=== pipe_hazard_ctl_flat ===
**pipe_hazard_ctl_flat: gate-type map**

Scale bar: 20 um.
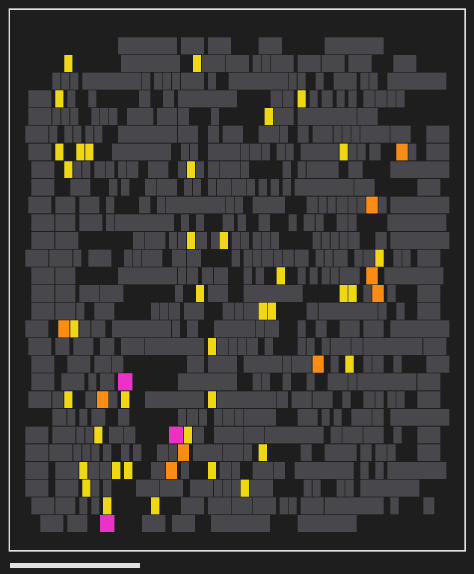

File: config.mk
export PLATFORM = sky130hd
export DESIGN_NAME = pipe_hazard_ctl_flat
export DESIGN_NICKNAME = d
export VERILOG_FILES = /design/src/rtl/pipe_hazard_ctl_if.sv /design/src/rtl/pipe_hazard_ctl.sv /design/src/flat_wrapper.sv
export SDC_FILE = /design/constraint.sdc
export NUM_CORES = 1
export LEC_CHECK = 0
export ABC_AREA = 1
export CAP_MARGIN = 10
export CORE_ASPECT_RATIO = 1.2
export CORE_MARGIN = 2
export CORE_UTILIZATION = 54
export DETAILED_ROUTE_END_ITERATION = 12
export PLACE_DENSITY = 0.86
export SYNTH_ARGS = -nofsm -noshare
export SYNTH_HDL_FRONTEND = slang
export SYNTH_SLANG_ARGS = --single-unit
export TNS_END_PERCENT = 100
File: constraint.sdc
create_clock -name clock -period 4.19 [get_ports clock]
set_input_delay 0.419 -clock clock [delete_from_list [all_inputs] [get_ports clock]]
set_output_delay 0.419 -clock clock [all_outputs]
set_load 0.05 [all_outputs]
File: src/rtl/pipe_hazard_ctl_if.sv
// Hazard-controller bundle: D-stage decode info and E/M-stage destination info
// going in, with forward selects, stall controls and MDU status coming back.
interface pipe_hazard_ctl_if #(
    parameter int AW    = 5,
    parameter int CNT_W = 32
);
    logic [AW-1:0]    rs;
    logic [AW-1:0]    rt;
    logic             d_use_rs;
    logic             d_use_rt;
    logic             d_mdu_start;
    logic             d_mdu_div;
    logic             d_use_hilo;
    logic             ewreg;
    logic             em2reg;
    logic [AW-1:0]    ern;
    logic             mwreg;
    logic             mm2reg;
    logic [AW-1:0]    mrn;
    logic [1:0]       fwda;
    logic [1:0]       fwdb;
    logic             wpcir;
    logic             bubble;
    logic             mdu_busy;
    logic             mdu_done;
    logic [CNT_W-1:0] stall_cnt;

    // Pipeline side: drives decode/stage info, consumes hazard decisions
    modport master (
        output rs, rt, d_use_rs, d_use_rt, d_mdu_start, d_mdu_div, d_use_hilo,
        output ewreg, em2reg, ern, mwreg, mm2reg, mrn,
        input  fwda, fwdb, wpcir, bubble, mdu_busy, mdu_done, stall_cnt
    );

    // Controller side
    modport slave (
        input  rs, rt, d_use_rs, d_use_rt, d_mdu_start, d_mdu_div, d_use_hilo,
        input  ewreg, em2reg, ern, mwreg, mm2reg, mrn,
        output fwda, fwdb, wpcir, bubble, mdu_busy, mdu_done, stall_cnt
    );
endinterface

File: src/rtl/pipe_hazard_ctl.sv
// Hazard and forwarding controller for the five-stage pipeline (D stage).
// Forwards E/M results to the D operand muxes, stalls on load-use, tracks the
// multi-cycle multiply/divide unit to hold HI/LO readers and back-to-back MDU
// ops, and counts stalled cycles in a saturating counter.
module pipe_hazard_ctl #(
    parameter int AW      = 5,
    parameter int MUL_LAT = 4,
    parameter int DIV_LAT = 16,
    parameter int CNT_W   = 32
) (
    input  logic             clock,
    input  logic             resetn,
    pipe_hazard_ctl_if.slave hz
);

    // MDU down-counter wide enough for the longer of the two latencies
    localparam int MAX_LAT = (MUL_LAT > DIV_LAT) ? MUL_LAT : DIV_LAT;
    localparam int MW      = $clog2(MAX_LAT + 1);

    localparam logic [MW-1:0]    MUL_LOAD  = MW'(MUL_LAT);
    localparam logic [MW-1:0]    DIV_LOAD  = MW'(DIV_LAT);
    localparam logic [MW-1:0]    CNT_ZERO  = {MW{1'b0}};
    localparam logic [MW-1:0]    CNT_ONE   = MW'(1'b1);
    localparam logic [AW-1:0]    REG_ZERO  = {AW{1'b0}};
    localparam logic [CNT_W-1:0] STALL_MAX = {CNT_W{1'b1}};
    localparam logic [CNT_W-1:0] STALL_ONE = CNT_W'(1'b1);

    // Forward select for one source register. E-stage ALU results win over
    // M-stage ones because they are younger; a load still in E cannot forward.
    // Register 0 is hard-wired zero and never forwards.
    function automatic logic [1:0] fwd_sel(
        input logic [AW-1:0] src,
        input logic          e_wreg,
        input logic          e_m2reg,
        input logic [AW-1:0] e_rn,
        input logic          m_wreg,
        input logic          m_m2reg,
        input logic [AW-1:0] m_rn
    );
        logic [1:0] sel;
        sel = 2'b00;
        if (src == REG_ZERO) begin
            sel = 2'b00;
        end else if (e_wreg && !e_m2reg && (e_rn == src)) begin
            sel = 2'b01;
        end else if (m_wreg && !m_m2reg && (m_rn == src)) begin
            sel = 2'b10;
        end else if (m_wreg && m_m2reg && (m_rn == src)) begin
            sel = 2'b11;
        end else begin
            sel = 2'b00;
        end
        return sel;
    endfunction

    logic [1:0]       fwda_s;
    logic [1:0]       fwdb_s;
    logic             load_use_s;
    logic             mdu_busy_s;
    logic             mdu_done_s;
    logic             mdu_stall_s;
    logic             stall_s;
    logic             mdu_accept_s;
    logic [MW-1:0]    cnt_d;
    logic [MW-1:0]    cnt_q;
    logic [CNT_W-1:0] stall_cnt_d;
    logic [CNT_W-1:0] stall_cnt_q;

    // Operand forward selects, rs and rt evaluated independently
    always_comb begin
        fwda_s = fwd_sel(hz.rs, hz.ewreg, hz.em2reg, hz.ern,
                         hz.mwreg, hz.mm2reg, hz.mrn);
        fwdb_s = fwd_sel(hz.rt, hz.ewreg, hz.em2reg, hz.ern,
                         hz.mwreg, hz.mm2reg, hz.mrn);
    end

    // Hazard detection: load-use and MDU-busy stalls, and MDU accept
    always_comb begin
        load_use_s = 1'b0;
        if (hz.ewreg && hz.em2reg && (hz.ern != REG_ZERO)) begin
            load_use_s = (hz.d_use_rs && (hz.ern == hz.rs)) ||
                         (hz.d_use_rt && (hz.ern == hz.rt));
        end else begin
            load_use_s = 1'b0;
        end
        mdu_busy_s   = (cnt_q != CNT_ZERO);
        mdu_done_s   = (cnt_q == CNT_ONE);
        // A start in the done cycle still waits, so operations never overlap
        mdu_stall_s  = mdu_busy_s && (hz.d_use_hilo || hz.d_mdu_start);
        stall_s      = load_use_s || mdu_stall_s;
        // A stalled MDU op stays in D and is re-evaluated next cycle
        mdu_accept_s = hz.d_mdu_start && !stall_s;
    end

    // Next MDU busy count: load on accept, otherwise count down to idle
    always_comb begin
        cnt_d = cnt_q;
        if (mdu_accept_s) begin
            cnt_d = hz.d_mdu_div ? DIV_LOAD : MUL_LOAD;
        end else if (cnt_q != CNT_ZERO) begin
            cnt_d = cnt_q - CNT_ONE;
        end else begin
            cnt_d = cnt_q;
        end
    end

    // Next stall-cycle count, saturating at all-ones
    always_comb begin
        stall_cnt_d = stall_cnt_q;
        if (stall_s && (stall_cnt_q != STALL_MAX)) begin
            stall_cnt_d = stall_cnt_q + STALL_ONE;
        end else begin
            stall_cnt_d = stall_cnt_q;
        end
    end

    // State registers; reset aborts any MDU operation in flight
    always_ff @(posedge clock or negedge resetn) begin
        if (!resetn) begin
            cnt_q       <= CNT_ZERO;
            stall_cnt_q <= {CNT_W{1'b0}};
        end else begin
            cnt_q       <= cnt_d;
            stall_cnt_q <= stall_cnt_d;
        end
    end

    assign hz.fwda      = fwda_s;
    assign hz.fwdb      = fwdb_s;
    assign hz.wpcir     = ~stall_s;
    assign hz.bubble    = stall_s;
    assign hz.mdu_busy  = mdu_busy_s;
    assign hz.mdu_done  = mdu_done_s;
    assign hz.stall_cnt = stall_cnt_q;

endmodule

File: src/flat_wrapper.sv
// flat-port wrapper written by rule: the top's interface ports become plain ports
module pipe_hazard_ctl_flat 
#(
    parameter int AW      = 5,
    parameter int MUL_LAT = 4,
    parameter int DIV_LAT = 16,
    parameter int CNT_W   = 32
)
  (clock, resetn, hz_rs, hz_rt, hz_d_use_rs, hz_d_use_rt, hz_d_mdu_start, hz_d_mdu_div, hz_d_use_hilo, hz_ewreg, hz_em2reg, hz_ern, hz_mwreg, hz_mm2reg, hz_mrn, hz_fwda, hz_fwdb, hz_wpcir, hz_bubble, hz_mdu_busy, hz_mdu_done, hz_stall_cnt);
  pipe_hazard_ctl_if #(.AW(AW), .CNT_W(CNT_W)) hz_i ();
  input  logic clock;
  input  logic resetn;
  input wire logic [$bits(hz_i.rs)-1:0] hz_rs;
  input wire logic [$bits(hz_i.rt)-1:0] hz_rt;
  input wire logic [$bits(hz_i.d_use_rs)-1:0] hz_d_use_rs;
  input wire logic [$bits(hz_i.d_use_rt)-1:0] hz_d_use_rt;
  input wire logic [$bits(hz_i.d_mdu_start)-1:0] hz_d_mdu_start;
  input wire logic [$bits(hz_i.d_mdu_div)-1:0] hz_d_mdu_div;
  input wire logic [$bits(hz_i.d_use_hilo)-1:0] hz_d_use_hilo;
  input wire logic [$bits(hz_i.ewreg)-1:0] hz_ewreg;
  input wire logic [$bits(hz_i.em2reg)-1:0] hz_em2reg;
  input wire logic [$bits(hz_i.ern)-1:0] hz_ern;
  input wire logic [$bits(hz_i.mwreg)-1:0] hz_mwreg;
  input wire logic [$bits(hz_i.mm2reg)-1:0] hz_mm2reg;
  input wire logic [$bits(hz_i.mrn)-1:0] hz_mrn;
  output wire logic [$bits(hz_i.fwda)-1:0] hz_fwda;
  output wire logic [$bits(hz_i.fwdb)-1:0] hz_fwdb;
  output wire logic [$bits(hz_i.wpcir)-1:0] hz_wpcir;
  output wire logic [$bits(hz_i.bubble)-1:0] hz_bubble;
  output wire logic [$bits(hz_i.mdu_busy)-1:0] hz_mdu_busy;
  output wire logic [$bits(hz_i.mdu_done)-1:0] hz_mdu_done;
  output wire logic [$bits(hz_i.stall_cnt)-1:0] hz_stall_cnt;
  assign hz_i.rs = hz_rs;
  assign hz_i.rt = hz_rt;
  assign hz_i.d_use_rs = hz_d_use_rs;
  assign hz_i.d_use_rt = hz_d_use_rt;
  assign hz_i.d_mdu_start = hz_d_mdu_start;
  assign hz_i.d_mdu_div = hz_d_mdu_div;
  assign hz_i.d_use_hilo = hz_d_use_hilo;
  assign hz_i.ewreg = hz_ewreg;
  assign hz_i.em2reg = hz_em2reg;
  assign hz_i.ern = hz_ern;
  assign hz_i.mwreg = hz_mwreg;
  assign hz_i.mm2reg = hz_mm2reg;
  assign hz_i.mrn = hz_mrn;
  assign hz_fwda = hz_i.fwda;
  assign hz_fwdb = hz_i.fwdb;
  assign hz_wpcir = hz_i.wpcir;
  assign hz_bubble = hz_i.bubble;
  assign hz_mdu_busy = hz_i.mdu_busy;
  assign hz_mdu_done = hz_i.mdu_done;
  assign hz_stall_cnt = hz_i.stall_cnt;
  pipe_hazard_ctl #(.AW(AW), .MUL_LAT(MUL_LAT), .DIV_LAT(DIV_LAT), .CNT_W(CNT_W)) u_core (.clock(clock), .resetn(resetn), .hz(hz_i));
endmodule
=== yacht_score_calc ===
[src/rtl/yacht_pkg.sv]
// Shared Yacht definitions: category indices, fixed scores, die width and the
// evaluator state encoding. The game controller imports the same category constants.
package yacht_pkg;

    localparam int DIE_W = 3;
    localparam int CAT_W = 4;
    localparam int SUM_W = 5;

    localparam logic [CAT_W-1:0] CAT_ONES      = 4'd0;
    localparam logic [CAT_W-1:0] CAT_TWOS      = 4'd1;
    localparam logic [CAT_W-1:0] CAT_THREES    = 4'd2;
    localparam logic [CAT_W-1:0] CAT_FOURS     = 4'd3;
    localparam logic [CAT_W-1:0] CAT_FIVES     = 4'd4;
    localparam logic [CAT_W-1:0] CAT_SIXES     = 4'd5;
    localparam logic [CAT_W-1:0] CAT_CHOICE    = 4'd6;
    localparam logic [CAT_W-1:0] CAT_FOUR_KIND = 4'd7;
    localparam logic [CAT_W-1:0] CAT_FULL_HOUSE = 4'd8;
    localparam logic [CAT_W-1:0] CAT_SSTRAIGHT = 4'd9;
    localparam logic [CAT_W-1:0] CAT_LSTRAIGHT = 4'd10;
    localparam logic [CAT_W-1:0] CAT_YACHT     = 4'd11;

    localparam logic [7:0] SCORE_SSTRAIGHT = 8'd15;
    localparam logic [7:0] SCORE_LSTRAIGHT = 8'd30;
    localparam logic [7:0] SCORE_YACHT     = 8'd50;

    typedef enum logic [1:0] {
        ST_IDLE  = 2'd0,
        ST_COUNT = 2'd1,
        ST_EVAL  = 2'd2
    } state_t;

endpackage

[src/rtl/yacht_histogram.sv]
// Six 3-bit face counters (index 0 = face 1). Clear wins over increment;
// faces 0 and 7 are ignored.
module yacht_histogram
    import yacht_pkg::*;
(
    input  logic                   clk,
    input  logic                   reset_n,
    input  logic                   clr,
    input  logic                   inc,
    input  logic [DIE_W-1:0]       face,
    output logic [5:0][DIE_W-1:0]  counts
);

    logic [5:0][DIE_W-1:0] counts_d, counts_q;

    always_comb begin
        counts_d = counts_q;
        if (clr) begin
            counts_d = '0;
        end else if (inc) begin
            for (int i = 0; i < 6; i++) begin
                if (face == DIE_W'(i + 1)) begin
                    counts_d[i] = counts_q[i] + 1'b1;
                end
            end
        end
    end

    always_ff @(posedge clk or negedge reset_n) begin
        if (!reset_n) begin
            counts_q <= '0;
        end else begin
            counts_q <= counts_d;
        end
    end

    assign counts = counts_q;

endmodule

[src/rtl/yacht_score_calc.sv]
// Yacht score evaluator: snapshots dice/category, histograms one die per cycle,
// then scores the category. Optional face range check under YACHT_DICE_RANGE_CHK_EN.
module yacht_score_calc
    import yacht_pkg::*;
#(
    parameter int NUM_DICE = 5,
    parameter int NUM_CAT  = 12
) (
    input  logic                        clk,
    input  logic                        reset_n,
    input  logic [NUM_DICE*DIE_W-1:0]   dice,
    input  logic [CAT_W-1:0]            category_idx,
    output logic [7:0]                  calc_score,
    output logic                        score_valid,
    output logic                        busy,
    output logic                        dice_err
);

    localparam logic [2:0] LAST_DIE = 3'(NUM_DICE - 1);

    state_t                       state_d, state_q;
    logic [NUM_DICE*DIE_W-1:0]    snap_dice_d, snap_dice_q;
    logic [CAT_W-1:0]             snap_cat_d, snap_cat_q;
    logic                         start_pending_d, start_pending_q;
    logic [2:0]                   die_cnt_d, die_cnt_q;
    logic [SUM_W-1:0]             sum_d, sum_q;
    logic [7:0]                   calc_score_d, calc_score_q;
    logic                         score_valid_d, score_valid_q;

    logic                         hist_clr, hist_inc, capture, inputs_changed;
    logic [DIE_W-1:0]             cur_face;
    logic [5:0][DIE_W-1:0]        counts;
    logic [5:0]                   present;
    logic                         any4, any5, has3, has2;
    logic [4:0]                   upper;
    logic [7:0]                   eval_score;

    assign inputs_changed = (dice != snap_dice_q) || (category_idx != snap_cat_q);
    assign cur_face       = snap_dice_q[die_cnt_q*DIE_W +: DIE_W];

    yacht_histogram u_hist (
        .clk     (clk),
        .reset_n (reset_n),
        .clr     (hist_clr),
        .inc     (hist_inc),
        .face    (cur_face),
        .counts  (counts)
    );

    // Category scoring from the finished histogram and running sum.
    always_comb begin
        upper   = '0;
        present = '0;
        any4    = 1'b0;
        any5    = 1'b0;
        has3    = 1'b0;
        has2    = 1'b0;
        for (int i = 0; i < 6; i++) begin
            present[i] = (counts[i] != '0);
            if (counts[i] >= 3'd4) any4 = 1'b1;
            if (counts[i] == 3'd5) any5 = 1'b1;
            if (counts[i] == 3'd3) has3 = 1'b1;
            if (counts[i] == 3'd2) has2 = 1'b1;
            if (snap_cat_q == CAT_W'(i)) upper = {2'b00, counts[i]} * 5'(i + 1);
        end
        eval_score = '0;
        if (snap_cat_q < CAT_W'(NUM_CAT)) begin
            case (snap_cat_q)
                CAT_ONES, CAT_TWOS, CAT_THREES,
                CAT_FOURS, CAT_FIVES, CAT_SIXES: eval_score = {3'b000, upper};
                CAT_CHOICE:     eval_score = {3'b000, sum_q};
                CAT_FOUR_KIND:  eval_score = any4 ? {3'b000, sum_q} : 8'd0;
                CAT_FULL_HOUSE: eval_score = (has3 && has2) ? {3'b000, sum_q} : 8'd0;
                CAT_SSTRAIGHT:  eval_score = ((&present[3:0]) || (&present[4:1]) || (&present[5:2]))
                                             ? SCORE_SSTRAIGHT : 8'd0;
                CAT_LSTRAIGHT:  eval_score = ((&present[4:0]) || (&present[5:1]))
                                             ? SCORE_LSTRAIGHT : 8'd0;
                CAT_YACHT:      eval_score = any5 ? SCORE_YACHT : 8'd0;
                default:        eval_score = '0;
            endcase
        end
    end

`ifdef YACHT_DICE_RANGE_CHK_EN
    logic range_err;
    logic dice_err_d, dice_err_q;

    always_comb begin
        range_err = 1'b0;
        for (int k = 0; k < NUM_DICE; k++) begin
            if (snap_dice_q[k*DIE_W +: DIE_W] == 3'd0 || snap_dice_q[k*DIE_W +: DIE_W] == 3'd7) begin
                range_err = 1'b1;
            end
        end
    end
`endif

    always_comb begin
        state_d         = state_q;
        snap_dice_d     = snap_dice_q;
        snap_cat_d      = snap_cat_q;
        start_pending_d = start_pending_q;
        die_cnt_d       = die_cnt_q;
        sum_d           = sum_q;
        calc_score_d    = calc_score_q;
        score_valid_d   = score_valid_q;
`ifdef YACHT_DICE_RANGE_CHK_EN
        dice_err_d      = dice_err_q;
`endif
        hist_clr        = 1'b0;
        hist_inc        = 1'b0;
        capture         = 1'b0;

        case (state_q)
            ST_IDLE: begin
                if (inputs_changed || start_pending_q) capture = 1'b1;
            end
            ST_COUNT: begin
                if (inputs_changed) begin
                    capture = 1'b1;
                end else begin
                    hist_inc = 1'b1;
                    sum_d    = sum_q + {2'b00, cur_face};
                    if (die_cnt_q == LAST_DIE) state_d = ST_EVAL;
                    else                       die_cnt_d = die_cnt_q + 3'd1;
                end
            end
            ST_EVAL: begin
                if (inputs_changed) begin
                    capture = 1'b1;
                end else begin
`ifdef YACHT_DICE_RANGE_CHK_EN
                    calc_score_d = range_err ? 8'd0 : eval_score;
                    dice_err_d   = range_err;
`else
                    calc_score_d = eval_score;
`endif
                    score_valid_d = 1'b1;
                    state_d       = ST_IDLE;
                end
            end
            default: state_d = ST_IDLE;
        endcase

        // A single capture path covers both fresh starts and mid-evaluation restarts.
        if (capture) begin
            snap_dice_d     = dice;
            snap_cat_d      = category_idx;
            start_pending_d = 1'b0;
            hist_clr        = 1'b1;
            die_cnt_d       = '0;
            sum_d           = '0;
            score_valid_d   = 1'b0;
            state_d         = ST_COUNT;
        end
    end

    always_ff @(posedge clk or negedge reset_n) begin
        if (!reset_n) begin
            state_q         <= ST_IDLE;
            snap_dice_q     <= '0;
            snap_cat_q      <= '0;
            start_pending_q <= 1'b1;
            die_cnt_q       <= '0;
            sum_q           <= '0;
            calc_score_q    <= '0;
            score_valid_q   <= 1'b0;
        end else begin
            state_q         <= state_d;
            snap_dice_q     <= snap_dice_d;
            snap_cat_q      <= snap_cat_d;
            start_pending_q <= start_pending_d;
            die_cnt_q       <= die_cnt_d;
            sum_q           <= sum_d;
            calc_score_q    <= calc_score_d;
            score_valid_q   <= score_valid_d;
        end
    end

`ifdef YACHT_DICE_RANGE_CHK_EN
    always_ff @(posedge clk or negedge reset_n) begin
        if (!reset_n) dice_err_q <= 1'b0;
        else          dice_err_q <= dice_err_d;
    end
    assign dice_err = dice_err_q;
`else
    assign dice_err = 1'b0;
`endif

    assign calc_score  = calc_score_q;
    assign score_valid = score_valid_q;
    assign busy        = (state_q != ST_IDLE);

endmodule

[config.mk]
export PLATFORM = sky130hd
export DESIGN_NAME = yacht_score_calc
export DESIGN_NICKNAME = d
export VERILOG_FILES = /design/src/rtl/yacht_pkg.sv /design/src/rtl/yacht_histogram.sv /design/src/rtl/yacht_score_calc.sv
export SDC_FILE = /design/constraint.sdc
export NUM_CORES = 1
export LEC_CHECK = 0
export CAP_MARGIN = 20
export CORE_MARGIN = 5
export CORE_UTILIZATION = 59
export DETAILED_ROUTE_END_ITERATION = 12
export GPL_TIMING_DRIVEN = 0
export PLACE_DENSITY_LB_ADDON = 0.25
export SLEW_MARGIN = 20
export SYNTH_ARGS = -nofsm -noshare
export SYNTH_HDL_FRONTEND = slang
export SYNTH_SLANG_ARGS = --single-unit
[constraint.sdc]
create_clock -name clk -period 3 [get_ports clk]
set_clock_uncertainty 0.1 [all_clocks]
set_input_delay 0.6 -clock clk [delete_from_list [all_inputs] [get_ports clk]]
set_output_delay 0.6 -clock clk [all_outputs]
set_load 0.05 [all_outputs]
=== pipe_link_ctrl ===
## src/rtl/pipe_link_pkg.sv

```systemverilog
// PIPE link controller shared definitions.
// Link training states and the 32-bit training/idle symbols.
package pipe_link_pkg;

  typedef enum logic [2:0] {
    DETECT   = 3'd0,
    POLL     = 3'd1,
    CONFIG   = 3'd2,
    IDLE_ST  = 3'd3,
    L0       = 3'd4,
    RECOVERY = 3'd5
  } link_state_e;

  localparam logic [31:0] TS1_SYM  = 32'h1E1E_4A4A;
  localparam logic [31:0] TS2_SYM  = 32'h2D2D_4545;
  localparam logic [31:0] IDLE_SYM = 32'h7C7C_0000;

  localparam int DETECT_CYCLES = 16;

endpackage

```

## src/rtl/pipe_sym_detect.sv

```systemverilog
// Received-word symbol classifier.
// Flags a PIPE word that is a full replication of TS1, TS2 or IDLE.
module pipe_sym_detect
  import pipe_link_pkg::*;
#(
  parameter int PIPE_DATA_WIDTH = 256
) (
  input  logic [PIPE_DATA_WIDTH-1:0] data_i,
  output logic                       ts1_o,
  output logic                       ts2_o,
  output logic                       idle_o
);

  localparam int NSYM = PIPE_DATA_WIDTH / 32;

  localparam logic [PIPE_DATA_WIDTH-1:0] TS1_W  = {NSYM{TS1_SYM}};
  localparam logic [PIPE_DATA_WIDTH-1:0] TS2_W  = {NSYM{TS2_SYM}};
  localparam logic [PIPE_DATA_WIDTH-1:0] IDLE_W = {NSYM{IDLE_SYM}};

  assign ts1_o  = (data_i == TS1_W);
  assign ts2_o  = (data_i == TS2_W);
  assign idle_o = (data_i == IDLE_W);

endmodule

```

## src/rtl/pipe_link_ctrl.sv

```systemverilog
// PIPE link training controller.
// Trains the link through DETECT/POLL/CONFIG/IDLE, then bridges DLL<->PHY in L0.
module pipe_link_ctrl
  import pipe_link_pkg::*;
#(
  parameter int PIPE_DATA_WIDTH = 256,
  parameter int TS_RX_CNT       = 8,
  parameter int TS_TX_MIN       = 16,
  parameter int IDLE_CNT        = 4,
  parameter int TIMEOUT_CYCLES  = 1024
) (
  input  logic                       clk,
  input  logic                       rst,
  input  logic [PIPE_DATA_WIDTH-1:0] dll_txdata_i,
  input  logic                       dll_txvalid_i,
  output logic [PIPE_DATA_WIDTH-1:0] dll_rxdata_o,
  output logic                       dll_rxvalid_o,
  output logic [PIPE_DATA_WIDTH-1:0] phy_txdata_o,
  output logic                       phy_txvalid_o,
  input  logic [PIPE_DATA_WIDTH-1:0] phy_rxdata_i,
  input  logic                       phy_rxvalid_i,
  input  logic                       retrain_i,
  output logic                       link_up_o,
  output logic [2:0]                 link_state_o
);

  localparam int W    = PIPE_DATA_WIDTH;
  localparam int NSYM = W / 32;

  localparam int RUN_MAX = (TS_RX_CNT > IDLE_CNT) ? TS_RX_CNT : IDLE_CNT;
  localparam int TO_MAX  = (TIMEOUT_CYCLES > DETECT_CYCLES)
                         ? TIMEOUT_CYCLES : DETECT_CYCLES;
  localparam int RW = $clog2(RUN_MAX + 1);
  localparam int TW = $clog2(TS_TX_MIN + 1);
  localparam int OW = $clog2(TO_MAX + 1);

  localparam logic [RW-1:0] RUN_SAT = RW'(RUN_MAX);
  localparam logic [RW-1:0] RX_TGT  = RW'(TS_RX_CNT);
  localparam logic [RW-1:0] IDL_TGT = RW'(IDLE_CNT);
  localparam logic [TW-1:0] TX_TGT  = TW'(TS_TX_MIN);
  localparam logic [OW-1:0] TO_SAT  = OW'(TO_MAX);
  localparam logic [OW-1:0] TO_TGT  = OW'(TIMEOUT_CYCLES);
  localparam logic [OW-1:0] DET_TGT = OW'(DETECT_CYCLES);

  localparam logic [W-1:0] TS1_W  = {NSYM{TS1_SYM}};
  localparam logic [W-1:0] TS2_W  = {NSYM{TS2_SYM}};
  localparam logic [W-1:0] IDLE_W = {NSYM{IDLE_SYM}};

  link_state_e   state_q, state_d;
  logic [RW-1:0] run_q, run_d, run_nxt;
  logic [TW-1:0] tx_q, tx_d, tx_nxt;
  logic [OW-1:0] to_q, to_d, to_nxt;
  logic          run_match, timeout, entry;

  logic          rx_ts1, rx_ts2, rx_idle;

  logic [W-1:0]  ptxd_q, ptxd_d;
  logic          ptxv_q, ptxv_d;
  logic [W-1:0]  drxd_q, drxd_d;
  logic          drxv_q, drxv_d;
  logic          up_q;

  pipe_sym_detect #(
    .PIPE_DATA_WIDTH (W)
  ) u_sym (
    .data_i (phy_rxdata_i),
    .ts1_o  (rx_ts1),
    .ts2_o  (rx_ts2),
    .idle_o (rx_idle)
  );

  // Run/tx/timeout counter increments; the run only counts words valid in this state.
  always_comb begin
    run_match = 1'b0;
    unique case (state_q)
      POLL, RECOVERY: run_match = rx_ts1 | rx_ts2;
      CONFIG:         run_match = rx_ts2;
      IDLE_ST:        run_match = rx_idle;
      default:        run_match = 1'b0;
    endcase
    if (phy_rxvalid_i && run_match)
      run_nxt = (run_q == RUN_SAT) ? run_q : run_q + RW'(1);
    else
      run_nxt = '0;
    tx_nxt  = (tx_q == TX_TGT) ? tx_q : tx_q + TW'(1);
    to_nxt  = (to_q == TO_SAT) ? to_q : to_q + OW'(1);
    timeout = (to_nxt >= TO_TGT);
  end

  // Next-state logic; timeout beats any advance in the same cycle.
  always_comb begin
    state_d = state_q;
    unique case (state_q)
      DETECT:
        if (to_nxt >= DET_TGT) state_d = POLL;
      POLL:
        if (timeout) state_d = DETECT;
        else if (run_nxt >= RX_TGT && tx_nxt >= TX_TGT) state_d = CONFIG;
      CONFIG:
        if (timeout) state_d = DETECT;
        else if (run_nxt >= RX_TGT && tx_nxt >= TX_TGT) state_d = IDLE_ST;
      IDLE_ST:
        if (timeout) state_d = DETECT;
        else if (run_nxt >= IDL_TGT) state_d = L0;
      L0:
        if (retrain_i || (phy_rxvalid_i && rx_ts1)) state_d = RECOVERY;
      RECOVERY:
        if (timeout) state_d = DETECT;
        else if (run_nxt >= RX_TGT) state_d = CONFIG;
      default:
        state_d = DETECT;
    endcase
    entry = (state_d != state_q);
    run_d = entry ? '0 : run_nxt;
    tx_d  = entry ? '0 : tx_nxt;
    to_d  = entry ? '0 : to_nxt;
  end

  // Registered PHY/DLL word selection for the current state.
  always_comb begin
    ptxv_d = 1'b0;
    ptxd_d = '0;
    drxv_d = 1'b0;
    drxd_d = '0;
    unique case (state_q)
      POLL, RECOVERY: begin
        ptxv_d = 1'b1;
        ptxd_d = TS1_W;
      end
      CONFIG: begin
        ptxv_d = 1'b1;
        ptxd_d = TS2_W;
      end
      IDLE_ST: begin
        ptxv_d = 1'b1;
        ptxd_d = IDLE_W;
      end
      L0: begin
        ptxv_d = dll_txvalid_i & ~retrain_i;
        ptxd_d = ptxv_d ? dll_txdata_i : '0;
        drxv_d = phy_rxvalid_i & ~rx_ts1;
        drxd_d = drxv_d ? phy_rxdata_i : '0;
      end
      default: ;
    endcase
  end

  // State, counters and output registers.
  always_ff @(posedge clk) begin
    if (rst) begin
      state_q <= DETECT;
      run_q   <= '0;
      tx_q    <= '0;
      to_q    <= '0;
      ptxv_q  <= 1'b0;
      ptxd_q  <= '0;
      drxv_q  <= 1'b0;
      drxd_q  <= '0;
      up_q    <= 1'b0;
    end else begin
      state_q <= state_d;
      run_q   <= run_d;
      tx_q    <= tx_d;
      to_q    <= to_d;
      ptxv_q  <= ptxv_d;
      ptxd_q  <= ptxd_d;
      drxv_q  <= drxv_d;
      drxd_q  <= drxd_d;
      up_q    <= (state_d == L0);
    end
  end

  assign phy_txvalid_o = ptxv_q;
  assign phy_txdata_o  = ptxd_q;
  assign dll_rxvalid_o = drxv_q;
  assign dll_rxdata_o  = drxd_q;
  assign link_up_o     = up_q;
  assign link_state_o  = state_q;

endmodule

```

## config.mk

```make
export PLATFORM = sky130hd
export DESIGN_NAME = pipe_link_ctrl
export DESIGN_NICKNAME = d
export VERILOG_FILES = /design/src/rtl/pipe_link_pkg.sv /design/src/rtl/pipe_sym_detect.sv /design/src/rtl/pipe_link_ctrl.sv
export SDC_FILE = /design/constraint.sdc
export NUM_CORES = 1
export LEC_CHECK = 0
export CORE_AREA = 3 3 399 401
export DETAILED_ROUTE_END_ITERATION = 8
export DIE_AREA = 0 0 402 404
export SLEW_MARGIN = 10
export SYNTH_ARGS = -nofsm -noshare
export SYNTH_HDL_FRONTEND = slang
export SYNTH_SLANG_ARGS = --single-unit
```

## constraint.sdc

```tcl
create_clock -name clk -period 5.1 [get_ports clk]
set_clock_uncertainty 0.15 [all_clocks]
set_input_delay 0.51 -clock clk [delete_from_list [all_inputs] [get_ports clk]]
set_output_delay 0.51 -clock clk [all_outputs]
set_load 0.01 [all_outputs]
```

**yacht_score_calc: placement by cell class**

Scale bar: 20 um.
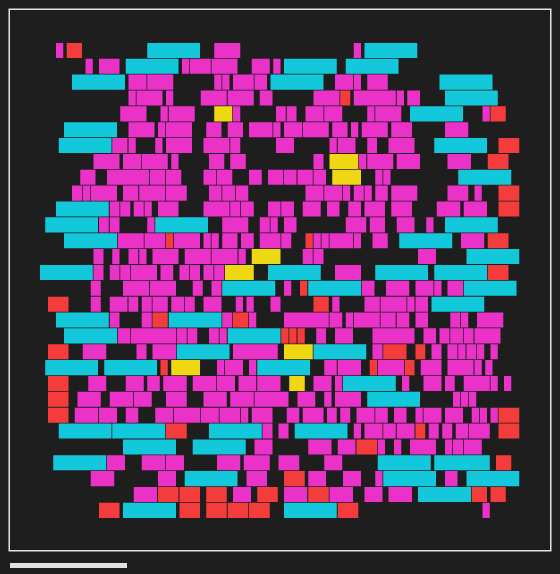
[yellow] clock drivers and dummy loads | cells: 8 | share of their area: 2.2%
[cyan] flops | cells: 55 | share of their area: 31%
[magenta] all other logic | cells: 338 | share of their area: 58%
[red] other buffers and delay cells | cells: 48 | share of their area: 8.8%

==> Changelog: implementation, yacht_score_calc <==
### Metrics

- Yosys cell types: 59
- Critical path startpoint category: input pin
- Max_slew headroom: 48.37%
- Clk cell area share: 2.170%
- Syn_area_per_cell: 9.869 um2
- Top cells by count, synth: dfrtp_1, ha_1, inv_1, mux2_2, nor2_1
- Status: finished, final reports clean
- Post-detail-place hpwl: 7396 um
- Clk root buf: clkbuf_8
- Drt pass-1 iters: 5
- Min Tclk post-route: 2863 ps
- Sink Count: 55
- Post-synth top area share: 33.56%
- Starting Density: 59.93%
- Ys flops: 55
- Setup TNS: 0 ps
- Worst-path maximum fanout: 5
- PwrDens: 300.2 nW/um2
- Worst Tran Pin Value: 773.7 ps
- Cts-stage hold buffer count: 0
- Final wirelength: 9556 um
- Net Sw Frac: 26.23%
- Multi-input gates: 307
- Total congestion overflow: 0
- Final ANT Viol Nets: 0
## yacht_score_calc: registers in the layout (all words and copies together) (netlist names), 2 cells and up
register,cells
u_hist.counts,18
snap_dice_q,15
calc_score,6
sum_q,5
snap_cat_q,4
die_cnt_q,3
state_q,2
## yacht_score_calc: per-layer routing
layer / vias up / routed length [um] / GRT usage [%]
met1: 1594 / 4484 / 33.47
met5: - / 0 / 0
met4: 0 / 144 / 5.372
met2: 99 / 4462 / 36.98
met3: 13 / 464 / 3.737
li1: 1525 / - / -
**pipe_hazard_ctl_flat: clock distribution**

Scale bar: 20 um.
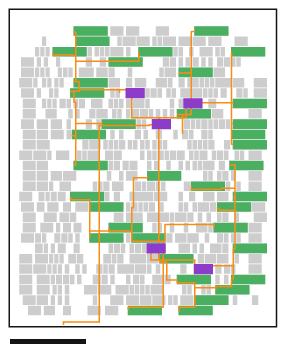
[green] flip-flops | count: 37
[orange] clock wires | length: 523 um
[purple] cells driving clock nets | count: 5
flops lie: all over the die

**pipe_hazard_ctl_flat: placement by cell class**

Scale bar: 20 um.
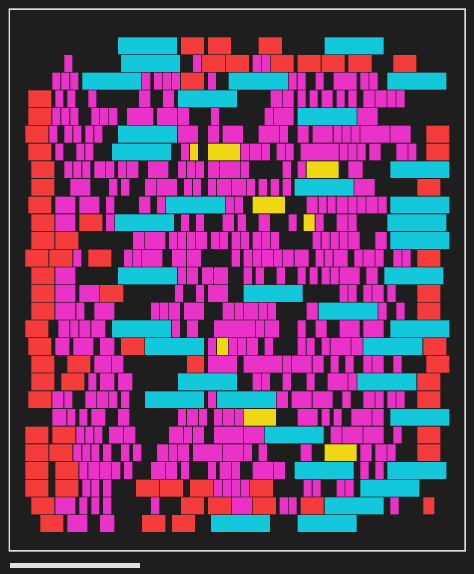
[magenta] all other logic | cells: 363 | share of their area: 51%
[yellow] clock drivers and dummy loads | cells: 8 | share of their area: 2.3%
[cyan] flops | cells: 37 | share of their area: 26%
[red] other buffers and delay cells | cells: 71 | share of their area: 20%

## Picture notes: 'gate-type map' of pipe_hazard_ctl_flat
[yellow] inverters | cells: 37 | most used: inv_1 | where: all over the die
[magenta] AND and OR gates | cells: 3 | most used: or2_2
[orange] inverting AOI/OAI gates | cells: 9 | most used: o21ai_0

==> Changelog: implementation, pipe_hazard_ctl_flat <==
### Metrics

- Status: finished, final reports clean
- Vias: 2904
- Gr usage total: 27.41%
- Fraction of layout cells with a size suffix above 1: 4.384%
- Rows: 28
- Setup WS pre-CTS: 1064 ps
- Final Skew: 8.442 ps
- Fin area: 3600 um2
- # Taps: 60
- Drt first-iter violations: 245
- CTS clk-pin slew, worst paths: 80 ps
- Post-synth top area share: 32.95%
- Post-Synthesis Cells: 409
- Post-CTS setup buffer count: 0
- Flop count: 37
- Area growth from synthesis to layout: 28.09%
- Cell Count, Final, Fillers Out: 539
- I/O Pins: 71
- R2R Setup Slk: 1790 ps
- First-pass GRT wire length: 12850 um
- Critical path startpoint category: input pin
- Worst R2R Start: u_core.hz.stall_cnt[0]$_DFFE_PN0P_
- Top cells by count, synth: nand2_1, nand3_1, dfrtp_1, nor2_1, inv_1
- Hold WS: 222.0 ps
- Tool warnings: 28
pipe_hazard_ctl_flat: routing by layer:
| metal | vias up | track usage (%) |
|---|---|---|
| met3 | 24 | 4.369 |
| met2 | 127 | 47.10 |
| met4 | 0 | 16.08 |
| li1 | 1449 | - |
| met5 | - | 0 |
| met1 | 1304 | 31.83 |
pipe_hazard_ctl_flat: power by group:
part	leakage, nW	switching, mW	internal (mW)
combinational	1.13	0.299	0.183
clock	0.0450	0.132	0.115
sequential	0.497	0.0685	0.410
total	1.67	0.500	0.708
**pipe_link_ctrl: placement by cell class**

Scale bar: 100 um.
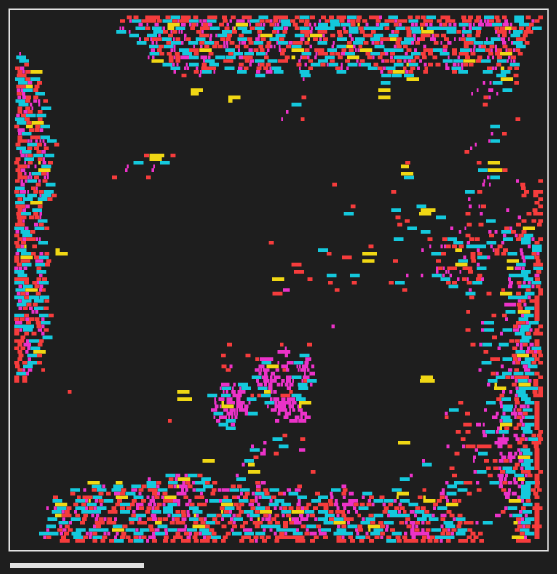
[red] other buffers and delay cells | cells: 1064 | share of their area: 36%
[yellow] clock drivers and dummy loads | cells: 115 | share of their area: 7.6%
[cyan] flops | cells: 538 | share of their area: 36%
[magenta] all other logic | cells: 989 | share of their area: 20%

==> Changelog: implementation, pipe_link_ctrl <==
### Metrics

- Final setup vio count: 0
- Total internal power: 7.499 mW
- Hold endpoint: phy_txdata_o[70]$_SDFF_PP0_
- Fin nets: 3183
- Max cap viols: 0
- WP buf/inv: 1
- Chip Height: 404 um
- # placed instances: 4649
- Critical path startpoint category: input pin
- Max_slew headroom: 15.28%
- Combinational gate power: 0.762 mW
- Yosys Instances: 1629
- Status: finished, final reports clean
- Clock-net power: 4.88 mW
- Worst R2R Start: link_state_o[1]$_SDFF_PP0_
- Post-synth top area share: 63.41%
- Ys flops: 538
- Syn_area_per_cell: 10.43 um2
- Mapped Area: 16990 um2
- Drt pass-1 iters: 5
- RSZ-0062 raised after global routing: no
- Net Sw Frac: 24.13%
- Met2 wire length: 49540 um
- Worst Hold Depth: 3
- Most instantiated logic cell after routing: clkdlybuf4s50_1
- GR peak layer: met2
- Area growth from synthesis to layout: 89.21%
- Final hold vios: 0
- Fraction of layout cells with a size suffix above 1: 5.913%
- CP Cell Sequence: clkdlybuf4s50_1 > nor4_1 > nand4_1 > nor4_2 > nand2_1 > and4bb_1 > a211oi_1 > a2111o_1 > nor2b_1
- Beginning of the critical path: phy_rxdata_i[67]
- Setup TNS: 0 ps
- R2R Setup Slk: 1650 ps
- Avg WL per Cell: 22.63 um
- Drt first-iter violations: 1277
- Cts-stage hold buffer count: 0
- Mux share: 0.1252%
- Yosys warning tally: 0
- CTS-repair resized insts: 0
- Top cells by count, synth: dfxtp_1, and2_1, nor2_1, a21oi_1, clkbuf_1
- Final core utilization: 20.60%
- CTS H-tree lvls: 3
- Yosys cell types: 58
-- pipe_link_ctrl: area by class of cell --
class,count,area [um2]
antenna,9,22.52
clock buffer,91,1928
clock inverter,24,309.0
fill,16970,123900
inverter,9,33.78
multi-input combinational,980,5863
sequential,538,10770
tap,2058,2575
timing repair buffer,1064,10640
-- pipe_link_ctrl: worst register-to-register path: stages, from the launching register on --
cell	delay, ps
dfxtp_1	720
nor2b_4	280
nand2_2	140
buf_4	360
nor4_1	510
buf_4	220
nand3_1	80
nor3_1	300
o32ai_1	160
o211ai_2	120
buf_4	190
nor4_1	70

=== mc_ctrl ===
**mc_ctrl: clock routing**

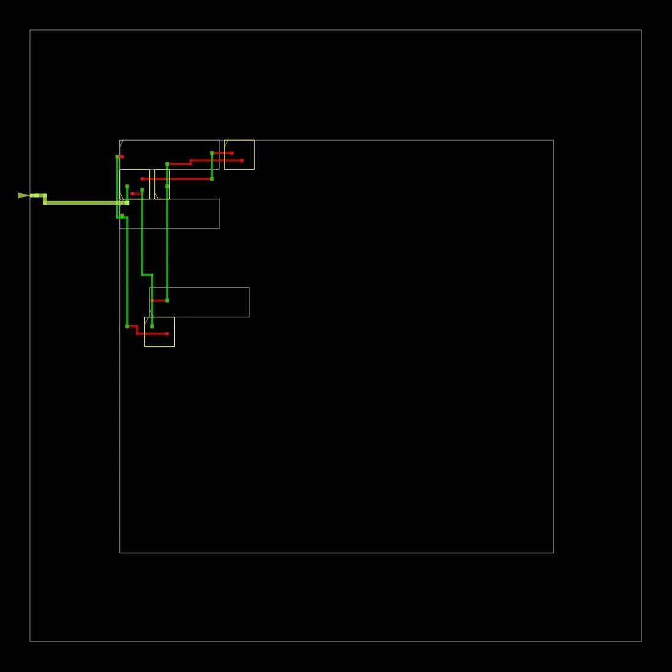

--- config.mk ---
export PLATFORM = sky130hd
export DESIGN_NAME = mc_ctrl
export DESIGN_NICKNAME = d
export VERILOG_FILES = /design/src/rtl/mc_ctrl_pkg.sv /design/src/rtl/mc_ctrl_dec.sv /design/src/rtl/mc_ctrl.sv
export SDC_FILE = /design/constraint.sdc
export NUM_CORES = 1
export LEC_CHECK = 0
export ABC_AREA = 1
export CAP_MARGIN = 20
export CORE_MARGIN = 8
export CORE_UTILIZATION = 41
export CTS_CLUSTER_SIZE = 8
export DETAILED_ROUTE_END_ITERATION = 12
export PLACE_DENSITY_LB_ADDON = 0.08
export SYNTH_ARGS = -nofsm -noshare
export SYNTH_HDL_FRONTEND = slang
export SYNTH_SLANG_ARGS = --single-unit
--- constraint.sdc ---
create_clock -name clk -period 2.1 [get_ports clk]
set_input_delay 0.315 -clock clk [delete_from_list [all_inputs] [get_ports clk]]
set_output_delay 0.315 -clock clk [all_outputs]
set_load 0.03 [all_outputs]
--- src/rtl/mc_ctrl_pkg.sv ---
// mc_ctrl_pkg: shared encodings for the multicycle controller (states, ALU ops, opcodes, functs, mux selects); honours macro MC_CTRL_JUMP_EN
package mc_ctrl_pkg;
  typedef enum logic [2:0] {S_FETCH, S_DECODE, S_EXEC, S_MEM, S_WB} state_t;
  typedef enum logic [2:0] {
    ALU_ADDU = 3'b000,
    ALU_SUBU = 3'b001,
    ALU_AND  = 3'b010,
    ALU_OR   = 3'b011,
    ALU_LUI  = 3'b100
  } alu_op_t;
  typedef enum logic [3:0] {
    C_NOP, C_ADDU, C_SUBU, C_JR, C_ORI, C_LUI, C_LW, C_SW, C_BEQ, C_J, C_JAL, C_ILL
  } iclass_t;
  localparam logic [5:0] OP_RTYPE = 6'b000000;
  localparam logic [5:0] OP_ORI   = 6'b001101;
  localparam logic [5:0] OP_LUI   = 6'b001111;
  localparam logic [5:0] OP_LW    = 6'b100011;
  localparam logic [5:0] OP_SW    = 6'b101011;
  localparam logic [5:0] OP_BEQ   = 6'b000100;
  localparam logic [5:0] OP_J     = 6'b000010;
  localparam logic [5:0] OP_JAL   = 6'b000011;
  localparam logic [5:0] FN_ADDU  = 6'b100001;
  localparam logic [5:0] FN_SUBU  = 6'b100011;
  localparam logic [5:0] FN_SLL   = 6'b000000;
  localparam logic [5:0] FN_JR    = 6'b001000;
  localparam logic       SRCA_PC  = 1'b0;
  localparam logic       SRCA_RS  = 1'b1;
  localparam logic [1:0] SRCB_RT  = 2'b00;
  localparam logic [1:0] SRCB_4   = 2'b01;
  localparam logic [1:0] SRCB_IMM = 2'b10;
  localparam logic       EXT_ZERO = 1'b0;
  localparam logic       EXT_SIGN = 1'b1;
  localparam logic [1:0] PC_ALU   = 2'b00;
  localparam logic [1:0] PC_BR    = 2'b01;
  localparam logic [1:0] PC_JMP   = 2'b10;
  localparam logic [1:0] PC_RS    = 2'b11;
  localparam logic [1:0] DST_RT   = 2'b00;
  localparam logic [1:0] DST_RD   = 2'b01;
  localparam logic [1:0] DST_RA   = 2'b10;
  localparam logic [1:0] WD_ALU   = 2'b00;
  localparam logic [1:0] WD_MEM   = 2'b01;
  localparam logic [1:0] WD_PC    = 2'b10;
`ifdef MC_CTRL_JUMP_EN
  localparam bit JUMP_EN = 1'b1;
`else
  localparam bit JUMP_EN = 1'b0;
`endif
  function automatic logic is_jump(iclass_t c);
    return c inside {C_J, C_JAL, C_JR};
  endfunction
  function automatic logic is_rtype(iclass_t c);
    return c inside {C_ADDU, C_SUBU};
  endfunction
endpackage

--- src/rtl/mc_ctrl_dec.sv ---
// mc_ctrl_dec: combinational opcode/funct to instruction-class decode; jumps fold into illegal unless MC_CTRL_JUMP_EN
// ports: opcode, funct in; iclass, illegal out
import mc_ctrl_pkg::*;
module mc_ctrl_dec (
  input  logic [5:0] opcode,
  input  logic [5:0] funct,
  output iclass_t    iclass,
  output logic       illegal
);
  iclass_t raw;
  always_comb begin
    raw = C_ILL;
    case (opcode)
      OP_RTYPE: raw = funct == FN_ADDU ? C_ADDU :
                      funct == FN_SUBU ? C_SUBU :
                      funct == FN_SLL  ? C_NOP  :
                      funct == FN_JR   ? C_JR   : C_ILL;
      OP_ORI:   raw = C_ORI;
      OP_LUI:   raw = C_LUI;
      OP_LW:    raw = C_LW;
      OP_SW:    raw = C_SW;
      OP_BEQ:   raw = C_BEQ;
      OP_J:     raw = C_J;
      OP_JAL:   raw = C_JAL;
      default:  raw = C_ILL;
    endcase
  end
  assign iclass  = (!JUMP_EN && is_jump(raw)) ? C_ILL : raw;
  assign illegal = iclass == C_ILL;
endmodule

--- src/rtl/mc_ctrl.sv ---
// mc_ctrl: multicycle MIPS-subset control FSM (FETCH/DECODE/EXEC/MEM/WB); jumps enabled by macro MC_CTRL_JUMP_EN
// ports: clk, reset (async active-low), opcode, funct, zero, mem_rdy in;
//        mem_req, alu_op, alu_srcA, alu_srcB, ext_op, ir_we, pc_we, reg_we, mem_we,
//        pc_src, reg_dst, wd_sel, instr_done, illegal out
import mc_ctrl_pkg::*;
module mc_ctrl (
  input  logic       clk,
  input  logic       reset,
  input  logic [5:0] opcode,
  input  logic [5:0] funct,
  input  logic       zero,
  input  logic       mem_rdy,
  output logic       mem_req,
  output logic [2:0] alu_op,
  output logic       alu_srcA,
  output logic [1:0] alu_srcB,
  output logic       ext_op,
  output logic       ir_we,
  output logic       pc_we,
  output logic       reg_we,
  output logic       mem_we,
  output logic [1:0] pc_src,
  output logic [1:0] reg_dst,
  output logic [1:0] wd_sel,
  output logic       instr_done,
  output logic       illegal
);
  state_t  state, state_nx;
  iclass_t ic;
  logic    dec_ill;
  alu_op_t x_op;
  logic [1:0] x_srcb;
  logic       x_ext;
  mc_ctrl_dec u_dec (
    .opcode (opcode),
    .funct  (funct),
    .iclass (ic),
    .illegal(dec_ill)
  );
  always_ff @(posedge clk or negedge reset)
    if (!reset) state <= S_FETCH;
    else        state <= state_nx;
  always_comb begin
    state_nx = state;
    case (state)
      S_FETCH:  state_nx = mem_rdy ? S_DECODE : S_FETCH;
      S_DECODE: state_nx = (dec_ill || ic == C_NOP || is_jump(ic)) ? S_FETCH : S_EXEC;
      S_EXEC:   state_nx = ic == C_BEQ ? S_FETCH : (ic inside {C_LW, C_SW}) ? S_MEM : S_WB;
      S_MEM:    state_nx = !mem_rdy ? S_MEM : ic == C_SW ? S_FETCH : S_WB;
      S_WB:     state_nx = S_FETCH;
      default:  state_nx = S_FETCH;
    endcase
  end
  // ALU controls shared by EXEC and MEM so the address stays stable through a memory stall
  always_comb begin
    x_op   = (ic inside {C_SUBU, C_BEQ}) ? ALU_SUBU :
             ic == C_ORI ? ALU_OR : ic == C_LUI ? ALU_LUI : ALU_ADDU;
    x_srcb = (ic inside {C_ORI, C_LUI, C_LW, C_SW}) ? SRCB_IMM : SRCB_RT;
    x_ext  = (ic inside {C_LW, C_SW}) ? EXT_SIGN : EXT_ZERO;
  end
  always_comb begin
    mem_req    = 1'b0;
    alu_op     = ALU_ADDU;
    alu_srcA   = SRCA_PC;
    alu_srcB   = SRCB_RT;
    ext_op     = EXT_ZERO;
    ir_we      = 1'b0;
    pc_we      = 1'b0;
    reg_we     = 1'b0;
    mem_we     = 1'b0;
    pc_src     = PC_ALU;
    reg_dst    = DST_RT;
    wd_sel     = WD_ALU;
    instr_done = 1'b0;
    illegal    = 1'b0;
    case (state)
      S_FETCH: begin
        mem_req  = 1'b1;
        alu_srcB = SRCB_4;
        ir_we    = mem_rdy;
        pc_we    = mem_rdy;
      end
      S_DECODE: begin
        illegal    = dec_ill;
        instr_done = ic == C_NOP || is_jump(ic);
        pc_we      = is_jump(ic);
        pc_src     = ic == C_JR ? PC_RS : is_jump(ic) ? PC_JMP : PC_ALU;
        reg_we     = ic == C_JAL;
        reg_dst    = ic == C_JAL ? DST_RA : DST_RT;
        wd_sel     = ic == C_JAL ? WD_PC : WD_ALU;
      end
      S_EXEC: begin
        alu_op     = x_op;
        alu_srcA   = SRCA_RS;
        alu_srcB   = x_srcb;
        ext_op     = x_ext;
        pc_we      = ic == C_BEQ && zero;
        pc_src     = (ic == C_BEQ && zero) ? PC_BR : PC_ALU;
        instr_done = ic == C_BEQ;
      end
      S_MEM: begin
        alu_op     = x_op;
        alu_srcA   = SRCA_RS;
        alu_srcB   = x_srcb;
        ext_op     = x_ext;
        mem_req    = 1'b1;
        mem_we     = ic == C_SW;
        instr_done = ic == C_SW && mem_rdy;
      end
      S_WB: begin
        reg_we     = 1'b1;
        instr_done = 1'b1;
        reg_dst    = is_rtype(ic) ? DST_RD : DST_RT;
        wd_sel     = ic == C_LW ? WD_MEM : WD_ALU;
      end
      default: ;
    endcase
    // reset overrides every enable, whatever the state decode says
    if (!reset) begin
      mem_req    = 1'b0;
      ir_we      = 1'b0;
      pc_we      = 1'b0;
      reg_we     = 1'b0;
      mem_we     = 1'b0;
      instr_done = 1'b0;
      illegal    = 1'b0;
    end
  end
endmodule

=== ber_counter ===
==> src/rtl/ber_counter.sv <==
// ber_counter: sweeps candidate delays of the PRBS reference against the sliced symbol sign, locks on the fewest-error delay, then counts errors/bits (clk, i_reset, i_en_rx, i_en_rate1, i_rx_sym, i_ref_bit, i_resync -> o_locked, o_latency, o_err_count, o_bit_count)
module ber_counter #(
    parameter int NBT_IN   = 12,
    parameter int DEPTH    = 511,
    parameter int NB_DELAY = 9,
    parameter int WINDOW   = 511,
    parameter int NB_WIN   = 10,
    parameter int NB_CNT   = 64
) (
    input  logic                clk,
    input  logic                i_reset,
    input  logic                i_en_rx,
    input  logic                i_en_rate1,
    input  logic [NBT_IN-1:0]   i_rx_sym,
    input  logic                i_ref_bit,
    input  logic                i_resync,
    output logic                o_locked,
    output logic [NB_DELAY-1:0] o_latency,
    output logic [NB_CNT-1:0]   o_err_count,
    output logic [NB_CNT-1:0]   o_bit_count
);
    typedef enum logic {SEARCH, LOCKED} state_t;
    state_t state, state_n;
    logic [DEPTH-1:0] sr, ref_vec;
    logic [NB_DELAY-1:0] cur_delay, best_delay, best_delay_n, delay;
    logic [NB_WIN-1:0] win_cnt, err_win, best_err, total;
    logic strobe, err, win_end, better;
    logic unused_sym_bits;
    assign unused_sym_bits = ^i_rx_sym[NBT_IN-2:0];
    assign o_locked = state == LOCKED;
    always_comb begin
        strobe = i_en_rx && i_en_rate1;
        ref_vec = {sr[DEPTH-2:0], i_ref_bit};
        delay = state == LOCKED ? best_delay : cur_delay;
        err = i_rx_sym[NBT_IN-1] ^ ref_vec[delay];
        win_end = win_cnt == NB_WIN'(WINDOW - 1);
        total = err_win + NB_WIN'(err);
        better = total < best_err;
        best_delay_n = better ? cur_delay : best_delay;
        state_n = (state == SEARCH && strobe && win_end && cur_delay == NB_DELAY'(DEPTH - 1)) ? LOCKED : state;
    end
    always_ff @(posedge clk or posedge i_reset) begin
        if (i_reset) begin
            sr          <= '0;
            state       <= SEARCH;
            cur_delay   <= '0;
            win_cnt     <= '0;
            err_win     <= '0;
            best_err    <= '1;
            best_delay  <= '0;
            o_latency   <= '0;
            o_err_count <= '0;
            o_bit_count <= '0;
        end else if (i_resync) begin
            state       <= SEARCH;
            cur_delay   <= '0;
            win_cnt     <= '0;
            err_win     <= '0;
            best_err    <= '1;
            best_delay  <= '0;
            o_latency   <= '0;
            o_err_count <= '0;
            o_bit_count <= '0;
        end else if (strobe) begin
            sr    <= ref_vec;
            state <= state_n;
            if (state == SEARCH) begin
                win_cnt <= win_end ? '0 : win_cnt + 1'b1;
                err_win <= win_end ? '0 : total;
                if (win_end) begin
                    best_err   <= better ? total : best_err;
                    best_delay <= best_delay_n;
                    cur_delay  <= state_n == LOCKED ? cur_delay : cur_delay + 1'b1;
                    o_latency  <= state_n == LOCKED ? best_delay_n : o_latency;
                end
            end else begin
                // each counter saturates on its own
                o_bit_count <= o_bit_count + NB_CNT'(!(&o_bit_count));
                o_err_count <= o_err_count + NB_CNT'(err && !(&o_err_count));
            end
        end
    end
endmodule

==> config.mk <==
export PLATFORM = sky130hd
export DESIGN_NAME = ber_counter
export DESIGN_NICKNAME = d
export VERILOG_FILES = /design/src/rtl/ber_counter.sv
export SDC_FILE = /design/constraint.sdc
export NUM_CORES = 2
export LEC_CHECK = 0
export CORE_MARGIN = 3
export CORE_UTILIZATION = 40
export DETAILED_ROUTE_END_ITERATION = 10
export PLACE_DENSITY = 0.57
export SYNTH_ARGS = -nofsm -noshare
export SYNTH_HDL_FRONTEND = slang
export SYNTH_SLANG_ARGS = --single-unit
==> constraint.sdc <==
create_clock -name clk -period 40.9 [get_ports clk]
set_input_delay 8.18 -clock clk [delete_from_list [all_inputs] [get_ports clk]]
set_output_delay 8.18 -clock clk [all_outputs]
set_load 0.005 [all_outputs]
=== out_disp_reg ===
<file path="src/rtl/out_disp_pkg.sv">
// Shared types and constants for the output display register and its
// double-dabble converter.
package out_disp_pkg;

  typedef enum logic [1:0] {
    IDLE,
    CONV,
    LOAD
  } state_t;

  localparam int unsigned ITERS   = 8;
  localparam int unsigned CONV_W  = 20;
  localparam logic [7:0]  SAT_VAL = 8'h99;

endpackage

</file>
<file path="src/rtl/out_disp_reg_bcd_adj3.sv">
// Double-dabble digit correction: add 3 to a BCD digit that is 5 or more,
// so the following left shift carries correctly into the next digit.
module bcd_adj3 (
  input  logic [3:0] din,
  output logic [3:0] dout
);

  always_comb begin
    dout = din;
    if (din >= 4'd5) dout = din + 4'd3;
  end

endmodule

</file>
<file path="src/rtl/out_disp_reg.sv">
// Display value register feeding the seven-segment controller.
// Define OUT_DISP_BCD_EN for decimal (double-dabble, saturating) mode; otherwise a raw binary pass-through register.
module out_disp_reg
  import out_disp_pkg::*;
#(
  parameter logic [7:0] RESET_VAL = 8'h00
) (
  input  logic       CLK,
  input  logic       RESETN,
  input  logic       in_valid,
  output logic       in_ready,
  input  logic [7:0] in_data,
  input  logic       clr,
  output logic [7:0] dout,
  output logic       dout_upd,
  output logic       ovf
);

`ifdef OUT_DISP_BCD_EN

  localparam logic [2:0] LAST_ITER = 3'(ITERS - 1);

  state_t              state;
  state_t              state_nxt;
  logic [CONV_W-1:0]   conv;
  logic [CONV_W-1:0]   conv_adj;
  logic [2:0]          cnt;

  // conv = {hundreds, tens, ones, binary}; only the BCD digits are corrected.
  bcd_adj3 u_adj_hund (.din(conv[19:16]), .dout(conv_adj[19:16]));
  bcd_adj3 u_adj_tens (.din(conv[15:12]), .dout(conv_adj[15:12]));
  bcd_adj3 u_adj_ones (.din(conv[11:8]),  .dout(conv_adj[11:8]));
  assign conv_adj[7:0] = conv[7:0];

  always_ff @(posedge CLK or negedge RESETN) begin
    if (!RESETN) state <= IDLE;
    else         state <= state_nxt;
  end

  always_comb begin
    state_nxt = state;
    in_ready  = 1'b0;
    case (state)
      IDLE: begin
        in_ready = 1'b1;
        if (in_valid) state_nxt = CONV;
      end
      CONV:    if (cnt == LAST_ITER) state_nxt = LOAD;
      LOAD:    state_nxt = IDLE;
      default: state_nxt = IDLE;
    endcase
    if (clr) state_nxt = IDLE;
  end

  always_ff @(posedge CLK or negedge RESETN) begin
    if (!RESETN) begin
      conv     <= '0;
      cnt      <= '0;
      dout     <= RESET_VAL;
      ovf      <= 1'b0;
      dout_upd <= 1'b0;
    end else begin
      dout_upd <= 1'b0;
      if (clr) begin
        conv     <= '0;
        cnt      <= '0;
        dout     <= RESET_VAL;
        ovf      <= 1'b0;
        dout_upd <= 1'b1;
      end else begin
        case (state)
          IDLE: begin
            if (in_valid) begin
              conv <= CONV_W'(in_data);
              cnt  <= '0;
            end
          end
          CONV: begin
            conv <= conv_adj << 1;
            cnt  <= cnt + 3'd1;
          end
          LOAD: begin
            dout_upd <= 1'b1;
            if (conv[19:16] == 4'd0) begin
              dout <= conv[15:8];
              ovf  <= 1'b0;
            end else begin
              dout <= SAT_VAL;
              ovf  <= 1'b1;
            end
          end
          default: ;
        endcase
      end
    end
  end

`else

  assign in_ready = 1'b1;
  assign ovf      = 1'b0;

  always_ff @(posedge CLK or negedge RESETN) begin
    if (!RESETN) begin
      dout     <= RESET_VAL;
      dout_upd <= 1'b0;
    end else begin
      dout_upd <= 1'b0;
      if (clr) begin
        dout     <= RESET_VAL;
        dout_upd <= 1'b1;
      end else if (in_valid) begin
        dout     <= in_data;
        dout_upd <= 1'b1;
      end
    end
  end

`endif

endmodule

</file>
<file path="config.mk">
export PLATFORM = sky130hd
export DESIGN_NAME = out_disp_reg
export DESIGN_NICKNAME = d
export VERILOG_FILES = /design/src/rtl/out_disp_pkg.sv /design/src/rtl/out_disp_reg_bcd_adj3.sv /design/src/rtl/out_disp_reg.sv
export SDC_FILE = /design/constraint.sdc
export NUM_CORES = 1
export LEC_CHECK = 0
export CAP_MARGIN = 5
export CORE_AREA = 2 2 39 41
export CTS_CLUSTER_SIZE = 8
export DETAILED_ROUTE_END_ITERATION = 10
export DIE_AREA = 0 0 41 43
export GPL_TIMING_DRIVEN = 1
export PLACE_DENSITY = 0.67
export SYNTH_ARGS = -nofsm -noshare
export SYNTH_HDL_FRONTEND = slang
export SYNTH_HIERARCHICAL = 1
export SYNTH_SLANG_ARGS = --single-unit
</file>
<file path="constraint.sdc">
create_clock -name CLK -period 0.9 [get_ports CLK]
set_input_delay 0.225 -clock CLK [delete_from_list [all_inputs] [get_ports CLK]]
set_output_delay 0.225 -clock CLK [all_outputs]
set_load 0.01 [all_outputs]
</file>
=== dmem_arbiter ===
--- src/rtl/dmem_arbiter.sv ---
// dmem_arbiter
// Shares the single data-memory port between the CPU M-stage and a DMA/loader
// master. The CPU wins contended cycles until the DMA master has been denied
// MAX_WAIT consecutive cycles; after that the DMA master wins the next
// contended cycle. Every access completes in the cycle it is granted.
//
// Handshake: a requester presents req plus stable fields; the access happens
// in the cycle its grant is high (cpu: ~cpu_stall, dma: dma_gnt). The DMA
// master holds dma_req and its fields until dma_gnt = 1 and may change them
// in the following cycle. The CPU holds its request while cpu_stall = 1.
//
// Ports:
//   clk, reset (async, active-low)
//   cpu_req/we/size/addr/wdata  CPU M-stage access
//   cpu_rdata                   combinational load data in the CPU grant cycle, else 0
//   cpu_stall                   cpu_req & ~cpu grant
//   dma_req/we/size/addr/wdata  DMA access, held until granted
//   dma_gnt                     DMA access performed this cycle
//   dma_rdata, dma_rvalid       registered DMA load data, valid one cycle after grant
//   mem_we/size/a/wd, mem_rd    dmem port
//   waitCnt                     debug view of the consecutive-denial counter
module dmem_arbiter #(
  parameter int DATA_W   = 32,
  parameter int MAX_WAIT = 4
) (
  input  logic              clk,
  input  logic              reset,
  input  logic              cpu_req,
  input  logic              cpu_we,
  input  logic [2:0]        cpu_size,
  input  logic [DATA_W-1:0] cpu_addr,
  input  logic [DATA_W-1:0] cpu_wdata,
  output logic [DATA_W-1:0] cpu_rdata,
  output logic              cpu_stall,
  input  logic              dma_req,
  input  logic              dma_we,
  input  logic [2:0]        dma_size,
  input  logic [DATA_W-1:0] dma_addr,
  input  logic [DATA_W-1:0] dma_wdata,
  output logic              dma_gnt,
  output logic [DATA_W-1:0] dma_rdata,
  output logic              dma_rvalid,
  output logic              mem_we,
  output logic [2:0]        mem_size,
  output logic [DATA_W-1:0] mem_a,
  output logic [DATA_W-1:0] mem_wd,
  input  logic [DATA_W-1:0] mem_rd,
  output logic [3:0]        waitCnt
);

  localparam logic [3:0] MaxWait = 4'(MAX_WAIT);

  logic [3:0] waitCntQ;
  logic [3:0] waitCntNext;
  logic       cpuGnt;
  logic       dmaGnt;

  // Grant decision. Everything is forced off while reset is low so that no
  // store can reach dmem during reset, whatever the requesters are doing.
  always_comb begin
    cpuGnt = 1'b0;
    dmaGnt = 1'b0;
    if (reset) begin
      if (cpu_req && dma_req) begin
        if (waitCntQ >= MaxWait) dmaGnt = 1'b1;
        else                     cpuGnt = 1'b1;
      end else if (cpu_req) begin
        cpuGnt = 1'b1;
      end else if (dma_req) begin
        dmaGnt = 1'b1;
      end
    end
  end

  // Counts consecutive denied DMA cycles, saturating at MAX_WAIT.
  always_comb begin
    waitCntNext = 4'd0;
    if (dma_req && !dmaGnt) begin
      if (waitCntQ < MaxWait) waitCntNext = waitCntQ + 4'd1;
      else                    waitCntNext = MaxWait;
    end
  end

  // Memory-port mux; idle port drives zeros so mem_we can never glitch a store.
  always_comb begin
    mem_we   = 1'b0;
    mem_size = 3'd0;
    mem_a    = '0;
    mem_wd   = '0;
    if (dmaGnt) begin
      mem_we   = dma_we;
      mem_size = dma_size;
      mem_a    = dma_addr;
      mem_wd   = dma_wdata;
    end else if (cpuGnt) begin
      mem_we   = cpu_we;
      mem_size = cpu_size;
      mem_a    = cpu_addr;
      mem_wd   = cpu_wdata;
    end
  end

  always_ff @(posedge clk or negedge reset) begin
    if (!reset) begin
      waitCntQ   <= 4'd0;
      dma_rdata  <= '0;
      dma_rvalid <= 1'b0;
    end else begin
      waitCntQ   <= waitCntNext;
      dma_rvalid <= dmaGnt && !dma_we;
      if (dmaGnt && !dma_we) dma_rdata <= mem_rd;
    end
  end

  assign cpu_rdata = cpuGnt ? mem_rd : '0;
  assign cpu_stall = reset && cpu_req && !cpuGnt;
  assign dma_gnt   = dmaGnt;
  assign waitCnt   = waitCntQ;

endmodule

--- config.mk ---
export PLATFORM = sky130hd
export DESIGN_NAME = dmem_arbiter
export DESIGN_NICKNAME = d
export VERILOG_FILES = /design/src/rtl/dmem_arbiter.sv
export SDC_FILE = /design/constraint.sdc
export NUM_CORES = 1
export LEC_CHECK = 0
export ABC_CLOCK_PERIOD_IN_PS = 2790
export CAP_MARGIN = 20
export CORE_AREA = 2 2 121 123
export CTS_CLUSTER_SIZE = 24
export DETAILED_ROUTE_END_ITERATION = 7
export DIE_AREA = 0 0 123 125
export PLACE_DENSITY = 0.67
export RECOVER_POWER = 100
export SYNTH_ARGS = -nofsm -noshare
export SYNTH_HDL_FRONTEND = slang
export SYNTH_SLANG_ARGS = --single-unit
--- constraint.sdc ---
create_clock -name clk -period 2.79 [get_ports clk]
set_input_delay 0.279 -clock clk [delete_from_list [all_inputs] [get_ports clk]]
set_output_delay 0.279 -clock clk [all_outputs]
set_load 0.01 [all_outputs]
=== dvv_bus_arb ===
$ cat src/rtl/dvv_arb_pkg.sv
// Shared types for the round-robin bus arbiter: FSM states, id width helper
// and the response-timeout counter type.
package dvv_arb_pkg;

    typedef enum logic [1:0] {
        ARB_IDLE  = 2'd0,
        ARB_ISSUE = 2'd1,
        ARB_WAIT  = 2'd2
    } arb_state_t;

    // Wide enough for the largest supported timeout (65535 cycles).
    localparam int TO_W = 16;
    typedef logic [TO_W-1:0] to_cnt_t;

    function automatic int id_w(input int n);
        return (n > 1) ? $clog2(n) : 1;
    endfunction

endpackage

$ cat src/rtl/dvv_rr_pick.sv
// Combinational rotate-priority picker: first asserted request searching
// upward from ptr+1 with wrap-around.
module dvv_rr_pick
    import dvv_arb_pkg::*;
#(
    parameter  int NREQ = 4,
    localparam int IW   = id_w(NREQ)
) (
    input  logic [NREQ-1:0] req,
    input  logic [IW-1:0]   ptr,
    output logic [NREQ-1:0] gnt,
    output logic [IW-1:0]   id,
    output logic            any
);

    logic [IW-1:0] idx;

    always_comb begin
        gnt = '0;
        id  = '0;
        any = 1'b0;
        idx = '0;
        for (int k = 1; k <= NREQ; k++) begin
            idx = IW'((int'(ptr) + k) % NREQ);
            if (!any && req[idx]) begin
                any      = 1'b1;
                gnt[idx] = 1'b1;
                id       = idx;
            end
        end
    end

endmodule

$ cat src/rtl/dvv_bus_arb.sv
// Round-robin sequencer sharing one single-outstanding bus master among NREQ
// requesters, with a response timeout so a hung target cannot lock the bus.
module dvv_bus_arb
    import dvv_arb_pkg::*;
#(
    parameter  int NREQ   = 4,
    parameter  int AW     = 32,
    parameter  int DW     = 32,
    parameter  int TO_CYC = 255,
    localparam int IW     = id_w(NREQ)
) (
    input  logic             clk,
    input  logic             rst,
    input  logic [NREQ-1:0]  req_vld,
    output logic [NREQ-1:0]  req_rdy,
    input  logic [NREQ*AW-1:0] req_addr,
    input  logic [NREQ-1:0]  req_we,
    input  logic [NREQ*DW-1:0] req_wd,
    output logic [NREQ-1:0]  resp_vld,
    output logic [DW-1:0]    resp_rd,
    output logic             resp_err,
    output logic             m_vld,
    input  logic             m_rdy,
    output logic [AW-1:0]    m_addr,
    output logic             m_we,
    output logic [DW-1:0]    m_wd,
    input  logic             m_resp_vld,
    input  logic [DW-1:0]    m_rd,
    output logic             busy,
    output logic [IW-1:0]    cur_id
);

    arb_state_t              state;
    logic [IW-1:0]           ptr;
    to_cnt_t                 cnt;
    logic [NREQ-1:0][AW-1:0] addr_a;
    logic [NREQ-1:0][DW-1:0] wd_a;
    logic [NREQ-1:0]         pick_gnt;
    logic [IW-1:0]           pick_id;
    logic                    pick_any;
    logic                    grant_ok;

    assign addr_a = req_addr;
    assign wd_a   = req_wd;

    dvv_rr_pick #(.NREQ(NREQ)) u_pick (
        .req (req_vld),
        .ptr (ptr),
        .gnt (pick_gnt),
        .id  (pick_id),
        .any (pick_any)
    );

    // No grant while the previous owner's completion pulse is still out,
    // so every owner sees its response before the bus moves on.
    assign grant_ok = (state == ARB_IDLE) && !(|resp_vld) && !rst;
    assign req_rdy  = grant_ok ? pick_gnt : '0;
    assign busy     = (state != ARB_IDLE);

    always_ff @(posedge clk) begin
        if (rst) begin
            state    <= ARB_IDLE;
            ptr      <= IW'(NREQ - 1);
            cnt      <= '0;
            cur_id   <= '0;
            m_vld    <= 1'b0;
            m_addr   <= '0;
            m_we     <= 1'b0;
            m_wd     <= '0;
            resp_vld <= '0;
            resp_rd  <= '0;
            resp_err <= 1'b0;
        end else begin
            resp_vld <= '0;
            case (state)
                ARB_IDLE: begin
                    if (grant_ok && pick_any) begin
                        m_addr <= addr_a[pick_id];
                        m_we   <= req_we[pick_id];
                        m_wd   <= wd_a[pick_id];
                        m_vld  <= 1'b1;
                        cur_id <= pick_id;
                        ptr    <= pick_id;
                        state  <= ARB_ISSUE;
                    end
                end
                ARB_ISSUE: begin
                    if (m_rdy) begin
                        m_vld <= 1'b0;
                        cnt   <= '0;
                        state <= ARB_WAIT;
                    end
                end
                ARB_WAIT: begin
                    // A response arriving on the timeout cycle still counts as normal.
                    if (m_resp_vld) begin
                        resp_vld[cur_id] <= 1'b1;
                        resp_rd          <= m_rd;
                        resp_err         <= 1'b0;
                        state            <= ARB_IDLE;
                    end else if (cnt == to_cnt_t'(TO_CYC - 1)) begin
                        resp_vld[cur_id] <= 1'b1;
                        resp_rd          <= '0;
                        resp_err         <= 1'b1;
                        state            <= ARB_IDLE;
                    end else begin
                        cnt <= cnt + to_cnt_t'(1);
                    end
                end
                default: state <= ARB_IDLE;
            endcase
        end
    end

endmodule

$ cat config.mk
export PLATFORM = sky130hd
export DESIGN_NAME = dvv_bus_arb
export DESIGN_NICKNAME = d
export VERILOG_FILES = /design/src/rtl/dvv_arb_pkg.sv /design/src/rtl/dvv_rr_pick.sv /design/src/rtl/dvv_bus_arb.sv
export SDC_FILE = /design/constraint.sdc
export NUM_CORES = 1
export LEC_CHECK = 0
export CAP_MARGIN = 20
export CORE_AREA = 2 2 158 160
export DETAILED_ROUTE_END_ITERATION = 16
export DIE_AREA = 0 0 160 162
export PLACE_DENSITY = 0.85
export SYNTH_ARGS = -nofsm -noshare
export SYNTH_HDL_FRONTEND = slang
export SYNTH_SLANG_ARGS = --single-unit
$ cat constraint.sdc
create_clock -name clk -period 5.1 [get_ports clk]
set_input_delay 1.275 -clock clk [delete_from_list [all_inputs] [get_ports clk]]
set_output_delay 1.275 -clock clk [all_outputs]
set_load 0.01 [all_outputs]

==> screenshots <==
PDN straps and rails.
Pins as bars on the die edge. Tap cells in gray.
panel A
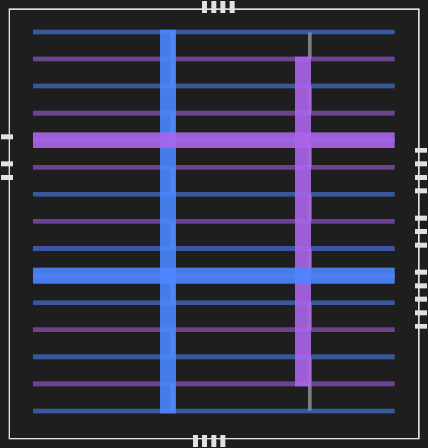
panel B
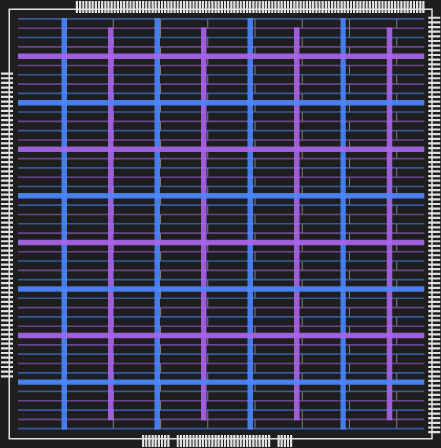
panel C
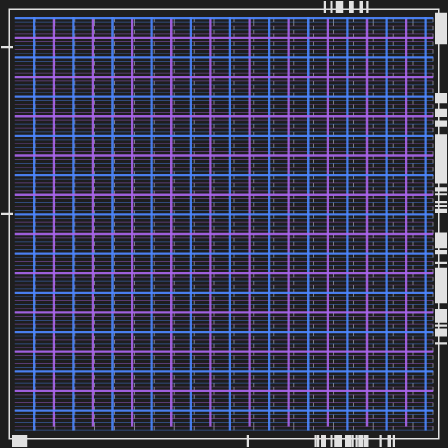
panel D
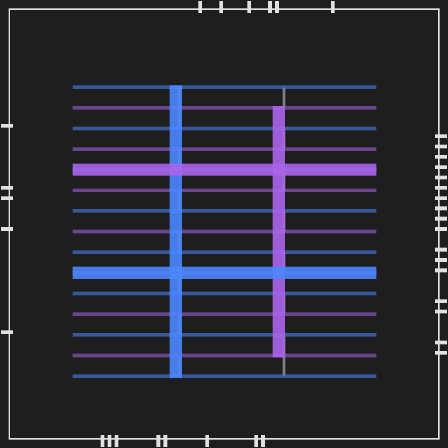
panel E
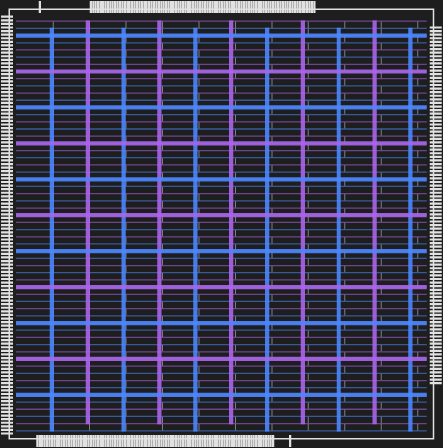
The one with the fewest pins is panel A.
The one with the most pins is panel E.
| picture | from |
|---|---|
| panel B | dmem_arbiter |
| panel A | out_disp_reg |
| panel E | dvv_bus_arb |
| panel C | ber_counter |
| panel D | mc_ctrl |

Key to panel C:
[blue] VSS
[purple] VDD
met5 straps: 21
met1 rails: 106
signal pins: 156
rows: 105
met4 straps: 21

**out_disp_reg: clock routing**

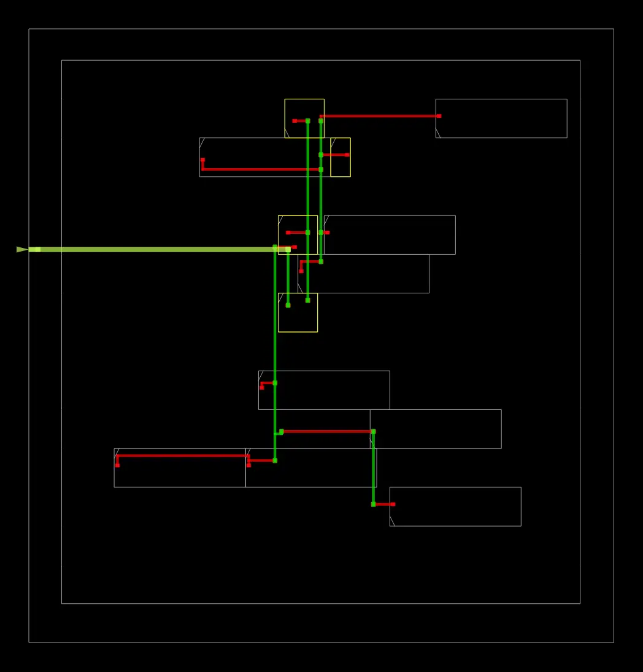
flop count: 9
clock buffer count from CTS: 3
clock buffers: 4
Final Skew: 0 ps
worst-skew pair later-pin latency: 250 ps

==> Changelog: implementation, out_disp_reg <==
### Metrics

- Clock-net power: 0.302 mW
- Die X: 41 um
- WS Path Type: flop to primary output
- Ys flops: 9
- Maximum clock rate: 1004 MHz
- Post-route worst setup slack: -95.76 ps
- Failing checks: setup timing
- Via density: 3.857
- FILL cells: 145
- Xor/xnor share: 0%
- Cell Count, Final, Fillers Out: 77
- Status: finished, violations left
- Syn Nets: 44
- Final setup vio count: 9
- Core Area: 1384 um2
==> out_disp_reg: state kept, by name, summed over array words and instances (netlist names) <==
name      cells
dout          8
dout_upd      1
==> out_disp_reg: repair_timing <==
| item | CTS | global route |
|---|---|---|
| hold buffers | 0 | 0 |
| endpoints found under the setup margin | 17 | 9 |
| buffers inserted | 1 | 2 |
| resized | 38 | 2 |
==> out_disp_reg: cells by family after synthesis <==
kind of cell / after synthesis
flip-flops: 9
multiplexers: 8
buffers and inverters: 4
other: 2
AND/OR/NAND/NOR: 9
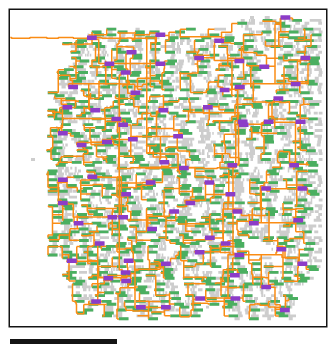
**Above:** ber_counter (clock distribution).
Scale bar: 100 um.
[purple] cells driving clock nets | count: 76
[orange] clock wires | length: 9430 um
[green] flip-flops | count: 696
routed clock nets: 77

**ber_counter: gate-type map**

Scale bar: 100 um.
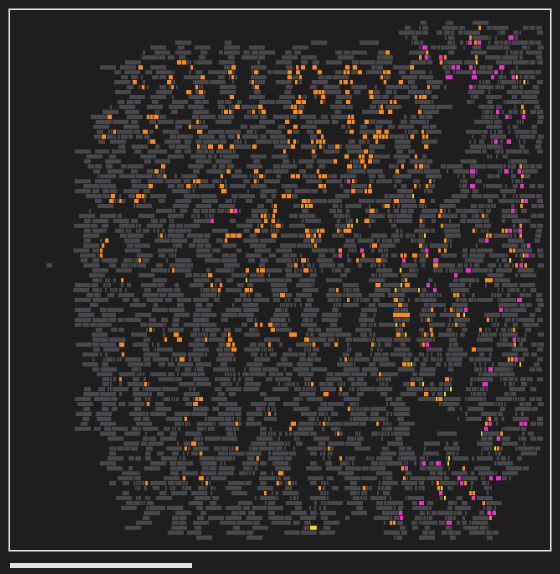
[orange] inverting AOI/OAI gates | cells: 394 | most used: o21ai_0
[magenta] AND and OR gates | cells: 75 | most used: or3_1 | where: a column on the right
[yellow] inverters | cells: 30 | most used: inv_1

==> Changelog: implementation, ber_counter <==
### Metrics

- Via density: 5.555
- Maximum clock rate: 75.88 MHz
- Worst-skew pair later-pin latency: 610 ps
- Tool warnings: 49
- Yosys Instances: 3086
- Rows: 105
- Max cap viols: 0
- Gr usage total: 18.45%
- Status: finished, final reports clean
- Comb/total area: 39.87%
- Reg with most FFs: sr
- Most instantiated logic cell after routing: dfrtp_1
- Post-DP Area: 36190 um2
- Post-CTS setup buffer count: 0
- Fin area: 38830 um2
- CP required: 41370 ps
- PwrDens: 40.23 nW/um2
- Drt first-iter violations: 1751
- Hold Crit Class: flop to flop
- Delay-heaviest family, CP: AND-OR/OR-AND gates
- Register area: 17430 um2
- GR peak layer: met2
- Combinational gate power: 0.139 mW
- Total congestion overflow: 0
- CTS H-tree lvls: 3
- Final setup vio count: 0
- Worst setup EP type: flop
- Max-slew violation count: 0
- Final RePlAce weighted congestion: 0.7663
- Worst Tran Pin Value: 1201 ps
- Yosys aoi share: 8.232%
- Met1 Usage GRT: 25.01%
- Hold WS: 478.7 ps
- Initial antenna violation count: 0
- Area leader, netlist: dfrtp_1
- # placed instances: 4185
- Met3 Wirelength: 3413 um
- Clock Path Buffers: 3
- Sequential power share: 44.9%
- Nonclk inv count: 30
- Worst-path maximum fanout: 29
- Logic pwr share: 8.9%
- Simple Share, Synth: 13.53%
ber_counter: worst paths after layout:
path	startpoint	depth (start not counted)	slack (ps)	endpoint
max	i_ref_bit	22	27720	o_latency[5]$_DFFE_PP0P_
min reg2reg	o_latency[2]$_DFFE_PP0P_	2	480	o_latency[2]$_DFFE_PP0P_
max reg2reg	o_locked$_DFFE_PP0P_	23	31970	o_latency[5]$_DFFE_PP0P_
max in group asynchronous	i_reset	5	29380	o_locked$_DFFE_PP0P_
min	o_latency[2]$_DFFE_PP0P_	2	480	o_latency[2]$_DFFE_PP0P_
min in group asynchronous	i_reset	2	8130	sr[440]$_DFFE_PP0P_
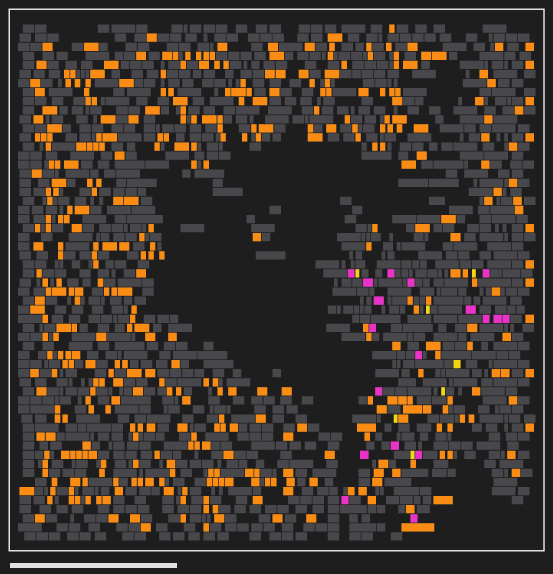
**Above:** dvv_bus_arb (gate-type map).
Scale bar: 50 um.
[orange] inverting AOI/OAI gates | cells: 387 | most used: a21oi_1 | where: all over the die
[magenta] AND and OR gates | cells: 18 | most used: and2_1
[yellow] inverters | cells: 7 | most used: inv_1

==> Changelog: implementation, dvv_bus_arb <==
### Metrics

- Final wirelength: 39410 um
- Worst Tran Pin Value: 877.9 ps
- CP arrival: 3650 ps
- Setup TNS: 0 ps
- Tool warnings: 36
- Initial antenna violation count: 6
- # placed instances: 1836
- Most instantiated logic cells after routing: clkdlybuf4s50_1, a21oi_1, mux2i_1
- Syn Nets: 1518
- Nonclk inv count: 7
- Setup WS pre-CTS: 182.5 ps
- Clock buffer count from CTS: 17
- Area leader, netlist: dfxtp_1
- R2r endpoint: m_addr[26]$_SDFFE_PP0P_
- Cell area leaders: dfxtp_1, mux2i_1, a21oi_1, o211a_1, o221ai_1
- Tot Pwr: 6.246 mW
- Routed length on met1: 15470 um
- Chip Height: 162 um
- CTS H-tree lvls: 4
- Fin nets: 1842
- YS chip area: 9843 um2
- Met3 Wirelength: 3499 um
- WS Path Type: input pin to primary output
- Top flop regs: m_addr: 32 flops, m_wd: 32 flops, resp_rd: 32 flops
- Worst Hold Depth: 2
- Critical Path Max Stage Delay: 580 ps
- Status: finished, final reports clean
- Yosys Instances: 1208
- Avg WL per Cell: 21.04 um
- Sink Count: 125
- Syn_area_per_cell: 8.148 um2
- Vias: 11310
- Drt pass-1 iters: 5
- Maximum clock rate: 202.9 MHz
- MI comb area: 6754 um2
- Max layer used: met4
- Beginning of the critical path: req_vld[1]
- Worst-skew pair later-pin latency: 420 ps
- Path depth of the worst reg2reg path: 8
- Worst setup EP type: primary output
-- dvv_bus_arb: power by group --
part	internal (mW)	switching (mW)
Clock	0.700	0.493
Sequential	1.25	0.165
Combinational	1.63	2.00
-- dvv_bus_arb: logic make-up after synthesis --
kind of cell | after synthesis | synth area share [%]
xor gates and xnor gates | 13 | 1.157
AOI/OAI and AO/OA | 461 | 34.49
muxes | 138 | 14.58
DFF | 125 | 25.42
buffers and inverters | 142 | 6.686
and+or+nand+nor | 319 | 16.40
adders and majority gates | 10 | 1.271
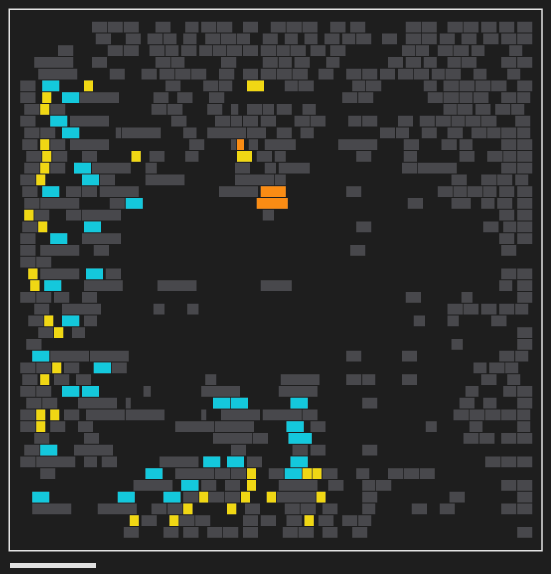
**Above:** dmem_arbiter (gate-type map).
Scale bar: 20 um.
[orange] inverting AOI/OAI gates | cells: 3
[cyan] multiplexers | cells: 32 | most used: mux2_2
[yellow] AND and OR gates | cells: 34 | most used: and2_1

==> Changelog: implementation, dmem_arbiter <==
### Metrics

- Rows: 44
- CP Cell Sequence: dlygate4sd3_1 > buf_2 > and3_4 > buf_12 > a22o_1 > clkdlybuf4s50_1
- Tool warnings: 26
- Path depth of the worst reg2reg path: 4
- PwrDens: 392.0 nW/um2
- Buffers outside the clock class: 323
- Reg with most FFs: dma_rdata
- Chip Height: 125 um
- Beginning of the critical path: reset
- First-pass GRT wire length: 18910 um
- CTS H-tree lvls: 2
- Final core utilization: 41.09%
- Top power group: combinational cells
- Clock buffer count from CTS: 5
- Status: finished, final reports clean
- Max cap viols: 0
- Area growth from synthesis to layout: 152.9%
- Slowest-stage cell, CP: clkdlybuf4s50_1
- Vias in the first global route: 3087
- CTS tree: built
- Crit path to: mem_wd[31]
- Yosys warning tally: 0
- Mux share: 15.78%
- Core Area: 14200 um2
- GR peak layer: met2
- Initial antenna violation count: 0
- # Taps: 184
- Avg WL per Cell: 20.08 um
- Largest class: buffers
- Met3 Wirelength: 1537 um
- Data buffer area share: 55.87%
- Final Skew: 6.826 ps
- Post-Synthesis Cells: 203
-- dmem_arbiter: cells in the mapped netlist, drive strengths merged --
cell type,instances,area [um2]
and3,1,6.260
nor3,1,5.000
dfrtp,37,925.9
o21ai,1,5.000
and2,32,200.2
conb,1,3.750
a22o,68,595.6
nor2,1,3.750
ha,1,12.51
a21oi,1,8.760
mux2,32,364.1
and4b,1,10.01
nor4bb,1,10.01
nor3b,2,15.01
a211oi,1,20.02
buf,16,98.84
clkbuf,5,18.77
nand2,1,3.750
**mc_ctrl: clock distribution**

Scale bar: 20 um.
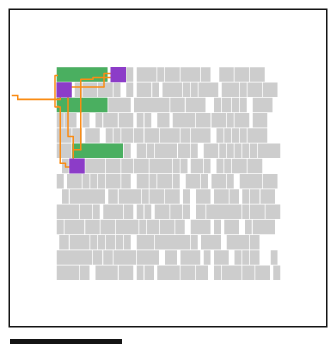
[orange] clock wires | length: 78.9 um
[purple] cells driving clock nets | count: 3
[green] flip-flops | count: 3
routed clock nets: 4

About 'clock routing' of mc_ctrl:
clock buffer count from CTS: 3
clock buffers: 4
Sink Count: 3
Final Skew: 0.5049 ps
flop count: 3

==> Changelog: implementation, mc_ctrl <==
### Metrics

- Slowest-stage cell, CP: dfrtp_1
- Total internal power: 0.2716 mW
- FILL cells: 68
- Post-synth top area share: 21.31%
- Delay-heaviest family, CP: simple AND/OR/NAND/NOR gates
- Fraction of layout cells with a size suffix above 1: 53.03%
- Total die size: 3182 um2
- Combinational gate power: 0.361 mW
- Register area: 75.07 um2
- Area growth from synthesis to layout: 106.0%
- Met2 wire length: 1841 um
- Post-route worst setup slack: -57.41 ps
- Failing checks: setup timing
- RSZ-0062 raised after global routing: yes
- Setup WS pre-CTS: -292.8 ps
- Max FFs per register: 3
- Reg with most FFs: state
- Logic pwr share: 65.4%
- Final setup vio count: 2
- Die X: 56.41 um
- GR peak layer: met2
- Max-slew violation count: 0
- Clock power share: 19.1%
- Critical Path Max Stage Delay: 340 ps
- Clock-net power: 0.105 mW
- # placed instances: 196
- Switching power: 0.2804 mW
- Buffers outside the clock class: 59
- Top non-seq family: simple AND/OR/NAND/NOR gates
- Status: finished, violations left
- Syn_area_per_cell: 4.922 um2
- Starting Density: 43.92%
- Met3 Use GR: 4.494%
- Met3 Wirelength: 418 um
- Seq share, synth: 11.21%
mc_ctrl: final timing paths:
check | start | endpoint | slack, ps | depth (start not counted)
max in group asynchronous | reset | state[2]$_DFF_PN0_ | 1580 | 2
min reg2reg | state[0]$_DFF_PN0_ | state[2]$_DFF_PN0_ | 730 | 3
max reg2reg | state[1]$_DFF_PN0_ | state[0]$_DFF_PN0_ | 710 | 8
min | reset | state[0]$_DFF_PN0_ | 400 | 2
max | state[1]$_DFF_PN0_ | instr_done | -60 | 9
min in group clk | opcode[0] | state[2]$_DFF_PN0_ | 670 | 6

=== divby_mersenne ===
**divby_mersenne: clock routing**

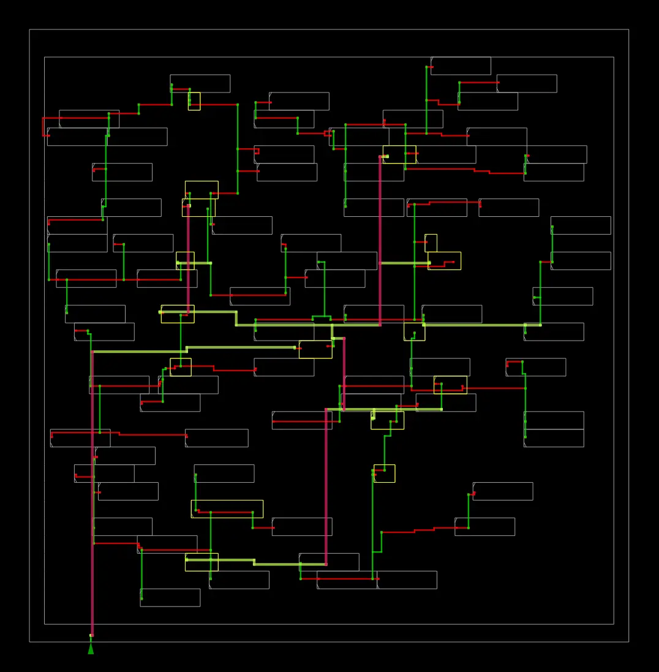

**config.mk**
```make
export PLATFORM = sky130hd
export DESIGN_NAME = divby_mersenne
export DESIGN_NICKNAME = d
export VERILOG_FILES = /design/src/rtl/divby_mersenne.sv
export SDC_FILE = /design/constraint.sdc
export NUM_CORES = 1
export LEC_CHECK = 0
export CAP_MARGIN = 0
export CORE_AREA = 2 2 90 92
export CTS_BUF_LIST = sky130_fd_sc_hd__clkbuf_4 sky130_fd_sc_hd__clkbuf_8
export DETAILED_ROUTE_END_ITERATION = 8
export DIE_AREA = 0 0 92 94
export GPL_TIMING_DRIVEN = 0
export PLACE_DENSITY = 0.74
export RECOVER_POWER = 100
export SLEW_MARGIN = 15
export SYNTH_ARGS = -nofsm -noshare
export SYNTH_HDL_FRONTEND = slang
export SYNTH_SLANG_ARGS = --single-unit
export TNS_END_PERCENT = 10
```
**constraint.sdc**
```tcl
create_clock -name i_clk -period 2.47 [get_ports i_clk]
set_input_delay 0.494 -clock i_clk [delete_from_list [all_inputs] [get_ports i_clk]]
set_output_delay 0.494 -clock i_clk [all_outputs]
set_load 0.01 [all_outputs]
```
**src/rtl/divby_mersenne.sv**
```systemverilog
// Sequential divider by D = 2^K - 1.
// Takes the dividend as NCHUNK chunks of CW bits, MSB chunk first. Runs a bit-serial restoring
// division, one quotient bit per cycle. Returns the quotient chunks, MSB chunk first, then the
// remainder as a final chunk flagged with o_out_last.
module divby_mersenne #(
  parameter int unsigned CW     = 16,
  parameter int unsigned NCHUNK = 2,
  parameter int unsigned K      = 8
) (
  input  logic          i_clk,
  input  logic          i_rst_n,
  input  logic          i_in_valid,
  input  logic [CW-1:0] i_in_data,
  output logic          o_in_ready,
  output logic          o_out_valid,
  output logic [CW-1:0] o_out_data,
  output logic          o_out_last,
  input  logic          i_out_ready,
  output logic          o_busy
);

  localparam int unsigned N    = CW * NCHUNK;
  localparam int unsigned CNTW = (NCHUNK > 1) ? $clog2(NCHUNK) : 1;
  localparam int unsigned IDXW = $clog2(NCHUNK + 1);
  localparam int unsigned BITW = $clog2(N);
  localparam logic [K:0]  D    = {1'b0, {K{1'b1}}};

  typedef enum logic [1:0] {
    StLoad,
    StCalc,
    StOut
  } state_e;

  state_e          r_state;
  logic [CNTW-1:0] r_chunk_cnt;
  logic [BITW-1:0] r_bit_cnt;
  logic [IDXW-1:0] r_out_idx;
  logic [N-1:0]    r_dividend;
  // Partial remainder. It stays below D between steps, so its top bit is always zero and is
  // not stored. The full K+1-bit value exists only as w_t.
  logic [K-1:0]    r_rem;
  logic            r_in_ready;
  logic            r_out_valid;
  logic            r_out_last;
  logic            r_busy;
  logic [CW-1:0]   r_out_data;

  logic [K:0]      w_t;
  logic [K:0]      w_diff;
  logic            w_qbit;
  logic [K-1:0]    w_rem_next;
  logic [N-1:0]    w_div_shift;
  logic [N-1:0]    w_div_load;
  logic [CW-1:0]   w_rem_chunk;
  logic [CW-1:0]   w_next_chunk;

  // One restoring-division step, plus the chunk-load and output-select datapaths.
  always_comb begin
    w_t        = {r_rem, r_dividend[N-1]};
    w_diff     = w_t - D;
    // t never exceeds 2D-1. So t-D fits in K bits when t >= D. A borrow sets bit K exactly when
    // t < D.
    w_qbit      = ~w_diff[K];
    w_rem_next  = w_qbit ? w_diff[K-1:0] : w_t[K-1:0];
    w_div_shift = {r_dividend[N-2:0], w_qbit};
    w_div_load  = (r_dividend << CW) | N'(i_in_data);
    w_rem_chunk = CW'(r_rem);
    w_next_chunk = '0;
    for (int i = 0; i < NCHUNK; i++) begin
      if (IDXW'(i) == r_out_idx + IDXW'(1)) begin
        w_next_chunk = r_dividend[(NCHUNK - 1 - i) * CW +: CW];
      end
    end
  end

  // Control FSM with registered handshake, status and data outputs.
  always_ff @(posedge i_clk or negedge i_rst_n) begin
    if (!i_rst_n) begin
      r_state     <= StLoad;
      r_chunk_cnt <= '0;
      r_bit_cnt   <= '0;
      r_out_idx   <= '0;
      r_dividend  <= '0;
      r_rem       <= '0;
      r_in_ready  <= 1'b1;
      r_out_valid <= 1'b0;
      r_out_last  <= 1'b0;
      r_busy      <= 1'b0;
      r_out_data  <= '0;
    end else begin
      unique case (r_state)
        StLoad: begin
          if (i_in_valid && r_in_ready) begin
            r_dividend <= w_div_load;
            if (r_chunk_cnt == CNTW'(NCHUNK - 1)) begin
              r_state     <= StCalc;
              r_chunk_cnt <= '0;
              r_rem       <= '0;
              r_bit_cnt   <= '0;
              r_in_ready  <= 1'b0;
              r_busy      <= 1'b1;
            end else begin
              r_chunk_cnt <= r_chunk_cnt + CNTW'(1);
            end
          end
        end
        StCalc: begin
          r_dividend <= w_div_shift;
          r_rem      <= w_rem_next;
          if (r_bit_cnt == BITW'(N - 1)) begin
            r_state     <= StOut;
            r_out_idx   <= '0;
            r_out_valid <= 1'b1;
            r_out_last  <= 1'b0;
            r_out_data  <= w_div_shift[N-1 -: CW];
          end else begin
            r_bit_cnt <= r_bit_cnt + BITW'(1);
          end
        end
        StOut: begin
          if (i_out_ready) begin
            if (r_out_idx == IDXW'(NCHUNK)) begin
              r_state     <= StLoad;
              r_out_idx   <= '0;
              r_out_valid <= 1'b0;
              r_out_last  <= 1'b0;
              r_out_data  <= '0;
              r_in_ready  <= 1'b1;
              r_busy      <= 1'b0;
            end else if (r_out_idx == IDXW'(NCHUNK - 1)) begin
              r_out_idx  <= r_out_idx + IDXW'(1);
              r_out_data <= w_rem_chunk;
              r_out_last <= 1'b1;
            end else begin
              r_out_idx  <= r_out_idx + IDXW'(1);
              r_out_data <= w_next_chunk;
            end
          end
        end
        default: begin
          r_state <= StLoad;
        end
      endcase
    end
  end

  assign o_in_ready  = r_in_ready;
  assign o_out_valid = r_out_valid;
  assign o_out_last  = r_out_last;
  assign o_out_data  = r_out_data;
  assign o_busy      = r_busy;

endmodule

```
=== reg_file_sb_flat ===
`config.mk`:
```
export PLATFORM = sky130hd
export DESIGN_NAME = reg_file_sb_flat
export DESIGN_NICKNAME = d
export VERILOG_FILES = /design/src/rtl/reg_file_sb_if.sv /design/src/rtl/reg_file_sb.sv /design/src/flat_wrapper.sv
export SDC_FILE = /design/constraint.sdc
export NUM_CORES = 2
export LEC_CHECK = 0
export CORE_AREA = 5 5 338 340
export DETAILED_ROUTE_END_ITERATION = 10
export DIE_AREA = 0 0 343 345
export PLACE_DENSITY_LB_ADDON = 0.08
export SYNTH_ARGS = -nofsm -noshare
export SYNTH_HDL_FRONTEND = slang
export SYNTH_SLANG_ARGS = --single-unit
export TNS_END_PERCENT = 10
```
`constraint.sdc`:
```
create_clock -name clk -period 48.6 [get_ports clk]
set_input_delay 7.29 -clock clk [delete_from_list [all_inputs] [get_ports clk]]
set_output_delay 7.29 -clock clk [all_outputs]
set_load 0.02 [all_outputs]
```
`src/rtl/reg_file_sb_if.sv`:
```
// reg_file_sb_if: ID read/issue, WB commit and stall signals of the register file.
interface reg_file_sb_if #(parameter int DATA_WIDTH = 32);
  logic                  read_en_1;
  logic [4:0]            read_addr_1;
  logic                  read_en_2;
  logic [4:0]            read_addr_2;
  logic [DATA_WIDTH-1:0] read_data_1;
  logic [DATA_WIDTH-1:0] read_data_2;
  logic                  issue_en;
  logic                  issue_write_en;
  logic [4:0]            issue_write_addr;
  logic                  write_en;
  logic [4:0]            write_addr;
  logic [DATA_WIDTH-1:0] write_data;
  logic                  flush;
  logic                  stall_req;
  modport master (
    output read_en_1, read_addr_1, read_en_2, read_addr_2,
    output issue_en, issue_write_en, issue_write_addr,
    output write_en, write_addr, write_data, flush,
    input  read_data_1, read_data_2, stall_req
  );
  modport slave (
    input  read_en_1, read_addr_1, read_en_2, read_addr_2,
    input  issue_en, issue_write_en, issue_write_addr,
    input  write_en, write_addr, write_data, flush,
    output read_data_1, read_data_2, stall_req
  );
endinterface

```
`src/rtl/reg_file_sb.sv`:
```
// reg_file_sb: register file with per-register pending-write counters, WB->ID bypass
// and an ID stall request when an operand is still owed or a counter is full.
module reg_file_sb #(
  parameter int DATA_WIDTH = 32,
  parameter int REG_NUM    = 32,
  parameter int CNT_WIDTH  = 2
) (
  input logic         clk,
  input logic         rst,
  reg_file_sb_if.slave bus
);
  localparam logic [CNT_WIDTH-1:0] CNT_MAX = '1;
  localparam logic [CNT_WIDTH-1:0] CNT_ONE = CNT_WIDTH'(1);
  logic [DATA_WIDTH-1:0] mem [REG_NUM];
  logic [CNT_WIDTH-1:0]  cnt [REG_NUM];
  logic byp_1, byp_2, hit_1, hit_2, cap, stall, inc, dec;
  always_comb begin
    byp_1 = bus.write_en && bus.write_addr == bus.read_addr_1;
    byp_2 = bus.write_en && bus.write_addr == bus.read_addr_2;
    bus.read_data_1 = (!bus.read_en_1 || bus.read_addr_1 == '0) ? '0 : byp_1 ? bus.write_data : mem[bus.read_addr_1];
    bus.read_data_2 = (!bus.read_en_2 || bus.read_addr_2 == '0) ? '0 : byp_2 ? bus.write_data : mem[bus.read_addr_2];
    // an operand whose last owed write is committing right now is covered by the bypass
    hit_1 = bus.read_en_1 && bus.read_addr_1 != '0 && cnt[bus.read_addr_1] != '0 &&
            !(byp_1 && cnt[bus.read_addr_1] == CNT_ONE);
    hit_2 = bus.read_en_2 && bus.read_addr_2 != '0 && cnt[bus.read_addr_2] != '0 &&
            !(byp_2 && cnt[bus.read_addr_2] == CNT_ONE);
    cap = bus.issue_en && bus.issue_write_en && bus.issue_write_addr != '0 &&
          cnt[bus.issue_write_addr] == CNT_MAX;
    stall = hit_1 || hit_2 || cap;
    bus.stall_req = stall;
    inc = bus.issue_en && !stall && bus.issue_write_en && bus.issue_write_addr != '0;
    dec = bus.write_en && bus.write_addr != '0 && cnt[bus.write_addr] != '0;
  end
  always_ff @(posedge clk or posedge rst) begin
    if (rst) begin
      for (int i = 0; i < REG_NUM; i++) begin
        mem[i] <= '0;
        cnt[i] <= '0;
      end
    end else begin
      if (bus.write_en && bus.write_addr != '0) mem[bus.write_addr] <= bus.write_data;
      // counter 0 is never touched, so it stays at its reset value
      for (int i = 1; i < REG_NUM; i++) begin
        if (bus.flush) cnt[i] <= '0;
        else if (inc && bus.issue_write_addr == 5'(i) && !(dec && bus.write_addr == 5'(i))) cnt[i] <= cnt[i] + CNT_ONE;
        else if (dec && bus.write_addr == 5'(i) && !(inc && bus.issue_write_addr == 5'(i))) cnt[i] <= cnt[i] - CNT_ONE;
      end
    end
  end
endmodule

```
`src/flat_wrapper.sv`:
```
// flat-port wrapper written by rule: the top's interface ports become plain ports
module reg_file_sb_flat 
#(
  parameter int DATA_WIDTH = 32,
  parameter int REG_NUM    = 32,
  parameter int CNT_WIDTH  = 2
)
  (clk, rst, bus_read_en_1, bus_read_addr_1, bus_read_en_2, bus_read_addr_2, bus_issue_en, bus_issue_write_en, bus_issue_write_addr, bus_write_en, bus_write_addr, bus_write_data, bus_flush, bus_read_data_1, bus_read_data_2, bus_stall_req);
  reg_file_sb_if #(.DATA_WIDTH(DATA_WIDTH)) bus_i ();
  input logic clk;
  input logic rst;
  input wire logic [$bits(bus_i.read_en_1)-1:0] bus_read_en_1;
  input wire logic [$bits(bus_i.read_addr_1)-1:0] bus_read_addr_1;
  input wire logic [$bits(bus_i.read_en_2)-1:0] bus_read_en_2;
  input wire logic [$bits(bus_i.read_addr_2)-1:0] bus_read_addr_2;
  input wire logic [$bits(bus_i.issue_en)-1:0] bus_issue_en;
  input wire logic [$bits(bus_i.issue_write_en)-1:0] bus_issue_write_en;
  input wire logic [$bits(bus_i.issue_write_addr)-1:0] bus_issue_write_addr;
  input wire logic [$bits(bus_i.write_en)-1:0] bus_write_en;
  input wire logic [$bits(bus_i.write_addr)-1:0] bus_write_addr;
  input wire logic [$bits(bus_i.write_data)-1:0] bus_write_data;
  input wire logic [$bits(bus_i.flush)-1:0] bus_flush;
  output wire logic [$bits(bus_i.read_data_1)-1:0] bus_read_data_1;
  output wire logic [$bits(bus_i.read_data_2)-1:0] bus_read_data_2;
  output wire logic [$bits(bus_i.stall_req)-1:0] bus_stall_req;
  assign bus_i.read_en_1 = bus_read_en_1;
  assign bus_i.read_addr_1 = bus_read_addr_1;
  assign bus_i.read_en_2 = bus_read_en_2;
  assign bus_i.read_addr_2 = bus_read_addr_2;
  assign bus_i.issue_en = bus_issue_en;
  assign bus_i.issue_write_en = bus_issue_write_en;
  assign bus_i.issue_write_addr = bus_issue_write_addr;
  assign bus_i.write_en = bus_write_en;
  assign bus_i.write_addr = bus_write_addr;
  assign bus_i.write_data = bus_write_data;
  assign bus_i.flush = bus_flush;
  assign bus_read_data_1 = bus_i.read_data_1;
  assign bus_read_data_2 = bus_i.read_data_2;
  assign bus_stall_req = bus_i.stall_req;
  reg_file_sb #(.DATA_WIDTH(DATA_WIDTH), .REG_NUM(REG_NUM), .CNT_WIDTH(CNT_WIDTH)) u_core (.clk(clk), .rst(rst), .bus(bus_i));
endmodule
```
=== rdi_tx_adapter ===
[config.mk]
export PLATFORM = sky130hd
export DESIGN_NAME = rdi_tx_adapter
export DESIGN_NICKNAME = d
export VERILOG_FILES = /design/src/rtl/rdi_pkg.sv /design/src/rtl/rdi_tx_fifo.sv /design/src/rtl/rdi_tx_adapter.sv
export SDC_FILE = /design/constraint.sdc
export NUM_CORES = 2
export LEC_CHECK = 0
export CAP_MARGIN = 0
export CORE_AREA = 2 2 414 416
export DETAILED_ROUTE_END_ITERATION = 12
export DIE_AREA = 0 0 416 418
export MAX_ROUTING_LAYER = met4
export PLACE_DENSITY = 0.8
export REMOVE_ABC_BUFFERS = 1
export SLEW_MARGIN = 15
export SYNTH_ARGS = -nofsm -noshare
export SYNTH_HDL_FRONTEND = slang
export SYNTH_SLANG_ARGS = --single-unit
[constraint.sdc]
create_clock -name lclk -period 26 [get_ports lclk]
set_input_delay 5.2 -clock lclk [delete_from_list [all_inputs] [get_ports lclk]]
set_output_delay 5.2 -clock lclk [all_outputs]
set_load 0.05 [all_outputs]
[src/rtl/rdi_pkg.sv]
// rtl/rdi_pkg.sv - RDI state codes and adapter TX FSM encodings
package rdi_pkg;

    typedef enum logic [3:0] {
        RDI_NOP       = 4'h0,
        RDI_ACTIVE    = 4'h1,
        RDI_L1        = 4'h4,
        RDI_LINKERROR = 4'hA
    } rdi_state_e;

    typedef enum logic [2:0] {
        FSM_RESET   = 3'd0,
        FSM_ACT_REQ = 3'd1,
        FSM_ACTIVE  = 3'd2,
        FSM_L1_REQ  = 3'd3,
        FSM_L1      = 3'd4,
        FSM_WAKE    = 3'd5,
        FSM_ERROR   = 3'd6
    } tx_fsm_e;

    // States in which the adapter waits on a PHY response and the timeout runs
    function automatic logic is_wait_state(input tx_fsm_e s);
        return (s == FSM_ACT_REQ) || (s == FSM_L1_REQ) || (s == FSM_WAKE);
    endfunction

endpackage

[src/rtl/rdi_tx_fifo.sv]
// rtl/rdi_tx_fifo.sv - zero-latency TX buffer with flush and occupancy
module rdi_tx_fifo #(
    parameter int WIDTH = 512,
    parameter int DEPTH = 4
) (
    input  logic                       clk,
    input  logic                       rst_n,
    input  logic                       push,
    input  logic [WIDTH-1:0]           push_data,
    input  logic                       pop,
    input  logic                       flush,
    output logic [WIDTH-1:0]           head,
    output logic                       full,
    output logic                       empty,
    output logic [$clog2(DEPTH):0]     level
);

    localparam int AW = $clog2(DEPTH);
    localparam int LW = AW + 1;

    logic [WIDTH-1:0] mem [DEPTH];
    logic [AW:0]      wr_ptr;
    logic [AW:0]      rd_ptr;
    logic             do_push;
    logic             do_pop;

    // Extra pointer bit distinguishes full from empty; pointers wrap naturally
    assign level   = wr_ptr - rd_ptr;
    assign full    = (level == LW'(DEPTH));
    assign empty   = (wr_ptr == rd_ptr);
    assign head    = mem[rd_ptr[AW-1:0]];
    assign do_pop  = pop && !empty;
    assign do_push = push && (!full || do_pop);

    // Pointer update; flush empties the buffer and overrides push/pop
    always_ff @(posedge clk) begin
        if (!rst_n || flush) begin
            wr_ptr <= '0;
            rd_ptr <= '0;
        end else begin
            if (do_push) wr_ptr <= wr_ptr + LW'(1);
            if (do_pop)  rd_ptr <= rd_ptr + LW'(1);
        end
    end

    // Storage write; contents need no reset since pointers gate visibility
    always_ff @(posedge clk) begin
        if (do_push) mem[wr_ptr[AW-1:0]] <= push_data;
    end

endmodule

[src/rtl/rdi_tx_adapter.sv]
// rtl/rdi_tx_adapter.sv - adapter-side RDI transmit controller
module rdi_tx_adapter
    import rdi_pkg::*;
#(
    parameter int NBYTES     = 64,
    parameter int FIFO_DEPTH = 4,
    parameter int TMO_CYCLES = 1024,
    parameter int CNT_W      = $clog2(TMO_CYCLES + 1)
) (
    input  logic                          lclk,
    input  logic                          rst_n,
    input  logic                          in_valid,
    output logic                          in_ready,
    input  logic [NBYTES*8-1:0]           in_data,
    input  logic                          link_up_req,
    input  logic                          pm_req,
    input  logic                          link_err,
    output logic                          lp_irdy,
    output logic                          lp_valid,
    output logic [NBYTES*8-1:0]           lp_data,
    input  logic                          pl_trdy,
    output logic [3:0]                    lp_state_req,
    output logic                          lp_linkerror,
    input  logic [3:0]                    pl_state_sts,
    input  logic                          pl_stallreq,
    output logic                          lp_stallack,
    input  logic                          pl_clk_req,
    output logic                          lp_clk_ack,
    output logic                          lp_wake_req,
    input  logic                          pl_wake_ack,
    output logic [2:0]                    fsm_state,
    output logic                          tmo_err,
    output logic [$clog2(FIFO_DEPTH):0]   fifo_level
);

    tx_fsm_e              fsm_q;
    tx_fsm_e              fsm_d;
    rdi_state_e           req_e;
    logic [CNT_W-1:0]     tmo_cnt_q;
    logic                 tmo_hit;
    logic                 tmo_fire;
    logic                 err_entry;
    logic                 stallack_q;
    logic                 clk_ack_q;
    logic                 tmo_err_q;
    logic                 fifo_full;
    logic                 fifo_empty;
    logic                 push;
    logic                 pop;
    logic                 flush;
    logic [NBYTES*8-1:0]  fifo_head;

    assign err_entry = link_err || (pl_state_sts == RDI_LINKERROR);
    assign tmo_hit   = is_wait_state(fsm_q) && (tmo_cnt_q == CNT_W'(TMO_CYCLES - 1));

    // Next-state logic; error entry overrides every other transition
    always_comb begin
        fsm_d    = fsm_q;
        tmo_fire = 1'b0;
        if (err_entry) begin
            fsm_d = FSM_ERROR;
        end else begin
            case (fsm_q)
                FSM_RESET:   if (link_up_req) fsm_d = FSM_ACT_REQ;
                FSM_ACT_REQ: begin
                    if (pl_state_sts == RDI_ACTIVE) fsm_d = FSM_ACTIVE;
                    else if (tmo_hit) begin
                        fsm_d    = FSM_ERROR;
                        tmo_fire = 1'b1;
                    end
                end
                FSM_ACTIVE:  if (pm_req && fifo_empty && !stallack_q) fsm_d = FSM_L1_REQ;
                FSM_L1_REQ: begin
                    if (pl_state_sts == RDI_L1) fsm_d = FSM_L1;
                    else if (tmo_hit) begin
                        fsm_d    = FSM_ERROR;
                        tmo_fire = 1'b1;
                    end
                end
                FSM_L1:      if (link_up_req) fsm_d = FSM_WAKE;
                FSM_WAKE: begin
                    if (pl_wake_ack) fsm_d = FSM_ACT_REQ;
                    else if (tmo_hit) begin
                        fsm_d    = FSM_ERROR;
                        tmo_fire = 1'b1;
                    end
                end
                FSM_ERROR:   if (pl_state_sts == RDI_NOP) fsm_d = FSM_RESET;
                default:     fsm_d = FSM_RESET;
            endcase
        end
    end

    // State request decoded from the current registered state
    always_comb begin
        req_e = RDI_NOP;
        case (fsm_q)
            FSM_ACT_REQ, FSM_ACTIVE: req_e = RDI_ACTIVE;
            FSM_L1_REQ:              req_e = RDI_L1;
            FSM_ERROR:               req_e = RDI_LINKERROR;
            default:                 req_e = RDI_NOP;
        endcase
    end

    // State, timeout counter, sticky timeout flag and one-cycle handshake follows
    always_ff @(posedge lclk) begin
        if (!rst_n) begin
            fsm_q      <= FSM_RESET;
            tmo_cnt_q  <= '0;
            tmo_err_q  <= 1'b0;
            stallack_q <= 1'b0;
            clk_ack_q  <= 1'b0;
        end else begin
            fsm_q      <= fsm_d;
            stallack_q <= pl_stallreq;
            clk_ack_q  <= pl_clk_req;
            if (tmo_fire) tmo_err_q <= 1'b1;
            if ((fsm_d != fsm_q) || !is_wait_state(fsm_q)) tmo_cnt_q <= '0;
            else                                            tmo_cnt_q <= tmo_cnt_q + CNT_W'(1);
        end
    end

    assign lp_valid     = !fifo_empty && (fsm_q == FSM_ACTIVE) && !stallack_q &&
                          (pl_state_sts == RDI_ACTIVE);
    assign lp_irdy      = lp_valid;
    assign lp_data      = lp_valid ? fifo_head : '0;
    assign in_ready     = !fifo_full && (fsm_q == FSM_ACTIVE) && !pl_stallreq && !stallack_q;
    assign push         = in_valid && in_ready;
    assign pop          = lp_valid && pl_trdy;
    assign flush        = (fsm_d == FSM_ERROR);
    assign lp_state_req = req_e;
    assign lp_linkerror = (fsm_q == FSM_ERROR);
    assign lp_wake_req  = (fsm_q == FSM_WAKE);
    assign lp_stallack  = stallack_q;
    assign lp_clk_ack   = clk_ack_q;
    assign tmo_err      = tmo_err_q;
    assign fsm_state    = fsm_q;

    rdi_tx_fifo #(
        .WIDTH (NBYTES * 8),
        .DEPTH (FIFO_DEPTH)
    ) u_fifo (
        .clk       (lclk),
        .rst_n     (rst_n),
        .push      (push),
        .push_data (in_data),
        .pop       (pop),
        .flush     (flush),
        .head      (fifo_head),
        .full      (fifo_full),
        .empty     (fifo_empty),
        .level     (fifo_level)
    );

endmodule


==> gallery <==
PDN straps and rails.
Pins as bars on the die edge. Tap cells in gray.
shot_01.png
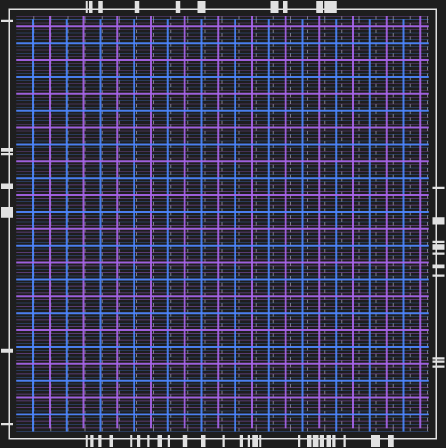
shot_02.png
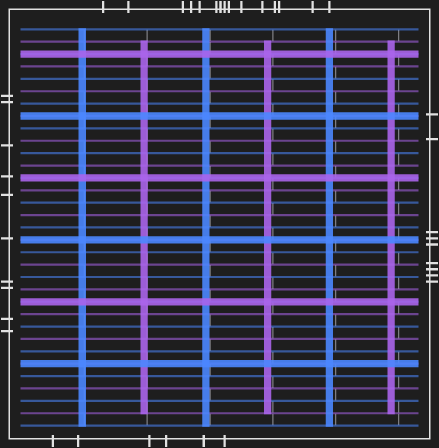
shot_03.png
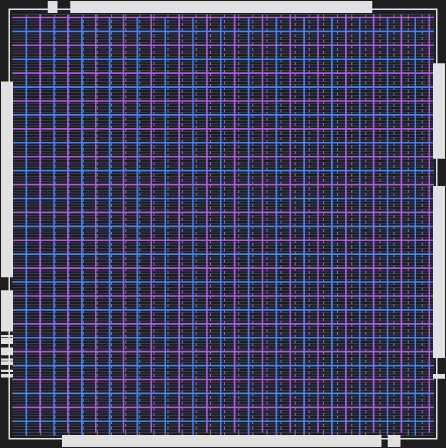
Of these, fewest pins: shot_02.png
Of these, smallest die: shot_02.png
divby_mersenne -> shot_02.png
rdi_tx_adapter -> shot_03.png
reg_file_sb_flat -> shot_01.png

**reg_file_sb_flat: clock distribution**

Scale bar: 100 um.
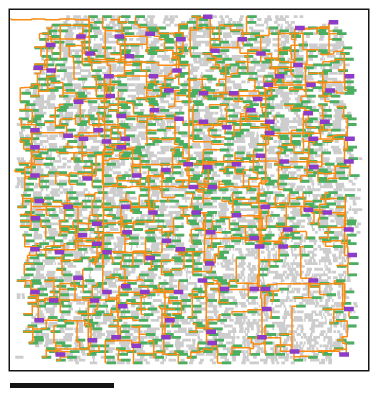
[purple] cells driving clock nets | count: 119
[orange] clock wires | length: 14400 um
[green] flip-flops | count: 1086
routed clock nets: 120
flops lie: all over the die

==> Changelog: implementation, reg_file_sb_flat <==
### Metrics

- Final setup vio count: 0
- Max FFs per register: 1024
- RSZ-0062 raised after global routing: no
- Status: finished, final reports clean
- Top power group: sequential cells
- Clock Path Buffers: 3
- R2R Setup Slk: 45160 ps
- Cycle use final: 39.59%
- Buffers outside the clock class: 224
- Top flop regs: u_core.mem: 1024 flops, u_core.cnt: 62 flops
- Reg with most FFs: u_core.mem
- Drt first-iter violations: 4081
- CP required: 41310 ps
- Sequential power share: 44.7%
- Maximum clock rate: 51.97 MHz
- Peak supply drop: 0.02675 mV
- Xor/xnor share: 1.043%
- Clock-net power: 0.925 mW
- MI comb area: 31740 um2
- First-pass GRT wire length: 278900 um
- Cell area leaders: dfrtp_1, mux4_2, mux2_2, nand2_1, clkbuf_1
- Register area: 27180 um2
- Post-CTS setup buffer count: 0
- Largest class: multi-input combinational cells
- Area growth from synthesis to layout: 10.58%
- Most instantiated logic cells after routing: dfrtp_1, mux2_2, nand2_1
- YS chip area: 60450 um2
- Seq power: 1.18 mW
- Nonclk inv count: 10
- Setup WS pre-CTS: 29210 ps
- Comb/total area: 47.49%
- Most instantiated logic cell after routing: dfrtp_1
- Syn Nets: 4516
- Critical path startpoint category: input pin
- Switching power: 0.7086 mW
- Post-Synthesis Cells: 4456
- Adder Share, Synth: 0%
- I/O Pins: 125
[reg_file_sb_flat: worst reg2reg max path: stages, from the launching register on]
cell	delay (ps)
dfrtp_1	460
mux4_2	510
nor2b_1	140
o311ai_1	120
a2111oi_2	580
o221ai_4	150
buf_4	330
nor4_1	750
xnor2_1	200
nor2_1	50
[reg_file_sb_flat: per-layer routing]
layer	vias to the layer above	routed length, um	share of wire [%]	GRT usage (%)
met3	381	11590	6.3	4.260
met5	-	0	0	0
met4	0	7772	4.2	11.87
met1	21540	74920	40	44.19
li1	16420	-	-	-
met2	1513	90850	49	51.25
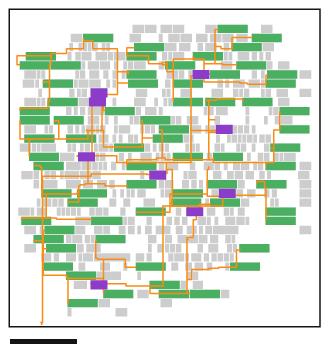
**Above:** divby_mersenne (clock distribution).
Scale bar: 20 um.
[purple] cells driving clock nets | count: 9
[green] flip-flops | count: 70
[orange] clock wires | length: 971 um
routed clock nets: 10
flops lie: all over the die

About 'clock routing' of divby_mersenne:
worst-skew pair later-pin latency: 360 ps
Sink Count: 70
Final Skew: 14.12 ps

==> Changelog: implementation, divby_mersenne <==
### Metrics

- Clock-net power: 0.952 mW
- Reg with most FFs: r_dividend
- Post-DP Area: 4293 um2
- CTS tree: built
- Max-slew violation count: 33
- Nonclk inv count: 4
- Area leader, netlist: dfrtp_1
- Status: finished, violations left
- Core Area: 7607 um2
- Buffers outside the clock class: 71
- Worst R2R Start: r_bit_cnt[0]$_DFFE_PN0P_
- Fin nets: 499
- I/O Pins: 40
- Delay-heaviest family, CP: AND-OR/OR-AND gates
- Post-route worst setup slack: 199.2 ps
- CP Cell Sequence: ha_1 > and3_1 > ha_1 > a22oi_1 > buf_2 > a21oi_1 > a21oi_1
- Max cap viols: 1
- Final core utilization: 58.75%
- CP arrival: 2550 ps
- Failing checks: capacitance limit, slew limit
- Tool warnings: 31
- First-pass GRT wire length: 15650 um
- Top-count cell post-synth: nand2_1
- # placed instances: 561
- Logic pwr share: 40.8%
- Rows: 32
## divby_mersenne: per-layer routing
metal | GRT usage, % | vias to the layer above | part of all wire (%)
li1 | - | 1579 | -
met1 | 31.89 | 1653 | 46
met2 | 35.97 | 130 | 47
met3 | 4.655 | 17 | 5.3
met4 | 8.085 | 0 | 1.7
met5 | 0 | - | 0
## divby_mersenne: tightest hold or removal path: stages, from the launching register on
cell	delay [ps]
dfrtp_1	340
nand2_1	50
nand2_1	60
**rdi_tx_adapter: clock routing**

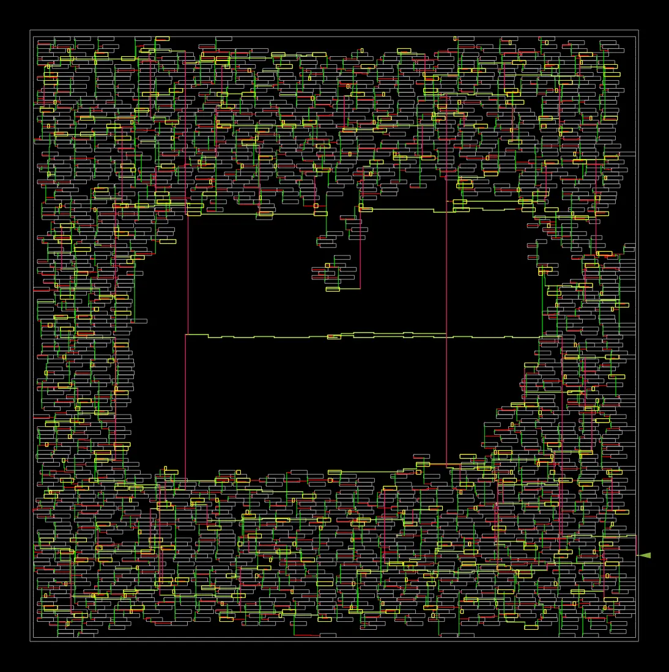
clock buffers: 235
clock-net power: 2.81 mW
clock buffer count from CTS: 199
worst-skew pair later-pin latency: 860 ps

==> Changelog: implementation, rdi_tx_adapter <==
### Metrics

- Status: finished, final reports clean
- Fin area: 98120 um2
- Gr usage total: 21.19%
- Hold endpoint: tmo_cnt_q[0]$_SDFF_PP0_
- Max-slew violation count: 0
- Setup TNS: 0 ps
- Final core utilization: 58.03%
- Clock Path Buffers: 3
- Crit path to: lp_data[66]
- First-pass GRT wire length: 262100 um
- WS Path Type: input pin to primary output
- Commonest flop: edfxtp_1
- Worst setup EP type: primary output
- Post-CTS setup buffer count: 0
- Yosys Instances: 3407
- Peak supply drop: 0.06737 mV
- Vias: 38540
- Mux share: 14.72%
- Fin nets: 5068
- Drt pass-1 iters: 5
- Top power group: sequential cells
- Final Skew: 58.25 ps
- R2R Setup Slk: 19440 ps
- Sink Count: 2073
- Post-route worst setup slack: 10120 ps
- PwrDens: 67.84 nW/um2
- Largest net degree at the start of global routing: 174
- Clock power share: 42.2%
- Most used cell along the critical path: buf_4
- Yosys aoi share: 0.2312%
- Diode count: 65
- Rows: 151
- Comb/total area: 15.99%
- Critical Path Max Stage Delay: 980 ps
- R2r endpoint: u_fifo.mem[3][444]$_DFFE_PP_
- Beginning of the critical path: pl_state_sts[0]
- Hold Crit Class: flop to flop
- Seq share, synth: 79.02%
- Yosys cell types: 50
==> rdi_tx_adapter: per-layer routing <==
metal	vias up	wire length [um]	GRT usage [%]
met5	-	0	-
met4	0	6885	10.02
met3	330	13010	5.211
met2	1663	98040	35.23
met1	20180	66740	24.26
li1	16370	-	-
==> rdi_tx_adapter: cells in the mapped netlist (7+ instances only) <==
library cell,instances
and2_1,517
dfxtp_1,25
clkbuf_1,70
inv_1,8
buf_2,56
nor2_1,19
xor2_1,7
mux4_2,512
buf_1,48
xnor2_1,8
nor3_2,10
ha_1,8
nand2_1,7
edfxtp_1,2048


==> screenshots <==
Gate-type map.
Plate I
Scale bar: 20 um.
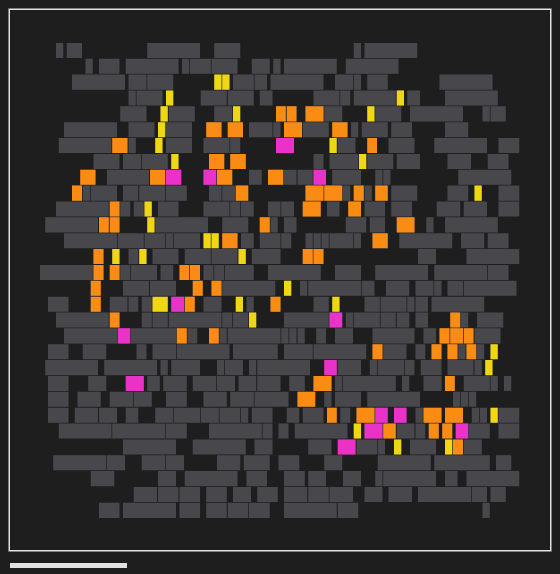
Plate II
Scale bar: 100 um.
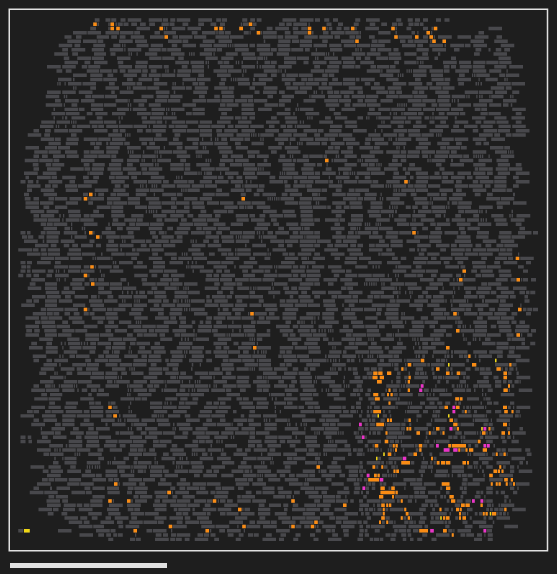
Plate III
Scale bar: 100 um.
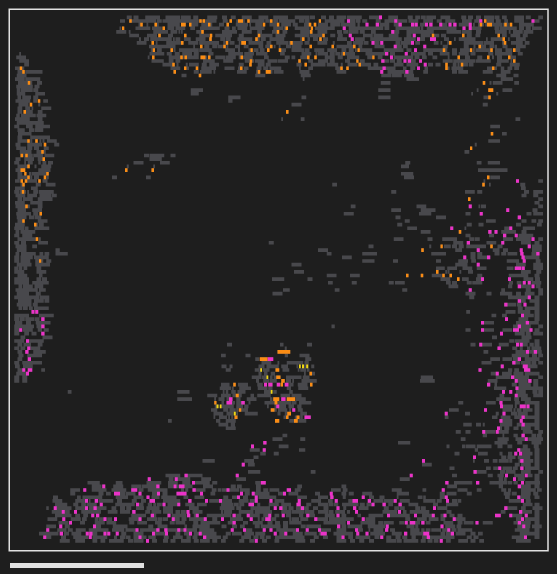
Plate IV
Scale bar: 20 um.
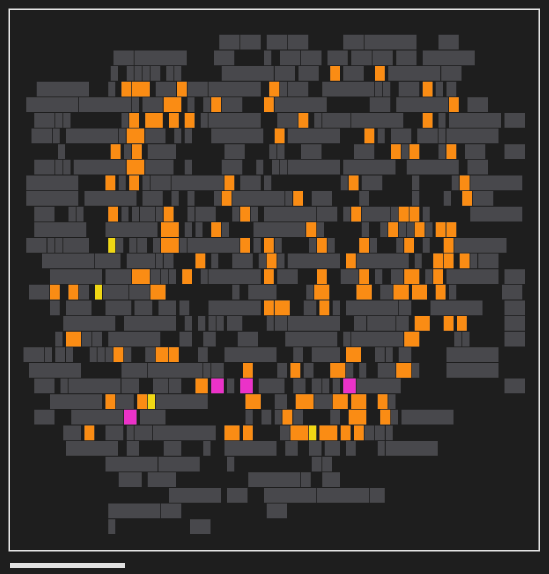
Plate V
Scale bar: 10 um.
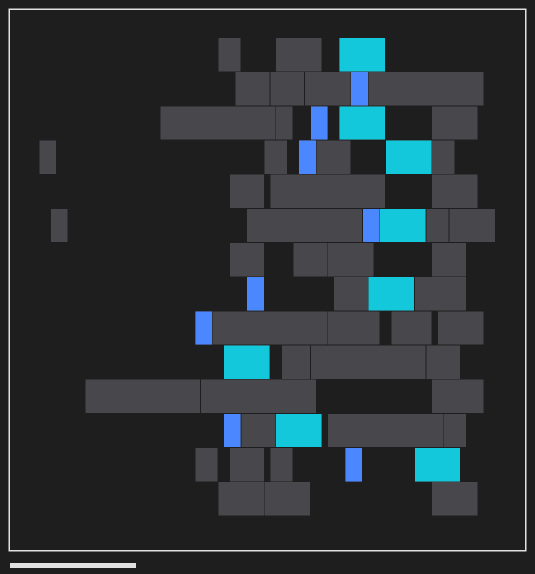
Plate VI
Scale bar: 20 um.
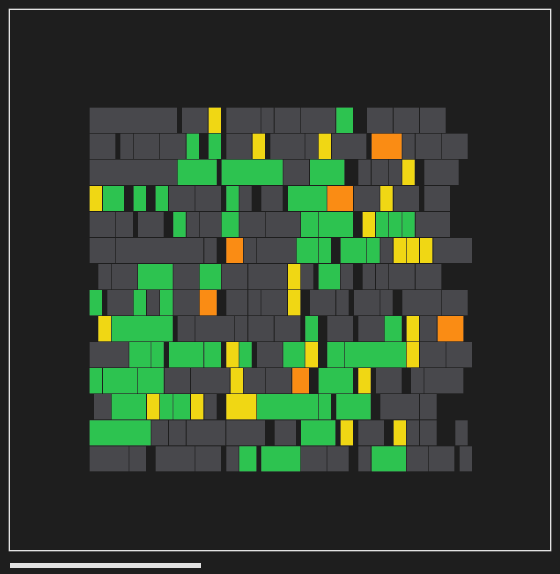
| picture | from |
|---|---|
| Plate III | pipe_link_ctrl |
| Plate V | out_disp_reg |
| Plate VI | mc_ctrl |
| Plate IV | divby_mersenne |
| Plate II | reg_file_sb_flat |
| Plate I | yacht_score_calc |


==> screenshots <==
Placement by cell class.
picture 1
Scale bar: 20 um.
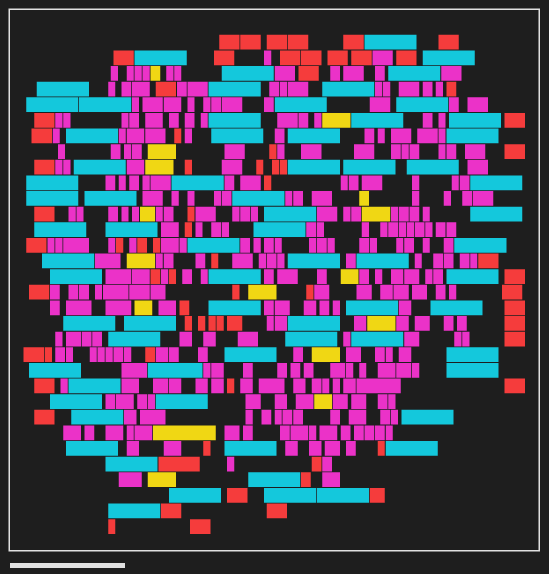
picture 2
Scale bar: 100 um.
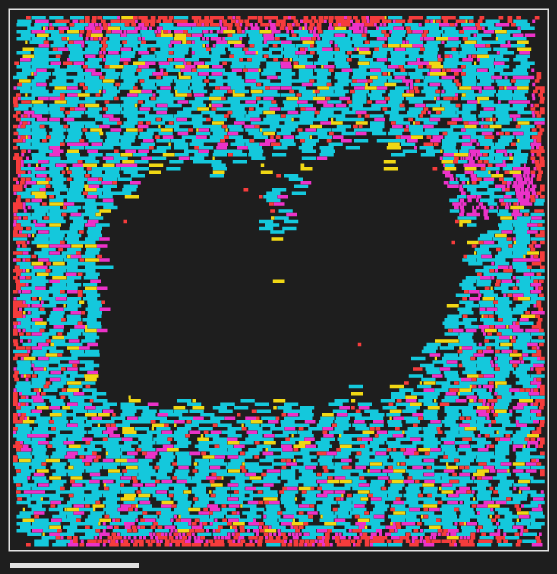
picture 3
Scale bar: 20 um.
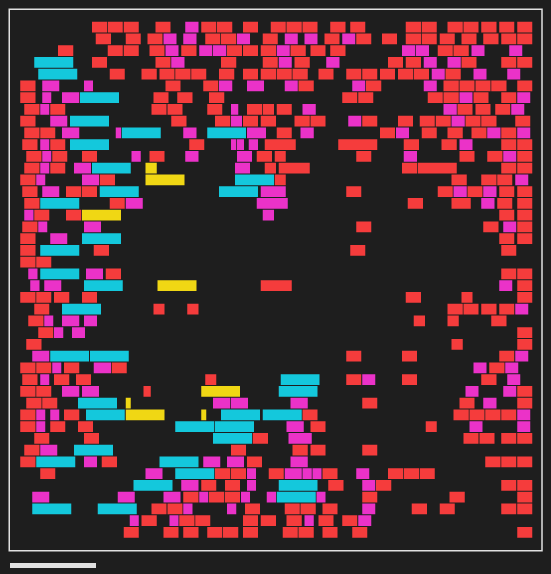
picture 4
Scale bar: 20 um.
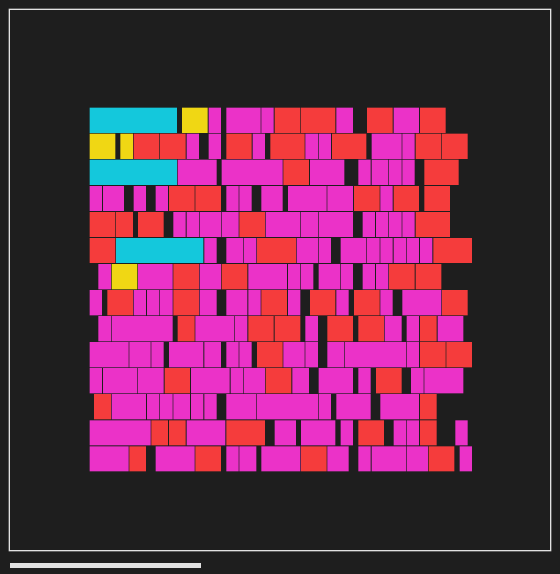
picture 5
Scale bar: 100 um.
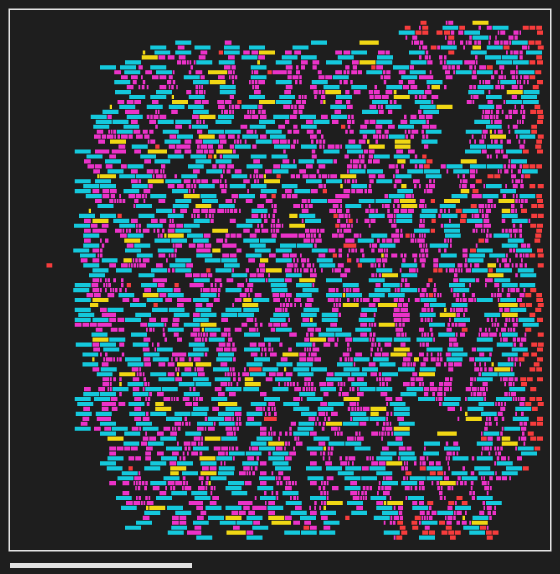
picture 6
Scale bar: 10 um.
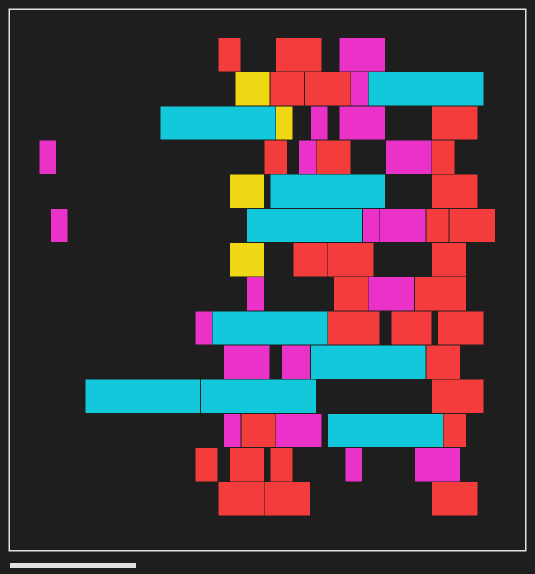
The one with the largest die is picture 2.
The one with the fewest sequential cells is picture 4.
- dmem_arbiter = picture 3
- divby_mersenne = picture 1
- mc_ctrl = picture 4
- rdi_tx_adapter = picture 2
- ber_counter = picture 5
- out_disp_reg = picture 6

Key to picture 5:
[magenta] all other logic | cells: 2186 | share of their area: 42%
[yellow] clock drivers and dummy loads | cells: 138 | share of their area: 7.0%
[red] other buffers and delay cells | cells: 180 | share of their area: 4.7%
[cyan] flops | cells: 696 | share of their area: 47%

Power is estimated from default activity; no workload was simulated.
